# ---- block 1 ----
File: config.mk
export PLATFORM = sky130hd
export DESIGN_NAME = pipe_reg_slice_flat
export DESIGN_NICKNAME = d
export VERILOG_FILES = /design/src/rtl/pipe_reg_slice_if.sv /design/src/rtl/pipe_reg_slice.sv /design/src/flat_wrapper.sv
export SDC_FILE = /design/constraint.sdc
export NUM_CORES = 1
export LEC_CHECK = 0
export CORE_MARGIN = 2
export CORE_UTILIZATION = 39
export DETAILED_ROUTE_END_ITERATION = 12
export PLACE_DENSITY = 0.82
export REMOVE_ABC_BUFFERS = 1
export SYNTH_ARGS = -nofsm -noshare
export SYNTH_HDL_FRONTEND = slang
export SYNTH_SLANG_ARGS = --single-unit
File: constraint.sdc
create_clock -name clk -period 4.1 [get_ports clk]
set_input_delay 1.23 -clock clk [delete_from_list [all_inputs] [get_ports clk]]
set_output_delay 1.23 -clock clk [all_outputs]
set_load 0.02 [all_outputs]
File: src/rtl/pipe_reg_slice_if.sv
// rtl/pipe_reg_slice_if.sv - upstream/downstream handshake bundle for pipe_reg_slice
interface pipe_reg_slice_if #(
  parameter int DATA_W = 81,
  parameter int DEPTH  = 1
);
  localparam int OCC_W = $clog2(2 * DEPTH + 1);

  logic              in_valid;
  logic              in_ready;
  logic [DATA_W-1:0] in_data;
  logic              out_valid;
  logic              out_ready;
  logic [DATA_W-1:0] out_data;
  logic [OCC_W-1:0]  occupancy;

  // side that feeds payloads in and drains them out
  modport master (
    output in_valid, in_data, out_ready,
    input  in_ready, out_valid, out_data, occupancy
  );

  // the register slice itself
  modport slave (
    input  in_valid, in_data, out_ready,
    output in_ready, out_valid, out_data, occupancy
  );
endinterface

File: src/rtl/pipe_reg_slice.sv
// rtl/pipe_reg_slice.sv - DEPTH-stage valid/ready register slice with flush and bubble NOPs
// Optional feature macro: PIPE_SKID_EN (adds one skid entry per stage, registered in_ready).
module pipe_reg_slice #(
  parameter int                DATA_W    = 81,
  parameter int                DEPTH     = 1,
  parameter logic [DATA_W-1:0] NOP_VALUE = '0
) (
  input  logic           clk,
  input  logic           rst,
  input  logic           flush,
  pipe_reg_slice_if.slave bus
);
  localparam int OCC_W = $clog2(2 * DEPTH + 1);

  logic             accept;
  logic             take;
  logic [OCC_W-1:0] occ_q;
  logic [OCC_W-1:0] occ_d;

`ifdef PIPE_SKID_EN
  // Each stage is a main register plus a skid register; a stage's ready is
  // registered from its own skid occupancy so out_ready never reaches in_ready.
  logic [DEPTH-1:0]  mv_q, mv_d, sv_q, sv_d, rdy_q, rdy_d, dn_rdy, src_v;
  logic [DATA_W-1:0] md_q [DEPTH];
  logic [DATA_W-1:0] md_d [DEPTH];
  logic [DATA_W-1:0] sd_q [DEPTH];
  logic [DATA_W-1:0] sd_d [DEPTH];
  logic [DATA_W-1:0] src_d [DEPTH];

  assign bus.in_ready  = rdy_q[0] & ~flush;
  assign bus.out_valid = mv_q[DEPTH-1];
  assign bus.out_data  = md_q[DEPTH-1];
  assign accept        = bus.in_valid & bus.in_ready;
  assign take          = mv_q[DEPTH-1] & bus.out_ready;

  // per-stage skid buffer next state: drain skid into main first, else load from upstream
  always_comb begin
    logic acc;
    acc      = 1'b0;
    src_v[0] = accept;
    src_d[0] = bus.in_data;
    for (int i = 1; i < DEPTH; i++) begin
      src_v[i] = mv_q[i-1];
      src_d[i] = md_q[i-1];
    end
    dn_rdy[DEPTH-1] = bus.out_ready;
    for (int i = 0; i < DEPTH - 1; i++) begin
      dn_rdy[i] = rdy_q[i+1];
    end
    mv_d = mv_q;
    sv_d = sv_q;
    for (int i = 0; i < DEPTH; i++) begin
      md_d[i] = md_q[i];
      sd_d[i] = sd_q[i];
      acc     = src_v[i] & rdy_q[i];
      if (!mv_q[i] || dn_rdy[i]) begin
        if (sv_q[i]) begin
          mv_d[i] = 1'b1;
          md_d[i] = sd_q[i];
          sv_d[i] = 1'b0;
          sd_d[i] = NOP_VALUE;
        end else if (acc) begin
          mv_d[i] = 1'b1;
          md_d[i] = src_d[i];
        end else begin
          mv_d[i] = 1'b0;
          md_d[i] = NOP_VALUE;
        end
      end else if (acc) begin
        sv_d[i] = 1'b1;
        sd_d[i] = src_d[i];
      end
    end
    rdy_d = ~sv_d;
  end

  // stage registers; ready stays low through reset and rises on the first edge after it
  always_ff @(posedge clk or posedge rst) begin
    if (rst) begin
      mv_q  <= '0;
      sv_q  <= '0;
      rdy_q <= '0;
      for (int i = 0; i < DEPTH; i++) begin
        md_q[i] <= NOP_VALUE;
        sd_q[i] <= NOP_VALUE;
      end
    end else if (flush) begin
      mv_q  <= '0;
      sv_q  <= '0;
      rdy_q <= '1;
      for (int i = 0; i < DEPTH; i++) begin
        md_q[i] <= NOP_VALUE;
        sd_q[i] <= NOP_VALUE;
      end
    end else begin
      mv_q  <= mv_d;
      sv_q  <= sv_d;
      rdy_q <= rdy_d;
      for (int i = 0; i < DEPTH; i++) begin
        md_q[i] <= md_d[i];
        sd_q[i] <= sd_d[i];
      end
    end
  end
`else
  // One entry per stage; a stage can load whenever some stage at or below it
  // is empty or the sink is taking, so the enable is a closed form per stage.
  logic [DEPTH-1:0]  v_q, v_d, en, src_v;
  logic [DATA_W-1:0] d_q [DEPTH];
  logic [DATA_W-1:0] d_d [DEPTH];
  logic [DATA_W-1:0] src_d [DEPTH];

  assign bus.in_ready  = en[0] & ~flush & ~rst;
  assign bus.out_valid = v_q[DEPTH-1];
  assign bus.out_data  = d_q[DEPTH-1];
  assign accept        = bus.in_valid & bus.in_ready;
  assign take          = v_q[DEPTH-1] & bus.out_ready;

  // stage load enables from the downstream fullness chain
  always_comb begin
    logic all_full;
    all_full = 1'b1;
    en       = '0;
    for (int i = DEPTH - 1; i >= 0; i--) begin
      all_full = all_full & v_q[i];
      en[i]    = bus.out_ready | ~all_full;
    end
  end

  // stage next state: load predecessor on enable, a missing predecessor becomes a NOP bubble
  always_comb begin
    src_v[0] = accept;
    src_d[0] = bus.in_data;
    for (int i = 1; i < DEPTH; i++) begin
      src_v[i] = v_q[i-1];
      src_d[i] = d_q[i-1];
    end
    v_d = v_q;
    for (int i = 0; i < DEPTH; i++) begin
      d_d[i] = d_q[i];
      if (en[i]) begin
        v_d[i] = src_v[i];
        d_d[i] = src_v[i] ? src_d[i] : NOP_VALUE;
      end
    end
  end

  // stage registers with async reset and synchronous flush
  always_ff @(posedge clk or posedge rst) begin
    if (rst) begin
      v_q <= '0;
      for (int i = 0; i < DEPTH; i++) d_q[i] <= NOP_VALUE;
    end else if (flush) begin
      v_q <= '0;
      for (int i = 0; i < DEPTH; i++) d_q[i] <= NOP_VALUE;
    end else begin
      v_q <= v_d;
      for (int i = 0; i < DEPTH; i++) d_q[i] <= d_d[i];
    end
  end
`endif

  assign bus.occupancy = occ_q;

  // entry count: up on accept only, down on take only, unchanged when both
  always_comb begin
    occ_d = occ_q;
    if (accept && !take) occ_d = occ_q + OCC_W'(1);
    else if (take && !accept) occ_d = occ_q - OCC_W'(1);
  end

  // entry counter register, cleared by reset or flush
  always_ff @(posedge clk or posedge rst) begin
    if (rst) occ_q <= '0;
    else if (flush) occ_q <= '0;
    else occ_q <= occ_d;
  end
endmodule

File: src/flat_wrapper.sv
// flat-port wrapper written by rule: the top's interface ports become plain ports
module pipe_reg_slice_flat 
#(
  parameter int                DATA_W    = 81,
  parameter int                DEPTH     = 1,
  parameter logic [DATA_W-1:0] NOP_VALUE = '0
)
  (clk, rst, flush, bus_in_valid, bus_in_data, bus_out_ready, bus_in_ready, bus_out_valid, bus_out_data, bus_occupancy);
  pipe_reg_slice_if #(.DATA_W(DATA_W), .DEPTH(DEPTH)) bus_i ();
  input  logic clk;
  input  logic rst;
  input  logic flush;
  input wire logic [$bits(bus_i.in_valid)-1:0] bus_in_valid;
  input wire logic [$bits(bus_i.in_data)-1:0] bus_in_data;
  input wire logic [$bits(bus_i.out_ready)-1:0] bus_out_ready;
  output wire logic [$bits(bus_i.in_ready)-1:0] bus_in_ready;
  output wire logic [$bits(bus_i.out_valid)-1:0] bus_out_valid;
  output wire logic [$bits(bus_i.out_data)-1:0] bus_out_data;
  output wire logic [$bits(bus_i.occupancy)-1:0] bus_occupancy;
  assign bus_i.in_valid = bus_in_valid;
  assign bus_i.in_data = bus_in_data;
  assign bus_i.out_ready = bus_out_ready;
  assign bus_in_ready = bus_i.in_ready;
  assign bus_out_valid = bus_i.out_valid;
  assign bus_out_data = bus_i.out_data;
  assign bus_occupancy = bus_i.occupancy;
  pipe_reg_slice #(.DATA_W(DATA_W), .DEPTH(DEPTH), .NOP_VALUE(NOP_VALUE)) u_core (.clk(clk), .rst(rst), .flush(flush), .bus(bus_i));
endmodule
# ---- block 2 ----
===== src/rtl/clock_time_counter_pkg.sv =====
// clock_pkg: shared BCD field type, field limits, set-select encodings and BCD step helper.
package clock_pkg;
  typedef logic [7:0] bcd_t;
  typedef enum logic [1:0] {SEL_SEC = 2'b00, SEL_MIN = 2'b01, SEL_HOUR = 2'b10, SEL_NONE = 2'b11} sel_e;
  localparam bcd_t BCD_59 = 8'h59;
  localparam bcd_t BCD_23 = 8'h23;
  function automatic bcd_t bcd_next(bcd_t v, bcd_t max);
    return (v == max) ? 8'h00 : (v[3:0] == 4'd9) ? {v[7:4] + 4'd1, 4'd0} : v + 8'd1;
  endfunction
endpackage


===== src/rtl/clock_time_counter_if.sv =====
// clock_time_counter_if: control inputs and time/pulse outputs of the time-of-day counter.
interface clock_time_counter_if;
  import clock_pkg::*;
  logic tick_1hz;
  logic set_mode;
  logic [1:0] set_sel;
  logic set_inc;
  bcd_t hour;
  bcd_t min;
  bcd_t sec;
  logic chime;
  logic day_carry;
  modport master (output tick_1hz, set_mode, set_sel, set_inc, input hour, min, sec, chime, day_carry);
  modport slave (input tick_1hz, set_mode, set_sel, set_inc, output hour, min, sec, chime, day_carry);
endinterface


===== src/rtl/clock_time_counter_bcd.sv =====
// bcd_field_counter: one wrapping BCD time field; carry_out flags a wrap only when carry_in_en allows chaining.
module bcd_field_counter
  import clock_pkg::*;
#(
  parameter bcd_t MAX_BCD   = BCD_59,
  parameter bcd_t RESET_VAL = 8'h00
) (
  input  logic clk,
  input  logic rst_n,
  input  logic inc,
  input  logic carry_in_en,
  output bcd_t value,
  output logic carry_out
);
  bcd_t value_q, value_d;
  always_comb value_d = inc ? bcd_next(value_q, MAX_BCD) : value_q;
  always_ff @(posedge clk or negedge rst_n)
    if (!rst_n) value_q <= RESET_VAL;
    else value_q <= value_d;
  assign value = value_q;
  assign carry_out = inc && carry_in_en && (value_q == MAX_BCD);
endmodule


===== src/rtl/clock_time_counter.sv =====
// clock_time_counter: BCD hh:mm:ss counter with 1 Hz advance, manual field setting,
// and registered hourly-chime / day-rollover pulses.
module clock_time_counter
  import clock_pkg::*;
#(
  parameter bcd_t RESET_HOUR = 8'h00,
  parameter bcd_t RESET_MIN  = 8'h00
) (
  input logic clk,
  input logic rst_n,
  clock_time_counter_if.slave bus
);
  logic count, set_en, sec_co, min_co, hour_co, chime_q, day_carry_q;
  assign count  = !bus.set_mode && bus.tick_1hz;
  assign set_en = bus.set_mode && bus.set_inc;
  // carries only chain while counting, so set-mode wraps never ripple or pulse
  bcd_field_counter #(.MAX_BCD(BCD_59), .RESET_VAL(8'h00)) u_sec (
    .clk, .rst_n,
    .inc(count || (set_en && bus.set_sel == SEL_SEC)),
    .carry_in_en(!bus.set_mode),
    .value(bus.sec), .carry_out(sec_co)
  );
  bcd_field_counter #(.MAX_BCD(BCD_59), .RESET_VAL(RESET_MIN)) u_min (
    .clk, .rst_n,
    .inc(sec_co || (set_en && bus.set_sel == SEL_MIN)),
    .carry_in_en(!bus.set_mode),
    .value(bus.min), .carry_out(min_co)
  );
  bcd_field_counter #(.MAX_BCD(BCD_23), .RESET_VAL(RESET_HOUR)) u_hour (
    .clk, .rst_n,
    .inc(min_co || (set_en && bus.set_sel == SEL_HOUR)),
    .carry_in_en(!bus.set_mode),
    .value(bus.hour), .carry_out(hour_co)
  );
  always_ff @(posedge clk or negedge rst_n)
    if (!rst_n) begin
      chime_q     <= 1'b0;
      day_carry_q <= 1'b0;
    end else begin
      chime_q     <= min_co;
      day_carry_q <= hour_co;
    end
  assign bus.chime     = chime_q;
  assign bus.day_carry = day_carry_q;
endmodule


===== src/flat_wrapper.sv =====
// flat-port wrapper written by rule: the top's interface ports become plain ports
module clock_time_counter_flat import clock_pkg::*;
#(
  parameter bcd_t RESET_HOUR = 8'h00,
  parameter bcd_t RESET_MIN  = 8'h00
)
  (clk, rst_n, bus_tick_1hz, bus_set_mode, bus_set_sel, bus_set_inc, bus_hour, bus_min, bus_sec, bus_chime, bus_day_carry);
  clock_time_counter_if bus_i ();
  input logic clk;
  input logic rst_n;
  input wire logic [$bits(bus_i.tick_1hz)-1:0] bus_tick_1hz;
  input wire logic [$bits(bus_i.set_mode)-1:0] bus_set_mode;
  input wire logic [$bits(bus_i.set_sel)-1:0] bus_set_sel;
  input wire logic [$bits(bus_i.set_inc)-1:0] bus_set_inc;
  output wire logic [$bits(bus_i.hour)-1:0] bus_hour;
  output wire logic [$bits(bus_i.min)-1:0] bus_min;
  output wire logic [$bits(bus_i.sec)-1:0] bus_sec;
  output wire logic [$bits(bus_i.chime)-1:0] bus_chime;
  output wire logic [$bits(bus_i.day_carry)-1:0] bus_day_carry;
  assign bus_i.tick_1hz = bus_tick_1hz;
  assign bus_i.set_mode = bus_set_mode;
  assign bus_i.set_sel = bus_set_sel;
  assign bus_i.set_inc = bus_set_inc;
  assign bus_hour = bus_i.hour;
  assign bus_min = bus_i.min;
  assign bus_sec = bus_i.sec;
  assign bus_chime = bus_i.chime;
  assign bus_day_carry = bus_i.day_carry;
  clock_time_counter #(.RESET_HOUR(RESET_HOUR), .RESET_MIN(RESET_MIN)) u_core (.clk(clk), .rst_n(rst_n), .bus(bus_i));
endmodule

===== config.mk =====
export PLATFORM = sky130hd
export DESIGN_NAME = clock_time_counter_flat
export DESIGN_NICKNAME = d
export VERILOG_FILES = /design/src/rtl/clock_time_counter_pkg.sv /design/src/rtl/clock_time_counter_if.sv /design/src/rtl/clock_time_counter_bcd.sv /design/src/rtl/clock_time_counter.sv /design/src/flat_wrapper.sv
export SDC_FILE = /design/constraint.sdc
export NUM_CORES = 1
export LEC_CHECK = 0
export CAP_MARGIN = 10
export CELL_PAD_IN_SITES_DETAIL_PLACEMENT = 1
export CELL_PAD_IN_SITES_GLOBAL_PLACEMENT = 2
export CORE_MARGIN = 2
export CORE_UTILIZATION = 34
export DETAILED_ROUTE_END_ITERATION = 10
export HOLD_SLACK_MARGIN = 0.05
export PLACE_DENSITY_LB_ADDON = 0.1
export SLEW_MARGIN = 20
export SYNTH_ARGS = -nofsm -noshare
export SYNTH_HDL_FRONTEND = slang
export SYNTH_SLANG_ARGS = --single-unit

===== constraint.sdc =====
create_clock -name clk -period 5.3 [get_ports clk]
set_input_delay 0.795 -clock clk [delete_from_list [all_inputs] [get_ports clk]]
set_output_delay 0.795 -clock clk [all_outputs]
set_load 0.01 [all_outputs]

# ---- block 3 ----
`config.mk`:
```
export PLATFORM = sky130hd
export DESIGN_NAME = reset_strategy_core
export DESIGN_NICKNAME = d
export VERILOG_FILES = /design/src/rtl/reset_strategy_core.sv
export SDC_FILE = /design/constraint.sdc
export NUM_CORES = 1
export LEC_CHECK = 0
export CELL_PAD_IN_SITES_DETAIL_PLACEMENT = 1
export CELL_PAD_IN_SITES_GLOBAL_PLACEMENT = 2
export CORE_AREA = 10 10 47 49
export DETAILED_ROUTE_END_ITERATION = 7
export DIE_AREA = 0 0 57 59
export GPL_TIMING_DRIVEN = 1
export HOLD_SLACK_MARGIN = 0.1
export PLACE_DENSITY = 0.53
export SLEW_MARGIN = 20
export SYNTH_ARGS = -nofsm -noshare
export SYNTH_HDL_FRONTEND = slang
export SYNTH_SLANG_ARGS = --single-unit
```
`constraint.sdc`:
```
create_clock -name clk -period 0.8 [get_ports clk]
set_clock_uncertainty 0.2 [all_clocks]
set_input_delay 0.08 -clock clk [delete_from_list [all_inputs] [get_ports clk]]
set_output_delay 0.08 -clock clk [all_outputs]
set_load 0.05 [all_outputs]
```
`src/rtl/reset_strategy_core.sv`:
```
// reset_strategy_core: free-running counter whose internal reset release is tailored per
// FPGA family and reset strategy. Assertion is always immediate; release is direct or synchronized.
`timescale 1ns/1ps

module reset_strategy_core #(
    parameter string FPGA_FAMILY = "Xilinx",
    parameter string RESET_TYPE  = "synchronous",
    parameter int    WIDTH       = 4
) (
    input  logic             clk,
    input  logic             rst,
    output logic [WIDTH-1:0] counter,
    output logic             reset_done
);

    localparam bit FAMILY_OK = (FPGA_FAMILY == "Xilinx") || (FPGA_FAMILY == "Intel") ||
                               (FPGA_FAMILY == "Lattice");
    localparam bit TYPE_OK   = (RESET_TYPE == "synchronous") || (RESET_TYPE == "asynchronous");
    localparam bit SYNC_MODE = (RESET_TYPE == "synchronous");
    localparam int SYNC_STAGES = (FPGA_FAMILY == "Intel") ? 3 : 2;

    generate
        if (!FAMILY_OK) begin : g_bad_family
            $fatal(1, "reset_strategy_core: illegal FPGA_FAMILY \"%s\"", FPGA_FAMILY);
        end
        if (!TYPE_OK) begin : g_bad_type
            $fatal(1, "reset_strategy_core: illegal RESET_TYPE \"%s\"", RESET_TYPE);
        end
        if (WIDTH < 1) begin : g_bad_width
            $fatal(1, "reset_strategy_core: illegal WIDTH %0d, must be >= 1", WIDTH);
        end
    endgenerate

    logic rst_int_n;

    generate
        if (SYNC_MODE) begin : g_sync
            if (FPGA_FAMILY == "Xilinx") begin : g_xilinx
                (* ASYNC_REG = "TRUE" *) logic [SYNC_STAGES-1:0] sync_q;

                // NOTE: every synchronizer stage is cleared asynchronously so assertion never waits
                // for a clock; only the release is retimed by shifting ones through the chain.
                always_ff @(posedge clk or negedge rst) begin
                    if (!rst) begin
                        sync_q <= '0;
                    end else begin
                        sync_q <= {sync_q[SYNC_STAGES-2:0], 1'b1};
                    end
                end

                assign rst_int_n = sync_q[SYNC_STAGES-1];
            end else begin : g_generic
                logic [SYNC_STAGES-1:0] sync_q;

                always_ff @(posedge clk or negedge rst) begin
                    if (!rst) begin
                        sync_q <= '0;
                    end else begin
                        sync_q <= {sync_q[SYNC_STAGES-2:0], 1'b1};
                    end
                end

                assign rst_int_n = sync_q[SYNC_STAGES-1];
            end
        end else begin : g_async
            assign rst_int_n = rst;
        end
    endgenerate

    // In synchronous mode rst_int_n falls within clk-to-q of rst, so the clear stays immediate.
    always_ff @(posedge clk or negedge rst_int_n) begin
        if (!rst_int_n) begin
            counter    <= '0;
            reset_done <= 1'b0;
        end else begin
            counter    <= counter + WIDTH'(1);
            reset_done <= 1'b1;
        end
    end

endmodule

```
### Cell density map, block 1

The bar under the picture is 20 um long. 9 x 9 tiles, from dark blue (low) to red (high), 0 to 100% covered.
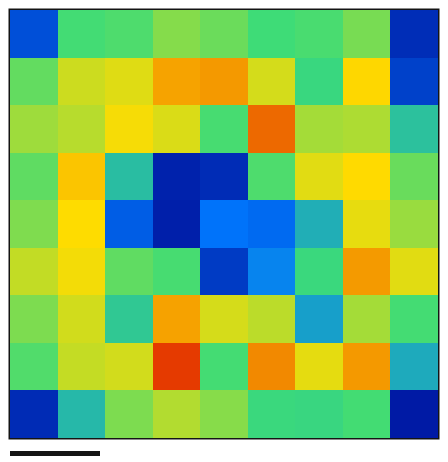
The fullest tile reaches 94%. The mean over all tiles is 54%. The emptiest ninth of the die: centre. 14% of the tiles are over 75% full.
Initial Util: 0.3966
Core Util, Final: 0.6182
Core Region: 8134 sq um

### The metal 2 layer, block 1

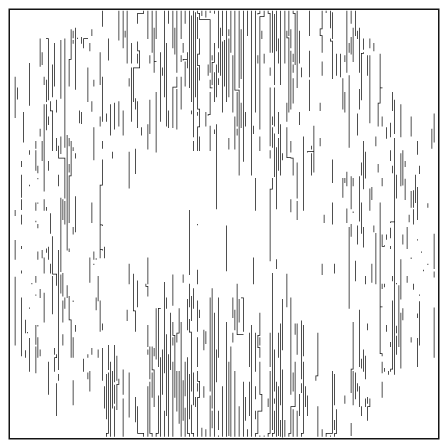
411 nets have wire on it. The wires run mostly vertical.
global routing usage on met2: 0.2778
routed via count: 2,377
Final Routed Wirelength: 7761 um

==> results.txt, block 1 <==
run metrics: Slew Limit Fails 0, Tmin final 3907 ps, cell area after layout 5029 sq um, drt pass-1 iters 4, max reg flops 81, logic share of the area 0.1699, outcome complete, no violations, Inverters 1, htree depth 3, Yosys chip area 3226 sq um, most frequent logic cells in the routed design clkdlybuf4s50_1, dfrtp_1, a22o_1, clkbuf_8, Routability Congestion 0.6864, hold slack 508.1 ps, DR WL/cell 16.24 um, Final #Nets 454, Async S/R FF share, synth 1.000, post-synthesis cell count 200, Yosys Instances 200, P_comb 0.232 mW, crit path launch bus_out_ready, Yosys cell types 18, Dominant comb cell AND-OR/OR-AND gates, area share, top type 0.6517
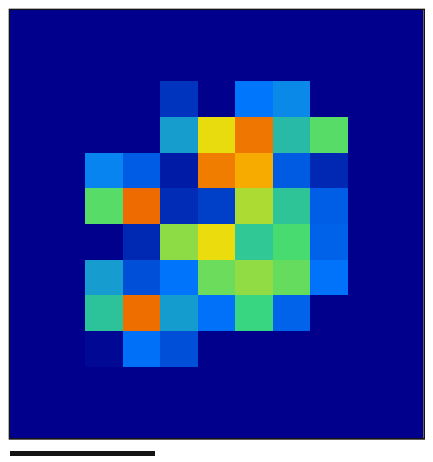
*Cell density map, block 3*
The bar under the picture is 20 um long. 11 x 12 tiles, from dark blue (low) to red (high), 0 to 100% covered.
3.8% of the tiles are over 75% full. The densest ninth of the die: centre. The emptiest ninth of the die: upper left. The mean over all tiles is 13%. 67% of the tiles are nearly empty.

### The metal 2 layer, block 3

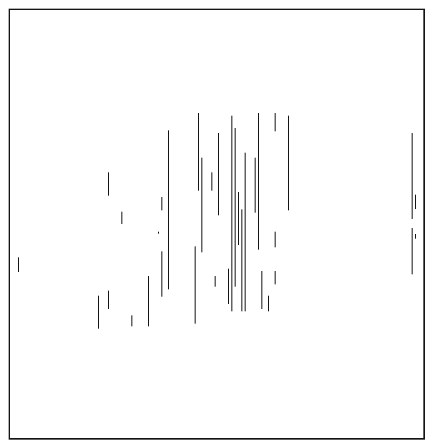
31 nets have wire on it. The layer carries 269 um of wire.

==> results.txt, block 3 <==
run metrics: I/O pins 7, cell area after layout 457.9 sq um, hold slack -203.8 ps, non-clk buf share 0.3634, Setup violations, final 9, failing checks negative hold slack, negative setup slack, top-count cell post-synth dfrtp_1, P_clk 0.310 mW, share of layout cells above drive strength 1 0.7000, detailed router's first-iteration violation count 0, Final #Nets 34, top sig layer met3, Tmin final 1184 ps, Root Buffer clkbuf_4, drt pass-1 iters 1, Routability Congestion 0.6196, TritonCTS clock tree done, Sequential Power 0.370 mW, outcome finished, violations left, top power group sequential cells, global-route wire length before repair 890 um, GR Util met3 0.01717, Inverters 1, Syn. warnings 0, fin worst setup slack -384.2 ps, Crit path largest cell delay 410 ps, final hold vios 7, Async S/R FF share, synth 1.000, Slew Limit Fails 0, Sw Share 0.1999, adder share 0.05747, Late-Pin Clk Latency 240 ps, Clock-cell share 0.05738, Synth area leaders dfrtp_1, ha_1, xnor2_1, xor2_1, nand3_1, Largest Register counter, Yosys cell types 7
### Met1 routing, block 2

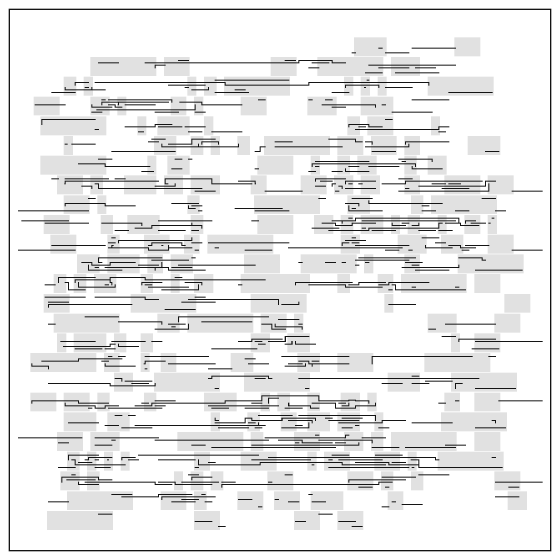
The layer holds 47% of the routed length. The layer carries 2,110 um of wire. 202 nets have wire on it.
routed via count: 1,511
Final Routed Wirelength: 4441 um
met1 GRT Util: 0.2345

==> results.txt, block 2 <==
run metrics: Top Family by Delay on Critical Path buffers and inverters, Dominant comb cell AND-OR/OR-AND gates, outcome complete, no violations, final hold vios 0, hold-fix buffers at CTS 0, Yosys Instances 172, Synth area leader dfrtp_1, FF-to-FF Start u_core.u_min.value[1], synthesized area 1687 sq um, P_comb 0.317 mW, P_leak 0.8829 nW, top sig layer met4, most frequent logic cells in the routed design clkdlybuf4s50_1, dfrtp_1, nand2_1, o21ai_0, ha_1, adder share 0.08902, P_clk 0.134 mW, Reg2Reg Capture Point u_core.u_hour.value[1], hold endpoint u_core.u_hour.value[7], Tmin final 2496 ps, top power group sequential cells, max_cap viols 0, Post-synth seq share 0.3858, Setup violations, final 0, fin worst setup slack 2804 ps, Worst-path clk slew 90 ps, worst reg-to-reg path cell count 6, Comb power frac 0.407

==> notes/layouts.md <==
Pictures saved along the way, in no particular order.

Sizing map.
image #1
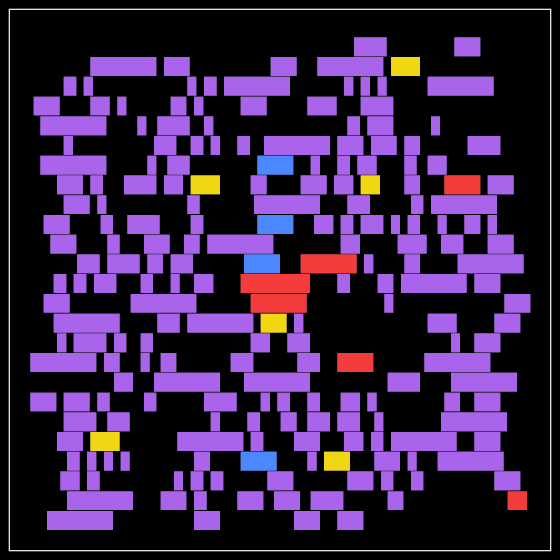
image #2
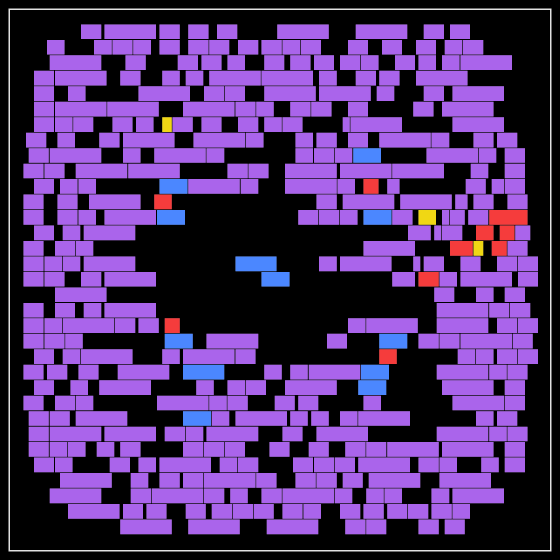
image #3
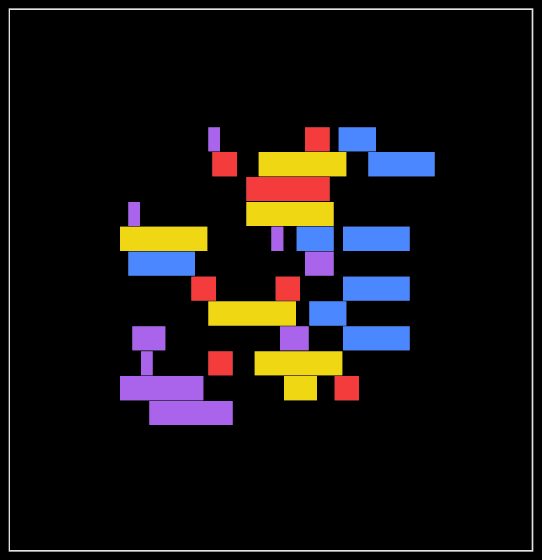
For block 2, see image #1.
For block 1, see image #2.
For block 3, see image #3.

Key to image #3:
Purple stands for drive 1 or less, cells 9. Red stands for drive 3 to 4, cells 7. Blue stands for drive 6 and up, cells 8, most used buf_12. Yellow stands for drive 2, cells 6, most used dfrtp_2.


# ---- block 4 ----
$ cat config.mk
export PLATFORM = sky130hd
export DESIGN_NAME = rf_writeback
export DESIGN_NICKNAME = d
export VERILOG_FILES = /design/src/rtl/wb_pkg.sv /design/src/rtl/wb_ldq.sv /design/src/rtl/rf_writeback.sv
export SDC_FILE = /design/constraint.sdc
export NUM_CORES = 1
export LEC_CHECK = 0
export ABC_AREA = 1
export CORE_ASPECT_RATIO = 0.6
export CORE_MARGIN = 2
export CORE_UTILIZATION = 52
export CTS_BUF_LIST = sky130_fd_sc_hd__clkbuf_2
export DETAILED_ROUTE_END_ITERATION = 8
export PLACE_DENSITY = 0.81
export SYNTH_ARGS = -nofsm -noshare
export SYNTH_HDL_FRONTEND = slang
export SYNTH_HIERARCHICAL = 1
export SYNTH_SLANG_ARGS = --single-unit
$ cat constraint.sdc
create_clock -name clk -period 2.65 [get_ports clk]
set_clock_uncertainty 0.15 [all_clocks]
set_input_delay 0.53 -clock clk [delete_from_list [all_inputs] [get_ports clk]]
set_output_delay 0.53 -clock clk [all_outputs]
set_load 0.005 [all_outputs]
$ cat src/rtl/wb_pkg.sv
// Shared sizes and types for the register-file write-back controller.
package wb_pkg;

  localparam int unsigned RAW       = 4;
  localparam int unsigned DW        = 8;
  localparam int unsigned LDQ_DEPTH = 4;
  localparam int unsigned NREG      = 2 ** RAW;
  localparam int unsigned CNT_W     = $clog2(LDQ_DEPTH + 1);

  typedef logic [RAW-1:0] reg_addr_t;
  typedef logic [DW-1:0]  word_t;

endpackage

$ cat src/rtl/wb_ldq.sv
// In-order queue of outstanding load destinations; a push on a full queue is legal
// when a pop happens in the same cycle.
module wb_ldq #(
  parameter int unsigned Depth = 4,
  parameter int unsigned Width = 4
) (
  input  logic             clk,
  input  logic             reset,
  input  logic             push_i,
  input  logic [Width-1:0] data_i,
  input  logic             pop_i,
  output logic [Width-1:0] head_o,
  output logic             full_o,
  output logic             empty_o
);

  localparam int unsigned PtrW = $clog2(Depth);
  localparam int unsigned CntW = $clog2(Depth + 1);

  logic [Width-1:0] mem_q [Depth];
  logic [PtrW-1:0]  wptr_q, rptr_q;
  logic [CntW-1:0]  cnt_q;

  assign head_o  = mem_q[rptr_q];
  assign full_o  = (cnt_q == CntW'(Depth));
  assign empty_o = (cnt_q == '0);

  // Depth is a power of two, so pointers wrap naturally.
  always_ff @(posedge clk) begin
    if (reset) begin
      wptr_q <= '0;
      rptr_q <= '0;
      cnt_q  <= '0;
    end else begin
      if (push_i) begin
        mem_q[wptr_q] <= data_i;
        wptr_q        <= wptr_q + PtrW'(1);
      end
      if (pop_i) begin
        rptr_q <= rptr_q + PtrW'(1);
      end
      if (push_i && !pop_i) begin
        cnt_q <= cnt_q + CntW'(1);
      end else if (!push_i && pop_i) begin
        cnt_q <= cnt_q - CntW'(1);
      end
    end
  end

endmodule

$ cat src/rtl/rf_writeback.sv
// Sole driver of the register-file write port: merges ALU results with in-order load
// returns and tracks per-register pending loads for decode stalls.
module rf_writeback
  import wb_pkg::*;
(
  input  logic            clk,
  input  logic            reset,
  input  logic            alu_valid_i,
  input  reg_addr_t       alu_rd_i,
  input  word_t           alu_data_i,
  output logic            alu_ready_o,
  input  logic            ld_valid_i,
  input  reg_addr_t       ld_rd_i,
  output logic            ld_ready_o,
  input  logic            mem_rvalid_i,
  input  word_t           mem_rdata_i,
  output logic            rf_wen_o,
  output reg_addr_t       rf_waddr_o,
  output word_t           rf_wdata_o,
  output logic [NREG-1:0] busy_o,
  output logic            err_o
);

  logic      q_full, q_empty, pop, push;
  reg_addr_t q_head;

  logic [CNT_W-1:0] cnt_q [NREG];
  logic [CNT_W-1:0] cnt_d [NREG];

  logic      rf_wen_q, rf_wen_d;
  reg_addr_t rf_waddr_q, rf_waddr_d;
  word_t     rf_wdata_q, rf_wdata_d;
  logic      err_q, err_d;

  assign pop         = mem_rvalid_i && !q_empty;
  assign alu_ready_o = !pop && !busy_o[alu_rd_i];
  assign ld_ready_o  = !q_full || pop;
  assign push        = ld_valid_i && ld_ready_o;

  wb_ldq #(
    .Depth (LDQ_DEPTH),
    .Width (RAW)
  ) u_ldq (
    .clk     (clk),
    .reset   (reset),
    .push_i  (push),
    .data_i  (ld_rd_i),
    .pop_i   (pop),
    .head_o  (q_head),
    .full_o  (q_full),
    .empty_o (q_empty)
  );

  always_comb begin
    for (int r = 0; r < NREG; r++) begin
      logic inc, dec;
      inc      = push && (ld_rd_i == reg_addr_t'(r));
      dec      = pop && (q_head == reg_addr_t'(r));
      cnt_d[r] = cnt_q[r];
      if (inc && !dec) begin
        cnt_d[r] = cnt_q[r] + CNT_W'(1);
      end else if (dec && !inc) begin
        cnt_d[r] = cnt_q[r] - CNT_W'(1);
      end
      busy_o[r] = (cnt_q[r] != '0);
    end
  end

  always_comb begin
    rf_wen_d   = 1'b0;
    rf_waddr_d = rf_waddr_q;
    rf_wdata_d = rf_wdata_q;
    if (pop) begin
      rf_wen_d   = 1'b1;
      rf_waddr_d = q_head;
      rf_wdata_d = mem_rdata_i;
    end else if (alu_valid_i && alu_ready_o) begin
      rf_wen_d   = 1'b1;
      rf_waddr_d = alu_rd_i;
      rf_wdata_d = alu_data_i;
    end
    // A return with nothing outstanding is a protocol error; its data is dropped.
    err_d = err_q || (mem_rvalid_i && q_empty);
  end

  always_ff @(posedge clk) begin
    if (reset) begin
      rf_wen_q   <= 1'b0;
      rf_waddr_q <= '0;
      rf_wdata_q <= '0;
      err_q      <= 1'b0;
      for (int r = 0; r < NREG; r++) begin
        cnt_q[r] <= '0;
      end
    end else begin
      rf_wen_q   <= rf_wen_d;
      rf_waddr_q <= rf_waddr_d;
      rf_wdata_q <= rf_wdata_d;
      err_q      <= err_d;
      for (int r = 0; r < NREG; r++) begin
        cnt_q[r] <= cnt_d[r];
      end
    end
  end

  assign rf_wen_o   = rf_wen_q;
  assign rf_waddr_o = rf_waddr_q;
  assign rf_wdata_o = rf_wdata_q;
  assign err_o      = err_q;

endmodule
# ---- block 5 ----
[config.mk]
export PLATFORM = sky130hd
export DESIGN_NAME = full_adder
export DESIGN_NICKNAME = d
export VERILOG_FILES = /design/src/rtl/full_adder_pkg.sv /design/src/rtl/full_adder_fa_cell.sv /design/src/rtl/full_adder.sv
export SDC_FILE = /design/constraint.sdc
export NUM_CORES = 1
export LEC_CHECK = 0
export ABC_AREA = 1
export ABC_CLOCK_PERIOD_IN_PS = 1300
export CORE_AREA = 3 3 40 42
export CTS_CLUSTER_DIAMETER = 120
export CTS_CLUSTER_SIZE = 25
export DETAILED_ROUTE_END_ITERATION = 10
export DIE_AREA = 0 0 43 45
export GPL_ROUTABILITY_DRIVEN = 1
export PLACE_DENSITY_LB_ADDON = 0.08
export SYNTH_ARGS = -nofsm -noshare
export SYNTH_HDL_FRONTEND = slang
export SYNTH_HIERARCHICAL = 1
export SYNTH_SLANG_ARGS = --single-unit
[constraint.sdc]
create_clock -name clk -period 1.3 [get_ports clk]
set_input_delay 0.26 -clock clk [delete_from_list [all_inputs] [get_ports clk]]
set_output_delay 0.26 -clock clk [all_outputs]
set_load 0.02 [all_outputs]
[src/rtl/full_adder_pkg.sv]
// Shared helpers for the ripple-carry adder: the signed-overflow rule
// derived from the two most significant carries of the chain.
package full_adder_pkg;

    function automatic logic signed_ovf(input logic carry_into_msb, input logic carry_out);
        return carry_into_msb ^ carry_out;
    endfunction

endpackage

[src/rtl/full_adder_fa_cell.sv]
// One-bit combinational full-adder cell; the ripple chain in full_adder
// is built from these. Holds no state.
module fa_cell (
    input  logic a,
    input  logic b,
    input  logic c,
    output logic S,
    output logic C
);

    assign S = a ^ b ^ c;
    assign C = (a & b) | (c & (a ^ b));

endmodule

[src/rtl/full_adder.sv]
// Registered WIDTH-bit ripple-carry adder with carry-out, signed overflow
// and a one-cycle valid pipeline.
module full_adder
    import full_adder_pkg::*;
#(
    parameter int WIDTH = 1
) (
    input  logic             clk,
    input  logic             rst,
    input  logic [WIDTH-1:0] a,
    input  logic [WIDTH-1:0] b,
    input  logic             c,
    input  logic             in_valid,
    output logic [WIDTH-1:0] S,
    output logic             C,
    output logic             V,
    output logic             out_valid
);

    logic [WIDTH:0]   carry;
    logic [WIDTH-1:0] sum_p0;
    logic             co_p0;
    logic             ov_p0;

    logic [WIDTH-1:0] sum_p1;
    logic             co_p1;
    logic             ov_p1;
    logic             vld_p1;

    // Stage 0: combinational ripple chain, LSB to MSB
    assign carry[0] = c;

    for (genvar i = 0; i < WIDTH; i++) begin : g_chain
        fa_cell u_cell (
            .a (a[i]),
            .b (b[i]),
            .c (carry[i]),
            .S (sum_p0[i]),
            .C (carry[i+1])
        );
    end

    assign co_p0 = carry[WIDTH];
    assign ov_p0 = signed_ovf(carry[WIDTH-1], carry[WIDTH]);

    // Stage 1: output register; data only loads on in_valid so idle inputs never disturb it
    always_ff @(posedge clk or posedge rst) begin
        if (rst) begin
            sum_p1 <= '0;
            co_p1  <= 1'b0;
            ov_p1  <= 1'b0;
            vld_p1 <= 1'b0;
        end else begin
            vld_p1 <= in_valid;
            if (in_valid) begin
                sum_p1 <= sum_p0;
                co_p1  <= co_p0;
                ov_p1  <= ov_p0;
            end
        end
    end

    assign S         = sum_p1;
    assign C         = co_p1;
    assign V         = ov_p1;
    assign out_valid = vld_p1;

endmodule

# ---- block 6 ----
==> src/rtl/mod_sub_256_seq_if.sv <==
// rtl/mod_sub_256_seq_if.sv - request/result bundle for the sequential modular subtractor
interface mod_sub_256_seq_if #(
    parameter int W = 64,
    parameter int N = 4
);
    logic             start;
    logic [W*N-1:0]   a;
    logic [W*N-1:0]   b;
    logic [W*N-1:0]   p;
    logic             busy;
    logic             done;
    logic [W*N-1:0]   result;
    logic             wrapped;

    modport master (output start, a, b, p, input busy, done, result, wrapped);
    modport slave  (input start, a, b, p, output busy, done, result, wrapped);
endinterface

==> src/rtl/mod_sub_256_seq.sv <==
// rtl/mod_sub_256_seq.sv - constant-time limb-serial (a - b) mod p
module mod_sub_256_seq #(
    parameter int W = 64,
    parameter int N = 4
) (
    input  logic              clk,
    input  logic              rst,
    mod_sub_256_seq_if.slave  bus
);
    localparam int CW = (N > 1) ? $clog2(N) : 1;

    typedef enum logic [1:0] {S_IDLE, S_SUB, S_CORR, S_DONE} state_t;

    state_t           state, state_nx;
    logic [CW-1:0]    cnt;
    logic [W*N-1:0]   a_r, b_r, p_r;
    logic             borrow, carry, mask;
    logic [W*N-1:0]   result_r;
    logic             wrapped_r;
    logic             last;
    logic [W:0]       diff;
    logic [W:0]       sum;
    logic [W*N-1:0]   corr_full;

    assign last = (cnt == CW'(N - 1));

    // a_r holds the operand, then the difference d, then the corrected limbs in place
    assign diff = {1'b0, a_r[cnt*W +: W]} - {1'b0, b_r[cnt*W +: W]} - {{W{1'b0}}, borrow};
    assign sum  = {1'b0, a_r[cnt*W +: W]} + {1'b0, p_r[cnt*W +: W] & {W{mask}}}
                + {{W{1'b0}}, carry};

    always_comb begin
        corr_full = a_r;
        corr_full[cnt*W +: W] = sum[W-1:0];
    end

    always_ff @(posedge clk or posedge rst) begin
        if (rst) state <= S_IDLE;
        else     state <= state_nx;
    end

    always_comb begin
        state_nx = state;
        case (state)
            S_IDLE: if (bus.start) state_nx = S_SUB;
            S_SUB:  if (last)      state_nx = S_CORR;
            S_CORR: if (last)      state_nx = S_DONE;
            S_DONE:                state_nx = S_IDLE;
            default:               state_nx = S_IDLE;
        endcase
    end

    always_ff @(posedge clk or posedge rst) begin
        if (rst) begin
            cnt       <= '0;
            a_r       <= '0;
            b_r       <= '0;
            p_r       <= '0;
            borrow    <= 1'b0;
            carry     <= 1'b0;
            mask      <= 1'b0;
            result_r  <= '0;
            wrapped_r <= 1'b0;
        end else begin
            case (state)
                S_IDLE: if (bus.start) begin
                    a_r    <= bus.a;
                    b_r    <= bus.b;
                    p_r    <= bus.p;
                    cnt    <= '0;
                    borrow <= 1'b0;
                end
                S_SUB: begin
                    a_r[cnt*W +: W] <= diff[W-1:0];
                    borrow          <= diff[W];
                    if (last) begin
                        wrapped_r <= diff[W];
                        mask      <= diff[W];
                        carry     <= 1'b0;
                        cnt       <= '0;
                    end else begin
                        cnt <= cnt + CW'(1);
                    end
                end
                S_CORR: begin
                    a_r[cnt*W +: W] <= sum[W-1:0];
                    carry           <= sum[W];
                    if (last) begin
                        // final carry out is dropped: result is mod 2^(W*N)
                        result_r <= corr_full;
                        cnt      <= '0;
                    end else begin
                        cnt <= cnt + CW'(1);
                    end
                end
                default: ;
            endcase
        end
    end

    assign bus.busy    = (state != S_IDLE);
    assign bus.done    = (state == S_DONE);
    assign bus.result  = result_r;
    assign bus.wrapped = wrapped_r;
endmodule

==> src/flat_wrapper.sv <==
// flat-port wrapper written by rule: the top's interface ports become plain ports
module mod_sub_256_seq_flat 
#(
    parameter int W = 64,
    parameter int N = 4
)
  (clk, rst, bus_start, bus_a, bus_b, bus_p, bus_busy, bus_done, bus_result, bus_wrapped);
  mod_sub_256_seq_if #(.W(W), .N(N)) bus_i ();
  input  logic clk;
  input  logic rst;
  input wire logic [$bits(bus_i.start)-1:0] bus_start;
  input wire logic [$bits(bus_i.a)-1:0] bus_a;
  input wire logic [$bits(bus_i.b)-1:0] bus_b;
  input wire logic [$bits(bus_i.p)-1:0] bus_p;
  output wire logic [$bits(bus_i.busy)-1:0] bus_busy;
  output wire logic [$bits(bus_i.done)-1:0] bus_done;
  output wire logic [$bits(bus_i.result)-1:0] bus_result;
  output wire logic [$bits(bus_i.wrapped)-1:0] bus_wrapped;
  assign bus_i.start = bus_start;
  assign bus_i.a = bus_a;
  assign bus_i.b = bus_b;
  assign bus_i.p = bus_p;
  assign bus_busy = bus_i.busy;
  assign bus_done = bus_i.done;
  assign bus_result = bus_i.result;
  assign bus_wrapped = bus_i.wrapped;
  mod_sub_256_seq #(.W(W), .N(N)) u_core (.clk(clk), .rst(rst), .bus(bus_i));
endmodule
==> config.mk <==
export PLATFORM = sky130hd
export DESIGN_NAME = mod_sub_256_seq_flat
export DESIGN_NICKNAME = d
export VERILOG_FILES = /design/src/rtl/mod_sub_256_seq_if.sv /design/src/rtl/mod_sub_256_seq.sv /design/src/flat_wrapper.sv
export SDC_FILE = /design/constraint.sdc
export NUM_CORES = 2
export LEC_CHECK = 0
export CORE_AREA = 2 2 397 399
export CTS_BUF_LIST = sky130_fd_sc_hd__clkbuf_16
export DETAILED_ROUTE_END_ITERATION = 16
export DIE_AREA = 0 0 399 401
export HOLD_SLACK_MARGIN = 0.1
export PLACE_DENSITY = 0.59
export SLEW_MARGIN = 20
export SYNTH_ARGS = -nofsm -noshare
export SYNTH_HDL_FRONTEND = slang
export SYNTH_SLANG_ARGS = --single-unit
==> constraint.sdc <==
create_clock -name clk -period 34.5 [get_ports clk]
set_input_delay 6.9 -clock clk [delete_from_list [all_inputs] [get_ports clk]]
set_output_delay 6.9 -clock clk [all_outputs]
set_load 0.01 [all_outputs]
# ---- block 7 ----
--- src/rtl/uart_host_master.sv ---
// uart_host_master
// Host-side UART command initiator. Turns a parallel register request into
// 8N1 frames on uart_txd: command byte {write, addr[6:0]}, then the data byte
// for writes. For reads it waits on uart_rxd for a single response byte and
// gives up after TIMEOUT_BITS bit periods.
//
// Ports:
//   clk, n_reset            system clock, asynchronous active-low reset
//   uart_txd                serial out (idles high, registered)
//   uart_rxd                serial in (asynchronous, synchronized here)
//   req_valid/req_ready     request handshake; fields captured on accept
//   req_write, req_addr,
//   req_wdata               request fields
//   rsp_valid               one-cycle completion pulse (the DONE state)
//   rsp_rdata               last good read byte, held between responses
//   rsp_err                 read timeout or framing error, qualifies rsp_valid
//   busy                    inverse of req_ready
module uart_host_master #(
    parameter int UART_CLK_FREQ = 24_000_000,
    parameter int UART_BAUD     = 115_200,
    parameter int TIMEOUT_BITS  = 64
) (
    input  logic       clk,
    input  logic       n_reset,
    output logic       uart_txd,
    input  logic       uart_rxd,
    input  logic       req_valid,
    output logic       req_ready,
    input  logic       req_write,
    input  logic [6:0] req_addr,
    input  logic [7:0] req_wdata,
    output logic       rsp_valid,
    output logic [7:0] rsp_rdata,
    output logic       rsp_err,
    output logic       busy
);

    localparam int DIV    = UART_CLK_FREQ / UART_BAUD;
    localparam int HALF   = DIV / 2;
    localparam int TO_CYC = TIMEOUT_BITS * DIV;
    localparam int BW     = $clog2(DIV + 1);
    localparam int TW     = $clog2(TO_CYC + 1);

    localparam logic [BW-1:0] DIV_M1  = BW'(DIV - 1);
    localparam logic [BW-1:0] DIV_END = BW'(DIV);
    localparam logic [BW-1:0] HALF_M1 = BW'(HALF - 1);
    localparam logic [TW-1:0] TO_M1   = TW'(TO_CYC - 1);

    localparam logic [2:0] IDLE    = 3'd0;
    localparam logic [2:0] TX_CMD  = 3'd1;
    localparam logic [2:0] TX_DATA = 3'd2;
    localparam logic [2:0] RX_WAIT = 3'd3;
    localparam logic [2:0] DONE    = 3'd4;

    localparam logic [1:0] RX_HUNT  = 2'd0;
    localparam logic [1:0] RX_START = 2'd1;
    localparam logic [1:0] RX_DATA  = 2'd2;

    logic [2:0]    state;
    logic          wr_q;
    logic [7:0]    wdata_q;
    logic          txd_q;
    logic [8:0]    tx_shift;    // remaining bits of the frame: {stop, data}
    logic [3:0]    tx_bit;      // 0 = start, 1..8 = data, 9 = stop
    logic [BW-1:0] tx_cnt;
    logic [BW-1:0] tx_limit;

    logic          rx_s1, rx_s2, rx_prev;
    logic [1:0]    rx_phase;
    logic [BW-1:0] rx_cnt;
    logic [3:0]    rx_bit;
    logic [7:0]    rx_shift;
    logic [TW-1:0] to_cnt;

    logic [7:0]    rdata_q;
    logic          err_q;

    // The data frame's stop bit is stretched by one cycle before DONE. The
    // line already idles high afterwards, so this is invisible on the wire,
    // and it places rsp_valid at 20*DIV+1 cycles after the accept edge.
    assign tx_limit = (state == TX_DATA && tx_bit == 4'd9) ? DIV_END : DIV_M1;

    always_ff @(posedge clk or negedge n_reset) begin
        if (!n_reset) begin
            state    <= IDLE;
            wr_q     <= 1'b0;
            wdata_q  <= '0;
            txd_q    <= 1'b1;
            tx_shift <= '0;
            tx_bit   <= '0;
            tx_cnt   <= '0;
            rx_s1    <= 1'b1;
            rx_s2    <= 1'b1;
            rx_prev  <= 1'b1;
            rx_phase <= RX_HUNT;
            rx_cnt   <= '0;
            rx_bit   <= '0;
            rx_shift <= '0;
            to_cnt   <= '0;
            rdata_q  <= '0;
            err_q    <= 1'b0;
        end else begin
            rx_s1   <= uart_rxd;
            rx_s2   <= rx_s1;
            rx_prev <= rx_s2;

            case (state)
                IDLE: begin
                    if (req_valid) begin
                        state    <= TX_CMD;
                        wr_q     <= req_write;
                        wdata_q  <= req_wdata;
                        txd_q    <= 1'b0;
                        tx_shift <= {1'b1, req_write, req_addr};
                        tx_bit   <= '0;
                        tx_cnt   <= '0;
                    end
                end

                TX_CMD, TX_DATA: begin
                    if (tx_cnt == tx_limit) begin
                        tx_cnt <= '0;
                        if (tx_bit == 4'd9) begin
                            tx_bit <= '0;
                            if (state == TX_DATA) begin
                                state <= DONE;
                                err_q <= 1'b0;
                            end else if (wr_q) begin
                                // data start bit follows the stop bit directly
                                state    <= TX_DATA;
                                txd_q    <= 1'b0;
                                tx_shift <= {1'b1, wdata_q};
                            end else begin
                                state    <= RX_WAIT;
                                to_cnt   <= '0;
                                rx_phase <= RX_HUNT;
                            end
                        end else begin
                            tx_bit   <= tx_bit + 4'd1;
                            txd_q    <= tx_shift[0];
                            tx_shift <= {1'b1, tx_shift[8:1]};
                        end
                    end else begin
                        tx_cnt <= tx_cnt + 1'b1;
                    end
                end

                RX_WAIT: begin
                    // timeout runs until a start bit is confirmed
                    if (rx_phase != RX_DATA) begin
                        if (to_cnt == TO_M1) begin
                            state <= DONE;
                            err_q <= 1'b1;
                        end else begin
                            to_cnt <= to_cnt + 1'b1;
                        end
                    end

                    case (rx_phase)
                        RX_HUNT: begin
                            if (rx_prev && !rx_s2) begin
                                rx_phase <= RX_START;
                                rx_cnt   <= '0;
                            end
                        end
                        RX_START: begin
                            if (rx_cnt == HALF_M1) begin
                                rx_cnt <= '0;
                                if (!rx_s2) begin
                                    rx_phase <= RX_DATA;
                                    rx_bit   <= '0;
                                end else begin
                                    rx_phase <= RX_HUNT;  // false start
                                end
                            end else begin
                                rx_cnt <= rx_cnt + 1'b1;
                            end
                        end
                        RX_DATA: begin
                            if (rx_cnt == DIV_M1) begin
                                rx_cnt <= '0;
                                if (rx_bit == 4'd8) begin
                                    state    <= DONE;
                                    rx_phase <= RX_HUNT;
                                    if (rx_s2) begin
                                        rdata_q <= rx_shift;
                                        err_q   <= 1'b0;
                                    end else begin
                                        err_q   <= 1'b1;
                                    end
                                end else begin
                                    rx_shift <= {rx_s2, rx_shift[7:1]};
                                    rx_bit   <= rx_bit + 4'd1;
                                end
                            end else begin
                                rx_cnt <= rx_cnt + 1'b1;
                            end
                        end
                        default: rx_phase <= RX_HUNT;
                    endcase
                end

                DONE:    state <= IDLE;
                default: state <= IDLE;
            endcase
        end
    end

    assign uart_txd  = txd_q;
    assign req_ready = (state == IDLE);
    assign busy      = ~req_ready;
    assign rsp_valid = (state == DONE);
    assign rsp_rdata = rdata_q;
    assign rsp_err   = err_q;

endmodule

--- config.mk ---
export PLATFORM = sky130hd
export DESIGN_NAME = uart_host_master
export DESIGN_NICKNAME = d
export VERILOG_FILES = /design/src/rtl/uart_host_master.sv
export SDC_FILE = /design/constraint.sdc
export NUM_CORES = 1
export LEC_CHECK = 0
export CAP_MARGIN = 5
export CORE_MARGIN = 2
export CORE_UTILIZATION = 56
export DETAILED_ROUTE_END_ITERATION = 8
export GPL_TIMING_DRIVEN = 0
export HOLD_SLACK_MARGIN = 0.15
export PLACE_DENSITY = 0.77
export SYNTH_ARGS = -nofsm -noshare
export SYNTH_HDL_FRONTEND = slang
export SYNTH_SLANG_ARGS = --single-unit
export TNS_END_PERCENT = 50
--- constraint.sdc ---
create_clock -name clk -period 2.6 [get_ports clk]
set_input_delay 0.52 -clock clk [delete_from_list [all_inputs] [get_ports clk]]
set_output_delay 0.52 -clock clk [all_outputs]
set_load 0.02 [all_outputs]

==> layout pictures side by side <==
Met1 routing.
picture 1
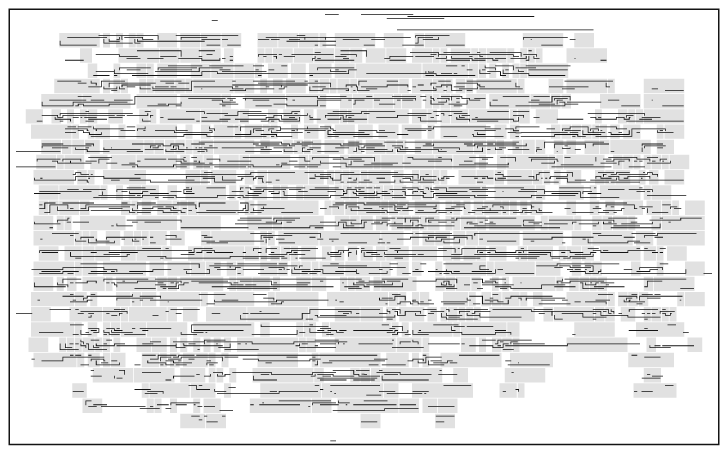
picture 2
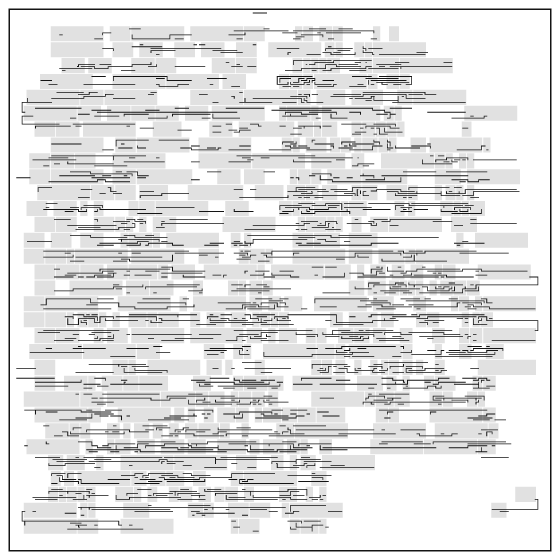
picture 3
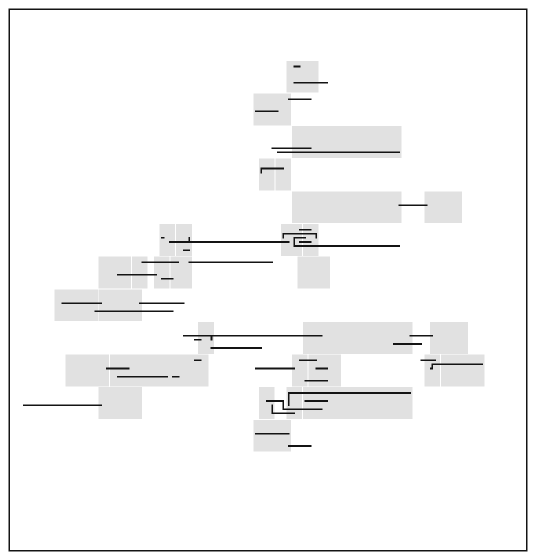
picture 4
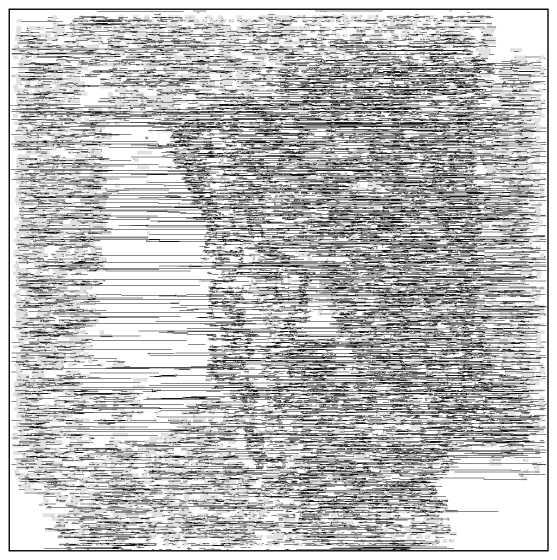
For block 5, see picture 3.
For block 7, see picture 2.
For block 6, see picture 4.
For block 4, see picture 1.

Key to picture 1:
The layer carries 5,650 um of wire. The wires run mostly horizontal. 723 nets have wire on it. The longest straight run is 46.5 um.

### Cell density map, block 5

The bar under the picture is 10 um long. 9 x 9 tiles, from dark blue (low) to red (high), 0 to 100% covered.
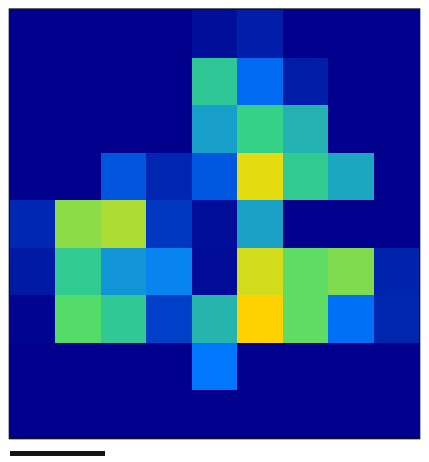
The mean over all tiles is 15%. 1.2% of the tiles are over 75% full. The fullest tile reaches 76%. 53% of the tiles are nearly empty. The emptiest ninth of the die: upper left.
Core Region: 1285 sq um
Core Util, Final: 0.2425
Initial Util: 0.1363

==> results.txt, block 5 <==
run metrics: GR peak layer met4, cell count after placement 44, Biggest Area Class sequential cells, crit path DRT 1420 ps, crit path DAT 1340 ps, Startpoint Class primary input, Tmin final 1222 ps, Final Cycle Share 0.9398, CP Class in -> reg, clk sink count 4, CTS max path bufs 2, most frequent logic cell in the layout nand2_1, drt pass-1 iters 3, Syn. warnings 6, Mapped Avg Cell Area 9.219 sq um, outcome complete, no violations, DRC violations left 0, Yosys cell types 7, adder share 0.1143, Comb gates 11, fraction of area in registers 0.3213, post-synthesis mux area share 0, Synth Area in XOR/XNOR 0, Post-synth EDFFs 0
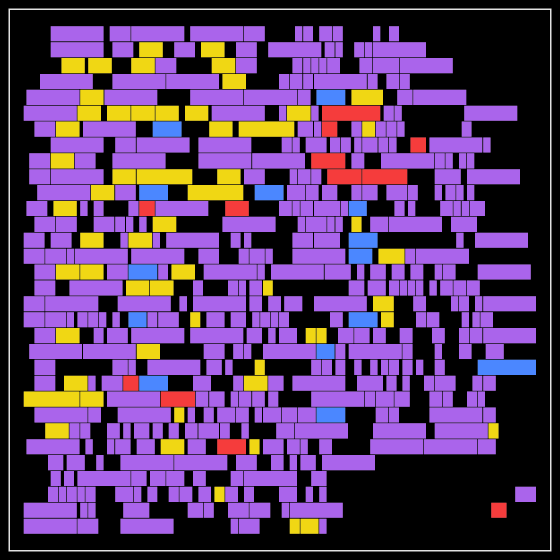
*Sizing map, block 7*
Red stands for drive 3 to 4, cells 12, most used clkinvlp_4. Yellow stands for drive 2, cells 57, most used mux2_2. Purple stands for drive 1 or less, cells 398, most used dfrtp_1. Blue stands for drive 6 and up, cells 14, most used clkbuf_8.

### Cell density map, block 7

The bar under the picture is 20 um long. 9 x 9 tiles, from dark blue (low) to red (high), 0 to 100% covered.
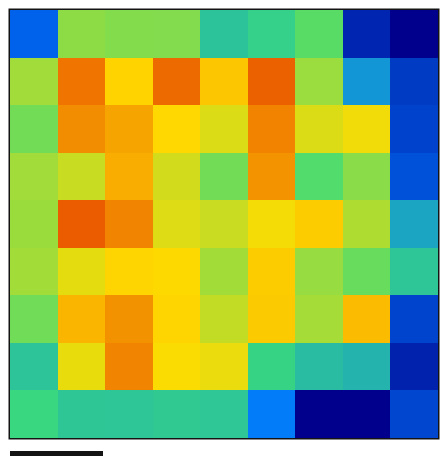
28% of the tiles are over 75% full. The fullest tile reaches 90%. 3.7% of the tiles are nearly empty. The mean over all tiles is 58%. The emptiest ninth of the die: lower right.
Initial Util: 0.5733
Core Region: 7647 sq um

==> results.txt, block 7 <==
run metrics: total negative setup slack 0 ps, critical path endpoint category primary output, Slew Limit Fails 0, Yosys chip area 4384 sq um, met2 routed WL 4130 um, worst path cell trace buf_2 -> clkbuf_1 -> nor3_1 -> clkdlybuf4s50_1, top_reg_cell synth dfrtp_1, DR vias/cell 5.864, final global-route overflow total 0, min-delay worst type reg -> reg, drt pass-1 iters 4, Post-synth EDFFs 0, GR peak layer met2, outcome complete, no violations, row count 32, Slew @ Worst Pin 670.9 ps, die y size 92.48 um, post-CTS setup buffers 0, fillers 600, # Taps 102, Reg area 2057 sq um, top cells by count dfrtp_1, nand2_1, mux2_2, o21ai_0, nand3_1
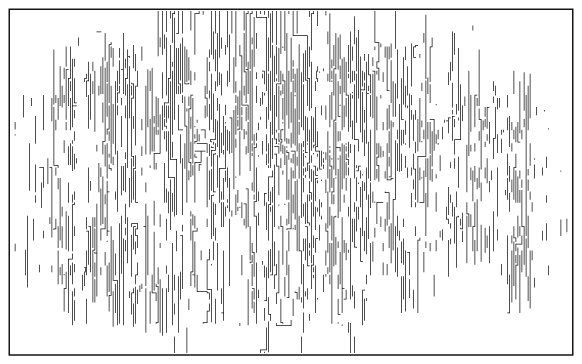
*The metal 2 layer, block 4*
The wires run mostly vertical. 647 nets have wire on it. The layer carries 5,950 um of wire. The layer holds 45% of the routed length. The longest straight run is 31.6 um.
global routing usage on met2: 0.4166
routed via count: 4,543

### Cell density map, block 4

The bar under the picture is 50 um long. 13 x 8 tiles, from dark blue (low) to red (high), 0 to 100% covered.
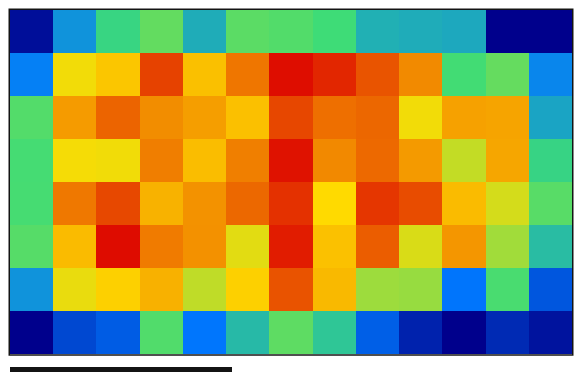
The emptiest ninth of the die: lower right. 47% of the tiles are over 75% full. The mean over all tiles is 63%. The densest ninth of the die: centre. The fullest tile reaches 99%.
Core Util, Final: 0.7273
Initial Util: 0.5430

==> results.txt, block 4 <==
run metrics: outcome finished, violations left, failing checks negative setup slack, Layout area overhead 33.95%, Yosys chip area 4681 sq um, crit path launch alu_rd_i[0], cell area after layout 6270 sq um, top-count cell post-synth nor2_1, max_cap viols 0, Root Buffer clkbuf_2, Final Routed Wirelength 13,210 um, tool warnings 32, Inverters 81, worst path cell trace dlygate4sd2_1 -> bufbuf_16 -> nand3_1 -> nand3_1 -> nand3_1 -> nand2_1 -> nand2_1 -> nand2_2 -> buf_2, Hold Path Origin cnt_q[0][13], Late-Pin Clk Latency 590 ps, CTS Buf Count 9, top cells by count nor2_1, inv_1, dfxtp_1, nand2_1, a21oi_1, die y size 77.49 um, chip width 126.5 um, vias in the first global route 4,272, crit path DRT 1970 ps, yosys simple share 0.2007, Clock-cell share 0.02275, pin count of the biggest net entering global routing 44, Antenna Nets Post-Route 0, row count 26, fin worst setup slack -17.02 ps, Setup violations, final 3, Reg2Reg Capture Point cnt_q[1][10]
### Track usage over the die, block 6

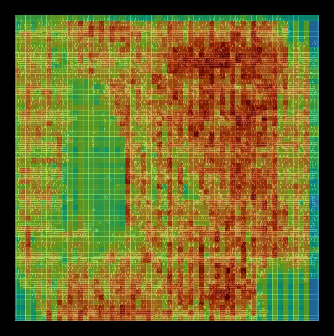
global routing usage on met2: 0.4746
met1 GRT Util: 0.4484

==> results.txt, block 6 <==
run metrics: Post-Layout Cell Count 8,946, CTS Buf Count 116, crit path launch rst, fraction of area in registers 0.3407, # Taps 2,058, drt pass-1 iters 6, Fmax 93.69 MHz, Initial Util 0.3842, hold-fix buffers at CTS 0, cell count after placement 8,700, hold endpoint u_core.bus.result[192], logic share of the area 0.4160, pin count of the biggest net entering global routing 224, outcome complete, no violations, Inserted Diodes 30, CP bufs+invs 7, global-route wire length before repair 382,600 um, Tmin final 10,670 ps, DRC violations left 0, Dominant comb cell multiplexers, top cells by count dfrtp_1, nand2_1, mux2_2, o21ai_0, nor2_1, tool warnings 54, Hold Path Origin u_core.bus.result[192], Inverters 247, fin worst setup slack 23,830 ps, hold slack 475.5 ps, hold path cells 2, clk sink count 1,031, Biggest Area Class logic gates, Yosys Instances 5,987, area share, top type 0.4314, Post-synth seq share 0.4314, Late-Pin Clk Latency 780 ps, Syn. warnings 0, Synth area leader dfrtp_1

# ---- block 8 ----
### Cell density map, block 8

The bar under the picture is 50 um long. 17 x 17 tiles, from dark blue (low) to red (high), 0 to 100% covered.
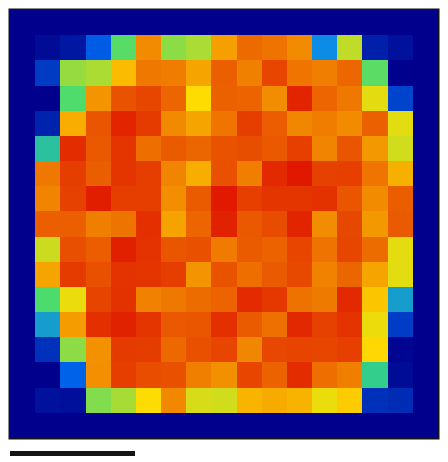

**src/rtl/mmio_gpio_bridge_pkg.sv**
```systemverilog
// Shared constants and helpers for the memory-mapped GPIO bridge.
// Latency: n/a (declarations only).
// Backpressure: n/a.
package mmio_gpio_bridge_pkg;

    // Widest bank the 32-bit data bus can carry.
    localparam int GPIO_MIN_W = 1;
    localparam int GPIO_MAX_W = 32;

    // Byte offsets of the register map. Bits [1:0] of the bus address are
    // dropped before decode. Offset 0x1C and above map to nothing.
    typedef enum logic [4:0] {
        OFF_IN       = 5'h00,
        OFF_OUT      = 5'h04,
        OFF_OUT_SET  = 5'h08,
        OFF_OUT_CLR  = 5'h0C,
        OFF_IRQ_EN   = 5'h10,
        OFF_EDGE_SEL = 5'h14,
        OFF_IRQ_STAT = 5'h18
    } reg_off_t;

    // Expand the four byte enables into a 32-bit bit mask.
    function automatic logic [31:0] byte_mask(input logic [3:0] be);
        return {{8{be[3]}}, {8{be[2]}}, {8{be[1]}}, {8{be[0]}}};
    endfunction

endpackage

```
**src/rtl/mmio_gpio_bridge_debounce.sv**
```systemverilog
// One input bit: two-flop synchroniser, stability counter, debounced level.
// Latency: a change first sampled at edge k lands in deb at edge k+1+DEB_CYCLES.
// Backpressure: none; free-running every cycle.
//
// Ports: clk/rstn (sync, active-low), sw (async pin), deb (debounced level),
// rise/fall (high in the cycle whose closing edge moves deb up/down).
module gpio_debounce #(
    parameter int DEB_CYCLES = 1000
) (
    input  logic clk,
    input  logic rstn,
    input  logic sw,
    output logic deb,
    output logic rise,
    output logic fall
);

    localparam int CW = (DEB_CYCLES < 1) ? 1 : $clog2(DEB_CYCLES + 1);

    logic          s1;
    logic          s2;
    logic [CW-1:0] cnt;
    logic          accept;

    // The counter has seen s2 differ from deb for DEB_CYCLES consecutive
    // cycles including this one: deb takes s2 at the coming edge.
    assign accept = (s2 != deb) && (cnt == CW'(DEB_CYCLES - 1));

    // Pulses are combinational look-ahead so the interrupt status can be set
    // on the very edge that deb changes.
    assign rise = accept &&  s2;
    assign fall = accept && !s2;

    always_ff @(posedge clk) begin
        if (!rstn) begin
            s1  <= 1'b0;
            s2  <= 1'b0;
            deb <= 1'b0;
            cnt <= '0;
        end else begin
            s1 <= sw;
            s2 <= s1;
            if (s2 == deb) begin
                cnt <= '0;
            end else if (accept) begin
                deb <= s2;
                cnt <= '0;
            end else begin
                cnt <= cnt + CW'(1);
            end
        end
    end

endmodule

```
**src/rtl/mmio_gpio_bridge.sv**
```systemverilog
// Memory-mapped GPIO: debounced input bank, set/clear output bank, edge IRQs.
// Latency: req sampled at edge k; writes land at k, ready/rdata valid in k+1.
// Backpressure: none; accepts a request every cycle, one ready per request.
//
// Ports: clk/rstn (sync, active-low); req/we/addr/wdata bus request;
// rdata/ready response (rdata is 0 outside ready); sw async inputs;
// led = OUT register; irq = |(IRQ_STAT & IRQ_EN).
module mmio_gpio_bridge
    import mmio_gpio_bridge_pkg::*;
#(
    parameter int IN_W       = 16,
    parameter int OUT_W      = 16,
    parameter int DEB_CYCLES = 1000
) (
    input  logic             clk,
    input  logic             rstn,
    input  logic             req,
    input  logic [3:0]       we,
    input  logic [4:0]       addr,
    input  logic [31:0]      wdata,
    output logic [31:0]      rdata,
    output logic             ready,
    input  logic [IN_W-1:0]  sw,
    output logic [OUT_W-1:0] led,
    output logic             irq
);

    if (IN_W < GPIO_MIN_W || IN_W > GPIO_MAX_W) begin : g_bad_in_w
        $error("IN_W out of range");
    end
    if (OUT_W < GPIO_MIN_W || OUT_W > GPIO_MAX_W) begin : g_bad_out_w
        $error("OUT_W out of range");
    end
    if (DEB_CYCLES < 1) begin : g_bad_deb
        $error("DEB_CYCLES must be at least 1");
    end

    logic [OUT_W-1:0] out_q;
    logic [IN_W-1:0]  irq_en_q;
    logic [IN_W-1:0]  edge_sel_q;
    logic [IN_W-1:0]  irq_stat_q;

    logic [IN_W-1:0]  deb;
    logic [IN_W-1:0]  rise;
    logic [IN_W-1:0]  fall;
    logic [IN_W-1:0]  ev;

    // ---------------------------------------------------------------------
    // Input bank
    // ---------------------------------------------------------------------
    for (genvar i = 0; i < IN_W; i++) begin : g_in
        gpio_debounce #(
            .DEB_CYCLES (DEB_CYCLES)
        ) u_deb (
            .clk  (clk),
            .rstn (rstn),
            .sw   (sw[i]),
            .deb  (deb[i]),
            .rise (rise[i]),
            .fall (fall[i])
        );
    end

    // EDGE_SEL only picks which pulse counts; flipping it never fabricates
    // an event because the pulses come from deb transitions alone.
    assign ev = (edge_sel_q & fall) | (~edge_sel_q & rise);

    // ---------------------------------------------------------------------
    // Bus decode
    // ---------------------------------------------------------------------
    logic [4:0]  word_off;
    logic        wr;
    logic [31:0] wmask;
    logic [31:0] wbits;
    logic [31:0] out32;
    logic        unused_addr_lsb;

    assign word_off        = {addr[4:2], 2'b00};
    assign unused_addr_lsb = ^addr[1:0];
    assign wr              = req && (we != 4'b0000);
    assign wmask           = byte_mask(we);
    assign wbits           = wdata & wmask;
    assign out32           = 32'(out_q);

    logic [31:0] rd_mux;

    always_comb begin
        rd_mux = '0;
        case (word_off)
            OFF_IN:       rd_mux = 32'(deb);
            OFF_OUT:      rd_mux = out32;
            OFF_IRQ_EN:   rd_mux = 32'(irq_en_q);
            OFF_EDGE_SEL: rd_mux = 32'(edge_sel_q);
            OFF_IRQ_STAT: rd_mux = 32'(irq_stat_q);
            default:      rd_mux = '0;
        endcase
    end

    // ---------------------------------------------------------------------
    // Register next-state
    // ---------------------------------------------------------------------
    logic [OUT_W-1:0] out_nxt;
    logic [IN_W-1:0]  irq_en_nxt;
    logic [IN_W-1:0]  edge_sel_nxt;
    logic [IN_W-1:0]  stat_clr;
    logic [IN_W-1:0]  irq_stat_nxt;

    always_comb begin
        out_nxt      = out_q;
        irq_en_nxt   = irq_en_q;
        edge_sel_nxt = edge_sel_q;
        stat_clr     = '0;
        if (wr) begin
            case (word_off)
                OFF_OUT:      out_nxt      = OUT_W'((out32 & ~wmask) | wbits);
                OFF_OUT_SET:  out_nxt      = OUT_W'(out32 | wbits);
                OFF_OUT_CLR:  out_nxt      = OUT_W'(out32 & ~wbits);
                OFF_IRQ_EN:   irq_en_nxt   = IN_W'((32'(irq_en_q) & ~wmask) | wbits);
                OFF_EDGE_SEL: edge_sel_nxt = IN_W'((32'(edge_sel_q) & ~wmask) | wbits);
                OFF_IRQ_STAT: stat_clr     = IN_W'(wbits);
                default:      ;
            endcase
        end
        // Clear first, then OR in new events so a coincident event survives.
        irq_stat_nxt = (irq_stat_q & ~stat_clr) | ev;
    end

    always_ff @(posedge clk) begin
        if (!rstn) begin
            out_q      <= '0;
            irq_en_q   <= '0;
            edge_sel_q <= '0;
            irq_stat_q <= '0;
            ready      <= 1'b0;
            rdata      <= '0;
        end else begin
            out_q      <= out_nxt;
            irq_en_q   <= irq_en_nxt;
            edge_sel_q <= edge_sel_nxt;
            irq_stat_q <= irq_stat_nxt;
            ready      <= req;
            // Read data is the pre-update register view; writes return 0.
            rdata      <= (req && !wr) ? rd_mux : '0;
        end
    end

    assign led = out_q;
    assign irq = |(irq_stat_q & irq_en_q);

endmodule
```
**config.mk**
```make
export PLATFORM = sky130hd
export DESIGN_NAME = mmio_gpio_bridge
export DESIGN_NICKNAME = d
export VERILOG_FILES = /design/src/rtl/mmio_gpio_bridge_pkg.sv /design/src/rtl/mmio_gpio_bridge_debounce.sv /design/src/rtl/mmio_gpio_bridge.sv
export SDC_FILE = /design/constraint.sdc
export NUM_CORES = 1
export LEC_CHECK = 0
export CORE_MARGIN = 10
export CORE_UTILIZATION = 54
export CTS_BUF_LIST = sky130_fd_sc_hd__clkbuf_4 sky130_fd_sc_hd__clkbuf_8
export CTS_CLUSTER_DIAMETER = 80
export DETAILED_ROUTE_END_ITERATION = 10
export PLACE_DENSITY = 0.78
export SETUP_SLACK_MARGIN = 0.4
export SYNTH_ARGS = -nofsm -noshare
export SYNTH_HDL_FRONTEND = slang
export SYNTH_SLANG_ARGS = --single-unit
```
**constraint.sdc**
```tcl
create_clock -name clk -period 1.68 [get_ports clk]
set_clock_uncertainty 0.2 [all_clocks]
set_input_delay 0.336 -clock clk [delete_from_list [all_inputs] [get_ports clk]]
set_output_delay 0.336 -clock clk [all_outputs]
set_load 0.05 [all_outputs]
```
# ---- block 9 ----
File: config.mk
export PLATFORM = sky130hd
export DESIGN_NAME = mfpga_xfer_ctrl
export DESIGN_NICKNAME = d
export VERILOG_FILES = /design/src/rtl/mfpga_xfer_ctrl.sv
export SDC_FILE = /design/constraint.sdc
export NUM_CORES = 1
export LEC_CHECK = 0
export CAP_MARGIN = 20
export CELL_PAD_IN_SITES_DETAIL_PLACEMENT = 1
export CELL_PAD_IN_SITES_GLOBAL_PLACEMENT = 2
export CORE_MARGIN = 2
export CORE_UTILIZATION = 22
export CTS_CLUSTER_SIZE = 20
export DETAILED_ROUTE_END_ITERATION = 6
export HOLD_SLACK_MARGIN = 0.15
export PLACE_DENSITY_LB_ADDON = 0.1
export SLEW_MARGIN = 10
export SYNTH_ARGS = -nofsm -noshare
export SYNTH_HDL_FRONTEND = slang
export SYNTH_SLANG_ARGS = --single-unit
File: constraint.sdc
create_clock -name clk -period 2.35 [get_ports clk]
set_input_delay 0.47 -clock clk [delete_from_list [all_inputs] [get_ports clk]]
set_output_delay 0.47 -clock clk [all_outputs]
set_load 0.1 [all_outputs]
File: src/rtl/mfpga_xfer_ctrl.sv
// Burst transfer controller for the master-FPGA inter-board link: arbitrates
// write/read requesters, sequences bursts on the shared bus, inserts turnaround.
//
// state     | meaning
// ----------+--------------------------------------------------
// S_IDLE    | bus released, arbitrating pending/new requests
// S_WR_REQ  | write requested, driving bus, waiting for s_ready
// S_WR_DATA | write beats from TX FIFO
// S_RD_REQ  | read requested, bus released, waiting for s_ready
// S_RD_DATA | read beats into RX FIFO, m_rd_req as flow control
// S_TURN    | one turnaround cycle, done/err visible here
module mfpga_xfer_ctrl #(
    parameter int DATA_WIDTH = 32,
    parameter int LEN_W      = 8,
    parameter int TIMEOUT    = 1023
) (
    input  logic                  clk,
    input  logic                  reset,
    input  logic                  wr_start,
    input  logic [LEN_W-1:0]      wr_len,
    input  logic                  rd_start,
    input  logic [LEN_W-1:0]      rd_len,
    input  logic [DATA_WIDTH-1:0] tx_data,
    input  logic                  tx_empty,
    output logic                  tx_pop,
    input  logic                  rx_full,
    output logic                  rx_push,
    output logic [DATA_WIDTH-1:0] rx_data,
    input  logic                  s_ready,
    output logic                  m_wr_req,
    output logic                  m_rd_req,
    output logic                  bus_oe,
    output logic [DATA_WIDTH-1:0] bus_dout,
    output logic                  bus_ov_out,
    input  logic [DATA_WIDTH-1:0] bus_din,
    input  logic                  bus_ov_in,
    output logic                  busy,
    output logic                  done,
    output logic                  err
);

    localparam int SW = $clog2(TIMEOUT + 1);
    localparam logic [SW-1:0] TMO = SW'(TIMEOUT);

    typedef enum logic [2:0] {
        S_IDLE,
        S_WR_REQ,
        S_WR_DATA,
        S_RD_REQ,
        S_RD_DATA,
        S_TURN
    } state_t;

    state_t           state_q, state_d;
    logic             wr_pend_q, wr_pend_d;
    logic             rd_pend_q, rd_pend_d;
    logic [LEN_W-1:0] wr_len_q, wr_len_d;
    logic [LEN_W-1:0] rd_len_q, rd_len_d;
    logic [LEN_W-1:0] cnt_q, cnt_d;
    logic [SW-1:0]    stall_q, stall_d;
    logic             last_wr_q, last_wr_d;
    logic             m_wr_req_q, m_wr_req_d;
    logic             rd_req_q, rd_req_d;
    logic             bus_oe_q, bus_oe_d;
    logic             busy_q, busy_d;
    logic             done_q, done_d;
    logic             err_q, err_d;

    logic wr_data_st, rd_data_st;
    logic wr_beat, rd_beat, overflow;
    logic wr_req_any, rd_req_any;
    logic grant_wr, grant_rd;
    logic stalled;

    assign wr_data_st = (state_q == S_WR_DATA);
    assign rd_data_st = (state_q == S_RD_DATA);

    // Data-phase handshakes stay combinational so each beat lines up with FIFO data.
    assign bus_ov_out = wr_data_st & ~tx_empty;
    assign wr_beat    = bus_ov_out & s_ready;
    assign tx_pop     = wr_beat;
    assign bus_dout   = wr_data_st ? tx_data : '0;

    assign m_rd_req   = rd_req_q | (rd_data_st & ~rx_full);
    assign rd_beat    = rd_data_st & bus_ov_in & ~rx_full;
    assign overflow   = rd_data_st & bus_ov_in & rx_full;
    assign rx_push    = rd_beat;
    assign rx_data    = rd_data_st ? bus_din : '0;

    assign m_wr_req = m_wr_req_q;
    assign bus_oe   = bus_oe_q;
    assign busy     = busy_q;
    assign done     = done_q;
    assign err      = err_q;

    assign wr_req_any = wr_pend_q | wr_start;
    assign rd_req_any = rd_pend_q | rd_start;

    always_comb begin
        state_d   = state_q;
        wr_pend_d = wr_pend_q;
        rd_pend_d = rd_pend_q;
        wr_len_d  = wr_len_q;
        rd_len_d  = rd_len_q;
        cnt_d     = cnt_q;
        stall_d   = '0;
        last_wr_d = last_wr_q;
        done_d    = 1'b0;
        err_d     = 1'b0;
        stalled   = 1'b0;

        grant_wr = wr_req_any & (~rd_req_any | ~last_wr_q);
        grant_rd = rd_req_any & ~grant_wr;

        if (wr_start && !wr_pend_q) begin
            wr_pend_d = 1'b1;
            wr_len_d  = wr_len;
        end
        if (rd_start && !rd_pend_q) begin
            rd_pend_d = 1'b1;
            rd_len_d  = rd_len;
        end

        case (state_q)
            S_IDLE: begin
                if (grant_wr) begin
                    state_d   = S_WR_REQ;
                    wr_pend_d = 1'b0;
                    cnt_d     = wr_pend_q ? wr_len_q : wr_len;
                    last_wr_d = 1'b1;
                end else if (grant_rd) begin
                    state_d   = S_RD_REQ;
                    rd_pend_d = 1'b0;
                    cnt_d     = rd_pend_q ? rd_len_q : rd_len;
                    last_wr_d = 1'b0;
                end
            end
            S_WR_REQ: begin
                if (s_ready) state_d = S_WR_DATA;
                else         stalled = 1'b1;
            end
            S_WR_DATA: begin
                if (wr_beat) begin
                    if (cnt_q == '0) begin
                        state_d = S_TURN;
                        done_d  = 1'b1;
                    end else begin
                        cnt_d = cnt_q - 1'b1;
                    end
                end else begin
                    stalled = 1'b1;
                end
            end
            S_RD_REQ: begin
                if (s_ready) state_d = S_RD_DATA;
                else         stalled = 1'b1;
            end
            S_RD_DATA: begin
                // A word arriving while we hold off is dropped and not counted.
                if (overflow) err_d = 1'b1;
                if (rd_beat) begin
                    if (cnt_q == '0) begin
                        state_d = S_TURN;
                        done_d  = 1'b1;
                    end else begin
                        cnt_d = cnt_q - 1'b1;
                    end
                end else begin
                    stalled = 1'b1;
                end
            end
            S_TURN:  state_d = S_IDLE;
            default: state_d = S_IDLE;
        endcase

        if (stalled) begin
            if (stall_q == TMO) begin
                state_d = S_TURN;
                err_d   = 1'b1;
            end else begin
                stall_d = stall_q + 1'b1;
            end
        end

        m_wr_req_d = (state_d == S_WR_REQ) || (state_d == S_WR_DATA);
        bus_oe_d   = m_wr_req_d;
        rd_req_d   = (state_d == S_RD_REQ);
        busy_d     = (state_d != S_IDLE) | wr_pend_d | rd_pend_d;
    end

    always_ff @(posedge clk or negedge reset) begin
        if (!reset) begin
            state_q    <= S_IDLE;
            wr_pend_q  <= 1'b0;
            rd_pend_q  <= 1'b0;
            wr_len_q   <= '0;
            rd_len_q   <= '0;
            cnt_q      <= '0;
            stall_q    <= '0;
            last_wr_q  <= 1'b0;
            m_wr_req_q <= 1'b0;
            rd_req_q   <= 1'b0;
            bus_oe_q   <= 1'b0;
            busy_q     <= 1'b0;
            done_q     <= 1'b0;
            err_q      <= 1'b0;
        end else begin
            state_q    <= state_d;
            wr_pend_q  <= wr_pend_d;
            rd_pend_q  <= rd_pend_d;
            wr_len_q   <= wr_len_d;
            rd_len_q   <= rd_len_d;
            cnt_q      <= cnt_d;
            stall_q    <= stall_d;
            last_wr_q  <= last_wr_d;
            m_wr_req_q <= m_wr_req_d;
            rd_req_q   <= rd_req_d;
            bus_oe_q   <= bus_oe_d;
            busy_q     <= busy_d;
            done_q     <= done_d;
            err_q      <= err_d;
        end
    end

endmodule

# ---- block 10 ----
File: src/rtl/sram_block_controller.sv
// SRAM block controller for the 68k SRAM region: one-hot block select plus
// CE/OE/WE/byte-lane sequencing through a programmable wait-state FSM with DTACK.
`timescale 1ns/1ps
module sram_block_controller #(
    parameter int ADDR_WIDTH  = 17,
    parameter int NUM_BLOCKS  = 4,
    parameter int WAIT_STATES = 1
) (
    input  logic                  Clock,
    input  logic                  Reset_L,
    input  logic [ADDR_WIDTH-1:0] Address,
    input  logic                  SRamSelect_H,
    input  logic                  AS_L,
    input  logic                  UDS_L,
    input  logic                  LDS_L,
    input  logic                  RW,
    output logic [NUM_BLOCKS-1:0] Block_H,
    output logic                  SRamCE_L,
    output logic                  SRamOE_L,
    output logic                  SRamWE_L,
    output logic                  SRamUB_L,
    output logic                  SRamLB_L,
    output logic                  Dtack_L,
    output logic                  Busy_H
);

    localparam int BLK_BITS = $clog2(NUM_BLOCKS);

    localparam logic [2:0] ST_IDLE    = 3'd0;
    localparam logic [2:0] ST_SETUP   = 3'd1;
    localparam logic [2:0] ST_WAIT    = 3'd2;
    localparam logic [2:0] ST_ACK     = 3'd3;
    localparam logic [2:0] ST_RELEASE = 3'd4;

    localparam logic [NUM_BLOCKS-1:0] BLK_ONE  = NUM_BLOCKS'(1);
    localparam logic [3:0]            WAIT_TOP = 4'(WAIT_STATES - 1);

    logic [2:0]          state_r,     state_nxt_s;
    logic [3:0]          wait_cnt_r,  wait_cnt_nxt_s;
    logic [BLK_BITS-1:0] blk_idx_r,   blk_idx_nxt_s;
    logic                rw_r,        rw_nxt_s;
    logic                uds_r,       uds_nxt_s;
    logic                lds_r,       lds_nxt_s;

    logic                  start_s;
    logic                  active_nxt_s;
    logic [NUM_BLOCKS-1:0] block_nxt_s;
    logic                  ce_nxt_s, oe_nxt_s, we_nxt_s, ub_nxt_s, lb_nxt_s;
    logic                  dtack_nxt_s, busy_nxt_s;

    // Only the block-index bits of the address matter here.
    logic addr_unused_s;
    assign addr_unused_s = ^Address[ADDR_WIDTH-BLK_BITS-1:0];

    assign start_s = !AS_L && SRamSelect_H && (!UDS_L || !LDS_L);

    // Next-state, wait counter and access-attribute latch.
    always_comb begin
        state_nxt_s    = state_r;
        wait_cnt_nxt_s = wait_cnt_r;
        blk_idx_nxt_s  = blk_idx_r;
        rw_nxt_s       = rw_r;
        uds_nxt_s      = uds_r;
        lds_nxt_s      = lds_r;
        case (state_r)
            ST_IDLE: begin
                if (start_s) begin
                    state_nxt_s   = ST_SETUP;
                    blk_idx_nxt_s = Address[ADDR_WIDTH-1 -: BLK_BITS];
                    rw_nxt_s      = RW;
                    uds_nxt_s     = UDS_L;
                    lds_nxt_s     = LDS_L;
                end else begin
                    state_nxt_s   = ST_IDLE;
                end
            end
            ST_SETUP: begin
                if (AS_L) begin
                    state_nxt_s    = ST_RELEASE;
                end else begin
                    state_nxt_s    = ST_WAIT;
                    wait_cnt_nxt_s = WAIT_TOP;
                end
            end
            ST_WAIT: begin
                // An address-strobe abort wins over reaching the last wait clock.
                if (AS_L) begin
                    state_nxt_s    = ST_RELEASE;
                end else if (wait_cnt_r == 4'd0) begin
                    state_nxt_s    = ST_ACK;
                end else begin
                    wait_cnt_nxt_s = wait_cnt_r - 4'd1;
                end
            end
            ST_ACK: begin
                if (AS_L) begin
                    state_nxt_s = ST_RELEASE;
                end else begin
                    state_nxt_s = ST_ACK;
                end
            end
            ST_RELEASE: state_nxt_s = ST_IDLE;
            default:    state_nxt_s = ST_IDLE;
        endcase
    end

    // Output values for the state being entered, so every output is a flop.
    always_comb begin
        active_nxt_s = (state_nxt_s == ST_SETUP) || (state_nxt_s == ST_WAIT) ||
                       (state_nxt_s == ST_ACK);
        if (active_nxt_s) begin
            block_nxt_s = BLK_ONE << blk_idx_nxt_s;
            ce_nxt_s    = 1'b0;
            oe_nxt_s    = !rw_nxt_s;
            ub_nxt_s    = uds_nxt_s;
            lb_nxt_s    = lds_nxt_s;
        end else begin
            block_nxt_s = {NUM_BLOCKS{1'b0}};
            ce_nxt_s    = 1'b1;
            oe_nxt_s    = 1'b1;
            ub_nxt_s    = 1'b1;
            lb_nxt_s    = 1'b1;
        end
        we_nxt_s    = !((state_nxt_s == ST_WAIT) && !rw_nxt_s);
        dtack_nxt_s = (state_nxt_s != ST_ACK);
        busy_nxt_s  = (state_nxt_s != ST_IDLE);
    end

    // State, latched access attributes and registered SRAM/68k outputs.
    always_ff @(posedge Clock or negedge Reset_L) begin
        if (!Reset_L) begin
            state_r    <= ST_IDLE;
            wait_cnt_r <= 4'd0;
            blk_idx_r  <= {BLK_BITS{1'b0}};
            rw_r       <= 1'b1;
            uds_r      <= 1'b1;
            lds_r      <= 1'b1;
            Block_H    <= {NUM_BLOCKS{1'b0}};
            SRamCE_L   <= 1'b1;
            SRamOE_L   <= 1'b1;
            SRamWE_L   <= 1'b1;
            SRamUB_L   <= 1'b1;
            SRamLB_L   <= 1'b1;
            Dtack_L    <= 1'b1;
            Busy_H     <= 1'b0;
        end else begin
            state_r    <= state_nxt_s;
            wait_cnt_r <= wait_cnt_nxt_s;
            blk_idx_r  <= blk_idx_nxt_s;
            rw_r       <= rw_nxt_s;
            uds_r      <= uds_nxt_s;
            lds_r      <= lds_nxt_s;
            Block_H    <= block_nxt_s;
            SRamCE_L   <= ce_nxt_s;
            SRamOE_L   <= oe_nxt_s;
            SRamWE_L   <= we_nxt_s;
            SRamUB_L   <= ub_nxt_s;
            SRamLB_L   <= lb_nxt_s;
            Dtack_L    <= dtack_nxt_s;
            Busy_H     <= busy_nxt_s;
        end
    end

endmodule

File: config.mk
export PLATFORM = sky130hd
export DESIGN_NAME = sram_block_controller
export DESIGN_NICKNAME = d
export VERILOG_FILES = /design/src/rtl/sram_block_controller.sv
export SDC_FILE = /design/constraint.sdc
export NUM_CORES = 1
export LEC_CHECK = 0
export ABC_AREA = 1
export CAP_MARGIN = 20
export CELL_PAD_IN_SITES_DETAIL_PLACEMENT = 1
export CELL_PAD_IN_SITES_GLOBAL_PLACEMENT = 2
export CORE_ASPECT_RATIO = 1.5
export CORE_MARGIN = 1
export CORE_UTILIZATION = 24
export DETAILED_ROUTE_END_ITERATION = 16
export GPL_ROUTABILITY_DRIVEN = 1
export PLACE_DENSITY = 0.81
export SLEW_MARGIN = 40
export SYNTH_ARGS = -nofsm -noshare
export SYNTH_HDL_FRONTEND = slang
export SYNTH_SLANG_ARGS = --single-unit
export TNS_END_PERCENT = 20
File: constraint.sdc
create_clock -name Clock -period 1.51 [get_ports Clock]
set_clock_uncertainty 0.15 [all_clocks]
set_input_delay 0.151 -clock Clock [delete_from_list [all_inputs] [get_ports Clock]]
set_output_delay 0.151 -clock Clock [all_outputs]
set_load 0.02 [all_outputs]
# ---- block 11 ----
## config.mk

```make
export PLATFORM = sky130hd
export DESIGN_NAME = boron_encoder
export DESIGN_NICKNAME = d
export VERILOG_FILES = /design/src/rtl/boron_encoder.sv
export SDC_FILE = /design/constraint.sdc
export NUM_CORES = 1
export LEC_CHECK = 0
export CELL_PAD_IN_SITES_DETAIL_PLACEMENT = 0
export CELL_PAD_IN_SITES_GLOBAL_PLACEMENT = 1
export CORE_ASPECT_RATIO = 0.6
export CORE_MARGIN = 4
export CORE_UTILIZATION = 43
export CTS_CLUSTER_SIZE = 40
export DETAILED_ROUTE_END_ITERATION = 10
export PLACE_DENSITY = 0.9
export SYNTH_ARGS = -nofsm -noshare
export SYNTH_HDL_FRONTEND = slang
export SYNTH_SLANG_ARGS = --single-unit
```

## constraint.sdc

```tcl
create_clock -name clk -period 3.39 [get_ports clk]
set_clock_uncertainty 0.1 [all_clocks]
set_input_delay 0.8475 -clock clk [delete_from_list [all_inputs] [get_ports clk]]
set_output_delay 0.8475 -clock clk [all_outputs]
set_load 0.05 [all_outputs]
```

## src/rtl/boron_encoder.sv

```systemverilog
// -----------------------------------------------------------------------------
// boron_encoder
//   Iterative BORON block-cipher encryptor. It takes a 64-bit block and an
//   80-bit key and runs one round per clock. Round keys are derived on the fly
//   in the forward direction, so there is no key pre-expansion phase. It uses
//   the same Start/done handshake as the BORON decryptor.
//
//   Ports
//     clk        : rising-edge clock
//     reset      : asynchronous, active-low reset
//     Start      : encrypt request, sampled only in IDLE
//     Plaintext  : 64-bit block, captured on the accepting edge
//     KEY0       : 80-bit user key, captured on the accepting edge
//     busy       : high from the accept edge until done is driven
//     done       : one-cycle pulse; Ciphertext is valid while it is high
//     Ciphertext : encrypted block
//
//   Build option
//     BORON_ENC_CT_HOLD_EN : when defined, Ciphertext holds the last result
//                            through FIN and IDLE. When undefined, Ciphertext
//                            reads all-ones whenever done is low.
// -----------------------------------------------------------------------------
module boron_encoder #(
    parameter int unsigned NROUNDS = 25
) (
    input  logic        clk,
    input  logic        reset,
    input  logic        Start,
    input  logic [63:0] Plaintext,
    input  logic [79:0] KEY0,
    output logic        busy,
    output logic        done,
    output logic [63:0] Ciphertext
);

    typedef enum logic [1:0] {
        S_IDLE,
        S_RUN,
        S_FIN
    } state_t;

    localparam logic [4:0] LP_RC_LAST = 5'(NROUNDS - 1);

    state_t      r_state;
    state_t      w_state_nxt;
    logic [63:0] r_st;
    logic [79:0] r_key;
    logic [4:0]  r_rc;
    logic        r_busy;
    logic        r_done;
    logic [63:0] r_ct;

    logic        w_accept;
    logic        w_last;
    logic [4:0]  w_rc_inc;
    logic [63:0] w_round;
    logic [79:0] w_key_nxt;

    function automatic logic [3:0] f_sbox(input logic [3:0] x);
        logic [3:0] y;
        case (x)
            4'h0: y = 4'hE;  4'h1: y = 4'h4;  4'h2: y = 4'hB;  4'h3: y = 4'h1;
            4'h4: y = 4'h7;  4'h5: y = 4'h9;  4'h6: y = 4'hC;  4'h7: y = 4'hA;
            4'h8: y = 4'hD;  4'h9: y = 4'h2;  4'hA: y = 4'h0;  4'hB: y = 4'hF;
            4'hC: y = 4'h8;  4'hD: y = 4'h5;  4'hE: y = 4'h3;  default: y = 4'h6;
        endcase
        return y;
    endfunction

    // S-box layer, byte shuffle, per-word rotations, then the XOR layer.
    function automatic logic [63:0] f_round(input logic [63:0] s);
        logic [63:0] sb;
        logic [63:0] sh;
        logic [15:0] w0, w1, w2, w3;
        for (int unsigned i = 0; i < 16; i++) begin
            sb[4*i +: 4] = f_sbox(s[4*i +: 4]);
        end
        // Bytes B7..B0 are reordered to B5 B4 B7 B6 B1 B0 B3 B2.
        sh = {sb[47:32], sb[63:48], sb[15:0], sb[31:16]};
        w0 = {sh[14:0],  sh[15]};
        w1 = {sh[27:16], sh[31:28]};
        w2 = {sh[40:32], sh[47:41]};
        w3 = {sh[54:48], sh[63:55]};
        w1 = w1 ^ w0;
        w2 = w2 ^ w1;
        w3 = w3 ^ w0;
        return {w3, w2, w1, w0};
    endfunction

    // Forward key step. It is the inverse of the decryptor's key step.
    function automatic logic [79:0] f_ks(input logic [79:0] k, input logic [4:0] i);
        logic [79:0] t;
        t        = {k[66:0], k[79:67]};
        t[3:0]   = f_sbox(t[3:0]);
        t[63:59] = t[63:59] ^ i;
        return t;
    endfunction

    always_comb begin
        w_rc_inc  = r_rc + 5'd1;
        w_round   = f_round(r_st ^ r_key[63:0]);
        w_key_nxt = f_ks(r_key, w_rc_inc);
        w_accept  = (r_state == S_IDLE) && Start;
        w_last    = (r_state == S_RUN) && (r_rc == LP_RC_LAST);
    end

    always_comb begin
        w_state_nxt = r_state;
        case (r_state)
            S_IDLE:  if (Start)  w_state_nxt = S_RUN;
            S_RUN:   if (w_last) w_state_nxt = S_FIN;
            S_FIN:   w_state_nxt = S_IDLE;
            default: w_state_nxt = S_IDLE;
        endcase
    end

    always_ff @(posedge clk or negedge reset) begin
        if (!reset) begin
            r_state <= S_IDLE;
        end else begin
            r_state <= w_state_nxt;
        end
    end

    always_ff @(posedge clk or negedge reset) begin
        if (!reset) begin
            r_st   <= '0;
            r_key  <= '0;
            r_rc   <= '0;
            r_busy <= 1'b0;
            r_done <= 1'b0;
            r_ct   <= '1;
        end else begin
            if (w_accept) begin
                r_st   <= Plaintext;
                r_key  <= KEY0;
                r_rc   <= '0;
                r_busy <= 1'b1;
            end else if (r_state == S_RUN) begin
                r_st  <= w_round;
                r_key <= w_key_nxt;
                if (w_last) begin
                    // Output whitening with the final round key.
                    r_ct   <= w_round ^ w_key_nxt[63:0];
                    r_done <= 1'b1;
                    r_busy <= 1'b0;
                end else begin
                    r_rc <= w_rc_inc;
                end
            end else if (r_state == S_FIN) begin
                r_done <= 1'b0;
            end
        end
    end

    assign busy = r_busy;
    assign done = r_done;

`ifdef BORON_ENC_CT_HOLD_EN
    assign Ciphertext = r_ct;
`else
    assign Ciphertext = r_done ? r_ct : '1;
`endif

endmodule
```

### Met1 routing, block 8

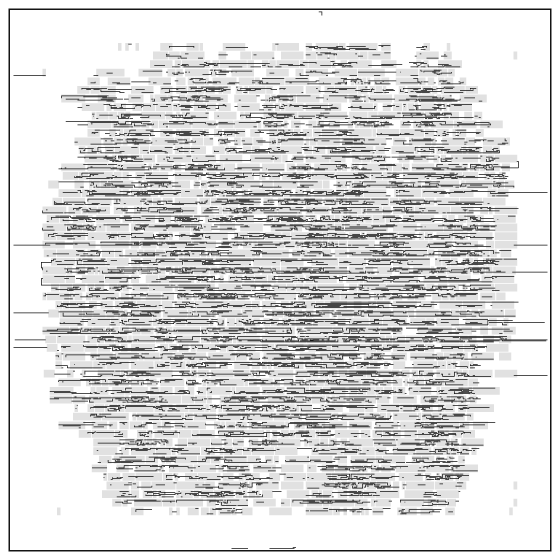
1,581 nets have wire on it. The wires run mostly horizontal. The layer holds 38% of the routed length. The longest straight run is 40.5 um. The layer carries 14,700 um of wire.
Final Routed Wirelength: 39,100 um
met1 GRT Util: 0.2569
routed via count: 11,440

### The metal 4 layer, block 8

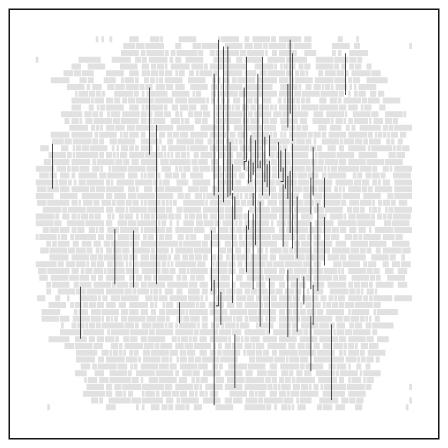
The layer holds 4.1% of the routed length. 55 nets have wire on it. The wires run mostly vertical. The layer carries 1,590 um of wire. The longest straight run is 63.2 um.

About 'Cell density map' of block 8:
24% of the tiles are nearly empty. 61% of the tiles are over 75% full. The densest ninth of the die: centre. The mean over all tiles is 61%. The fullest tile reaches 97%.
Core Util, Final: 0.8024
Initial Util: 0.5457
Core Region: 22,500 sq um

==> results.txt, block 8 <==
run metrics: outcome finished, violations left, fin worst setup slack -621.4 ps, Dominant comb cell simple AND/OR/NAND/NOR gates, CP bufs+invs 1, Synth area leader dfxtp_1, post-synthesis cell count 1,362, slowest CP cell dfxtp_1, clk sink count 289, Layout area overhead 47.06%, clock buf count 68, DR vias/cell 5.886, crit path DAT 1770 ps, post-CTS setup buffers 54, Top Family by Delay on Critical Path AND-OR/OR-AND gates, Die ar. 29,170 sq um, cell area after layout 18,060 sq um, hold slack 23.66 ps, GR peak layer met2, seq_cells 289, Yosys cell types 55, Reg2Reg Capture Point g_in[15].u_deb.cnt[7], tool warnings 47, Setup violations, final 12, Slew @ Worst Pin 507.8 ps, I/O pins 110, die y size 170.8 um, failing checks negative setup slack, gr usage total 0.2273, Slew Limit Fails 0, CTS max path bufs 3, Critical Path Fanout Max 3, antenna violations before repair 0, # Taps 285, DP Area 14,660 sq um, worst path cell trace a22o_1 -> a221oi_2 -> nand4_1 -> buf_6, top cells by count dfxtp_1, nor2_1, nand2_1, xnor2_1, nand3_1
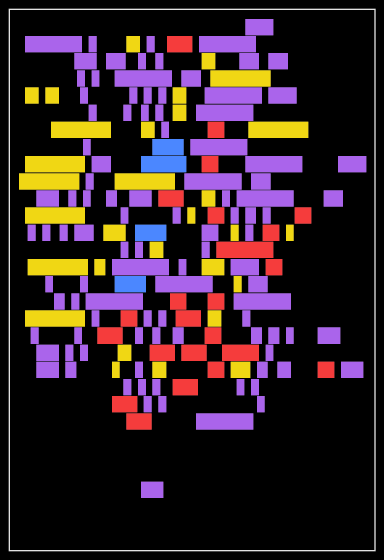
*Sizing map, block 10*
Yellow stands for drive 2, cells 30. Red stands for drive 3 to 4, cells 23, most used buf_4. Purple stands for drive 1 or less, cells 101, most used nand2_1. Blue stands for drive 6 and up, cells 4, most used clkbuf_8.

### Met1 routing, block 10

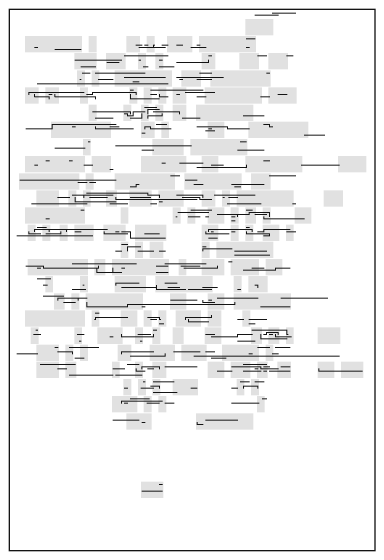
154 nets have wire on it. The longest straight run is 23.0 um. The layer carries 918 um of wire. The wires run mostly horizontal.

==> results.txt, block 10 <==
run metrics: synthesized area 1120 sq um, top flop regs Block_H: 4 flops, wait_cnt_r: 4 flops, state_r: 3 flops, Antenna Nets Post-Route 0, Synth area leaders dfrtp_1, dfstp_2, nand2_1, inv_1, nand2_2, global-route wire length before repair 4071 um, critical path endpoint Busy_H, Inserted Diodes 0, GR Util met3 0.01659, failing checks design-rule violations, negative setup slack, Post-Layout Cell Count 206, Final #Nets 185, Biggest Area Class sequential cells, Setup violations, final 7, top sig layer met4, cell area after layout 1541 sq um, routed via count 864, DRC violations left 2, top_reg_cell synth dfrtp_1, chip width 57.77 um, clk sink count 23, final hold vios 0, pin count of the biggest net entering global routing 24, outcome finished, violations left, Reg2Reg Capture Point Busy_H, CTS Buf Count 3, non-clk buf share 0.1802, most frequent logic cell in the layout nand2_1, fin worst setup slack -68.57 ps, Fmax 633.5 MHz, seq_cells 23
### The metal 4 layer, block 11

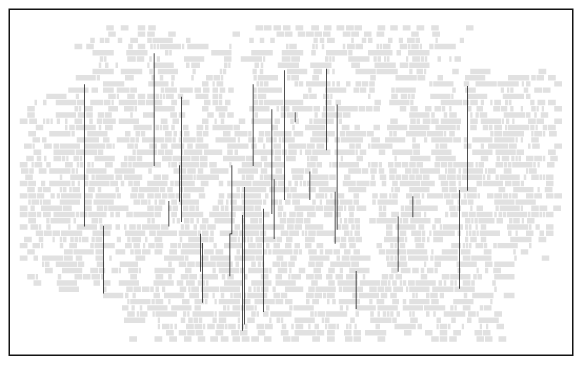
The longest straight run is 61.9 um. 16 nets have wire on it. The wires run mostly vertical. The layer holds 1.8% of the routed length. The layer carries 897 um of wire.
Final Routed Wirelength: 50,090 um
routed via count: 11,790

==> results.txt, block 11 <==
run metrics: outcome complete, no violations, top cells by count nand2_1, o21ai_0, dfrtp_1, mux2i_1, xnor2_1, CTS max path bufs 3, hold slack 217.4 ps, global routing usage on met2 0.3850, comb. cell area 8584 sq um, most frequent logic cell in the layout clkdlybuf4s50_1, clock buf count 30, fraction of area in registers 0.3046, Root Buffer clkbuf_16, Async S/R FF share, synth 1.000, worst reg-to-reg path cell count 8, Largest Register r_key, met2 routed WL 20,540 um, fillers 2,980, critical path depth 3, Post-synth EDFFs 0, Synth area leaders dfrtp_1, dfstp_2, mux2i_1, xnor2_1, o21ai_0
### The metal 2 layer, block 9

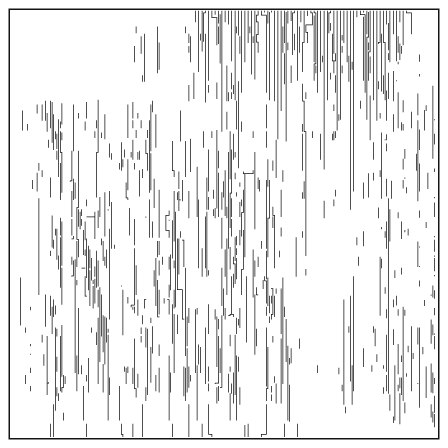
The layer holds 48% of the routed length. The layer carries 5,040 um of wire. The wires run mostly vertical. The longest straight run is 55.4 um. 527 nets have wire on it.

==> results.txt, block 9 <==
run metrics: Reg area 1130 sq um, final hold vios 0, Clock-cell share 0.02687, Worst-path clk slew 60 ps, share of layout cells above drive strength 1 0.2779, worst relative slew slack 0.6175, CTS max path bufs 2, fraction of area in registers 0.1989, seq_cells 45, Yosys chip area 2932 sq um, CTS Buf Count 5, outcome complete, no violations, TritonCTS clock tree done

==> screenshots <==
Track usage over the die.
panel A
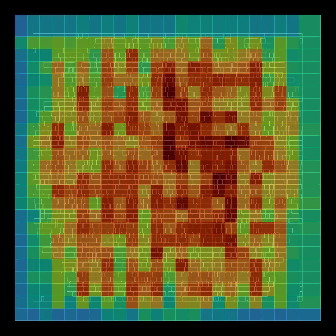
panel B
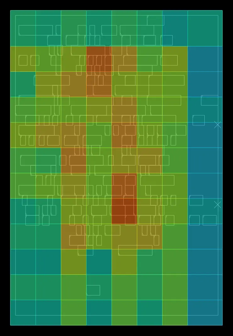
panel C
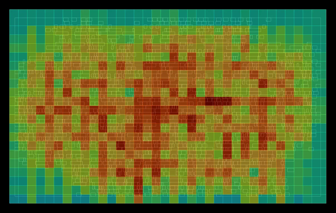
panel D
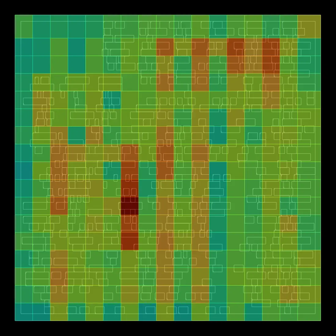
panel B -> block 10
panel A -> block 8
panel D -> block 9
panel C -> block 11
Of these, highest utilization: panel A
Of these, highest track usage: panel C



==> gallery <==
Met1 routing.
Plate I
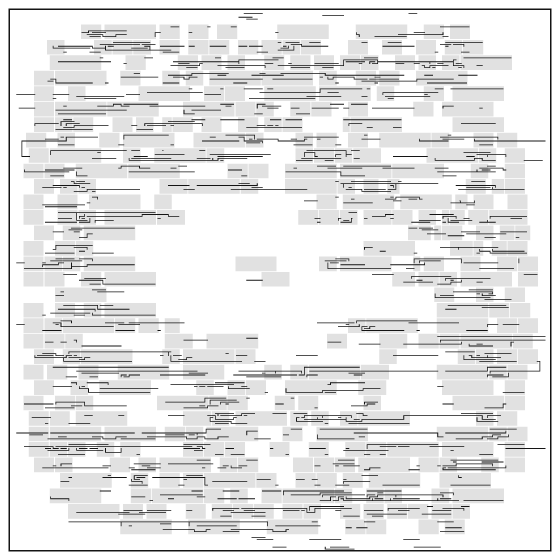
Plate II
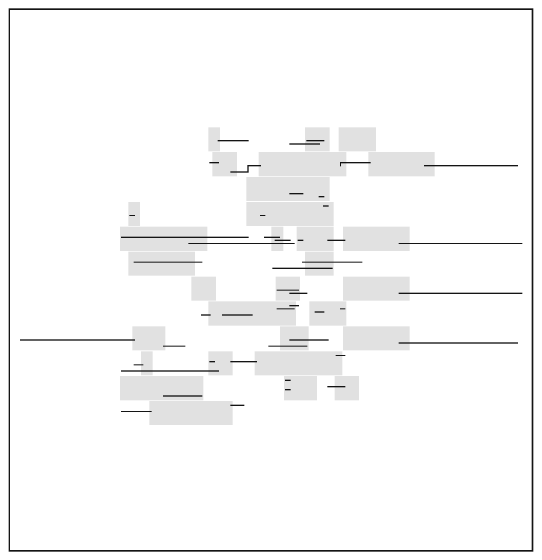
Plate III
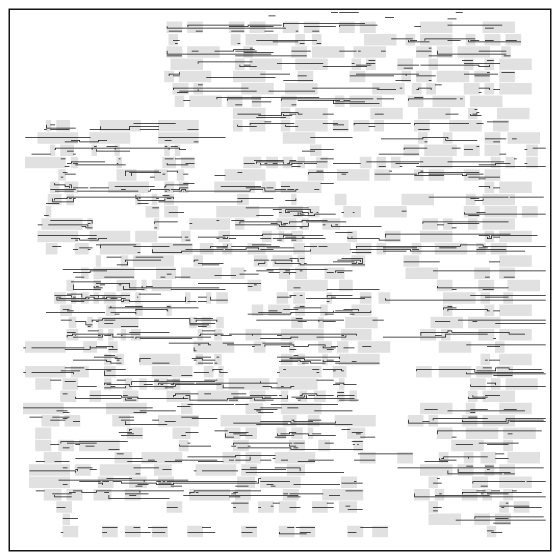
Plate IV
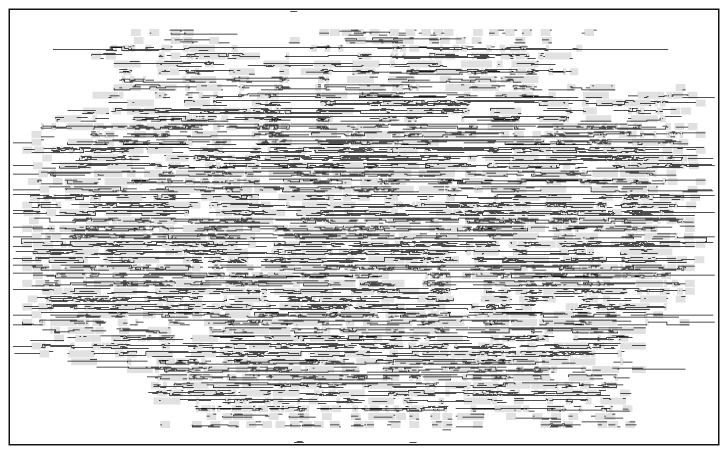
| from | picture |
|---|---|
| block 11 | Plate IV |
| block 1 | Plate I |
| block 3 | Plate II |
| block 9 | Plate III |

Key to Plate II:
The layer holds 37% of the routed length. The layer carries 183 um of wire.


==> layout pictures side by side <==
The metal 2 layer.
shot_01.png
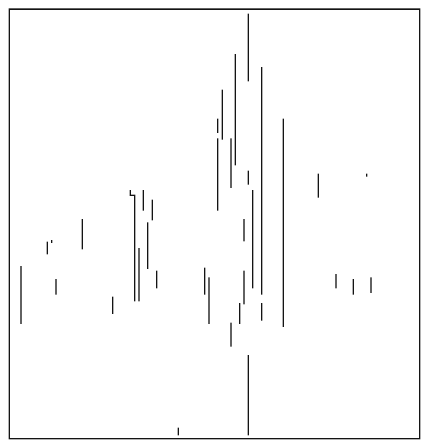
shot_02.png
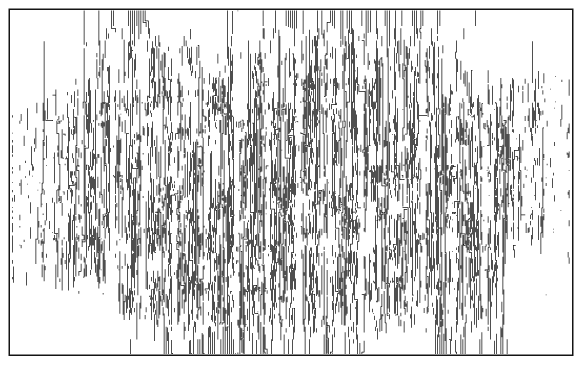
shot_03.png
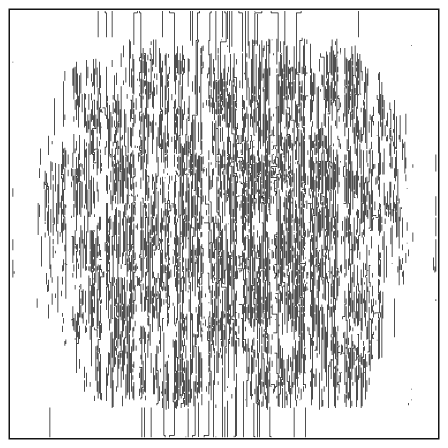
shot_04.png
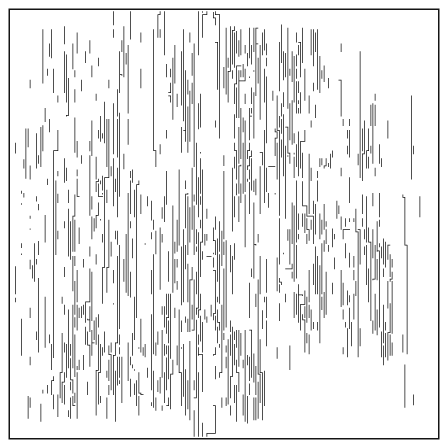
shot_05.png
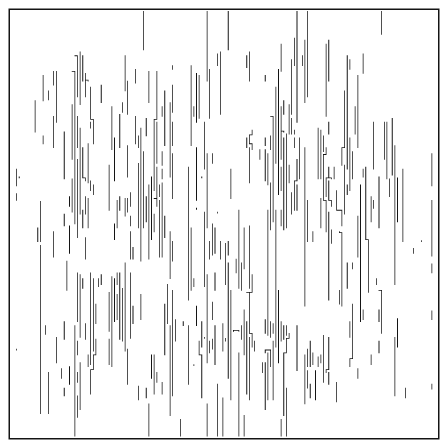
shot_06.png
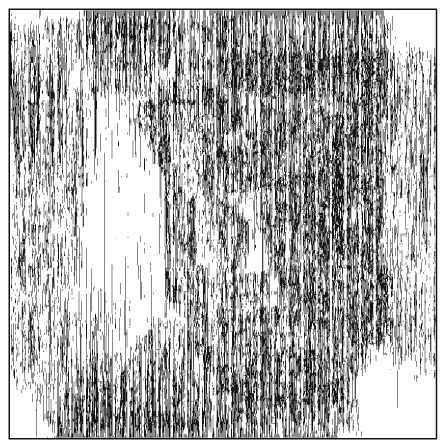
shot_05.png is block 2.
shot_04.png is block 7.
shot_02.png is block 11.
shot_03.png is block 8.
shot_01.png is block 5.
shot_06.png is block 6.

Power figures rest on the tool's default switching activity, not on a simulated workload.
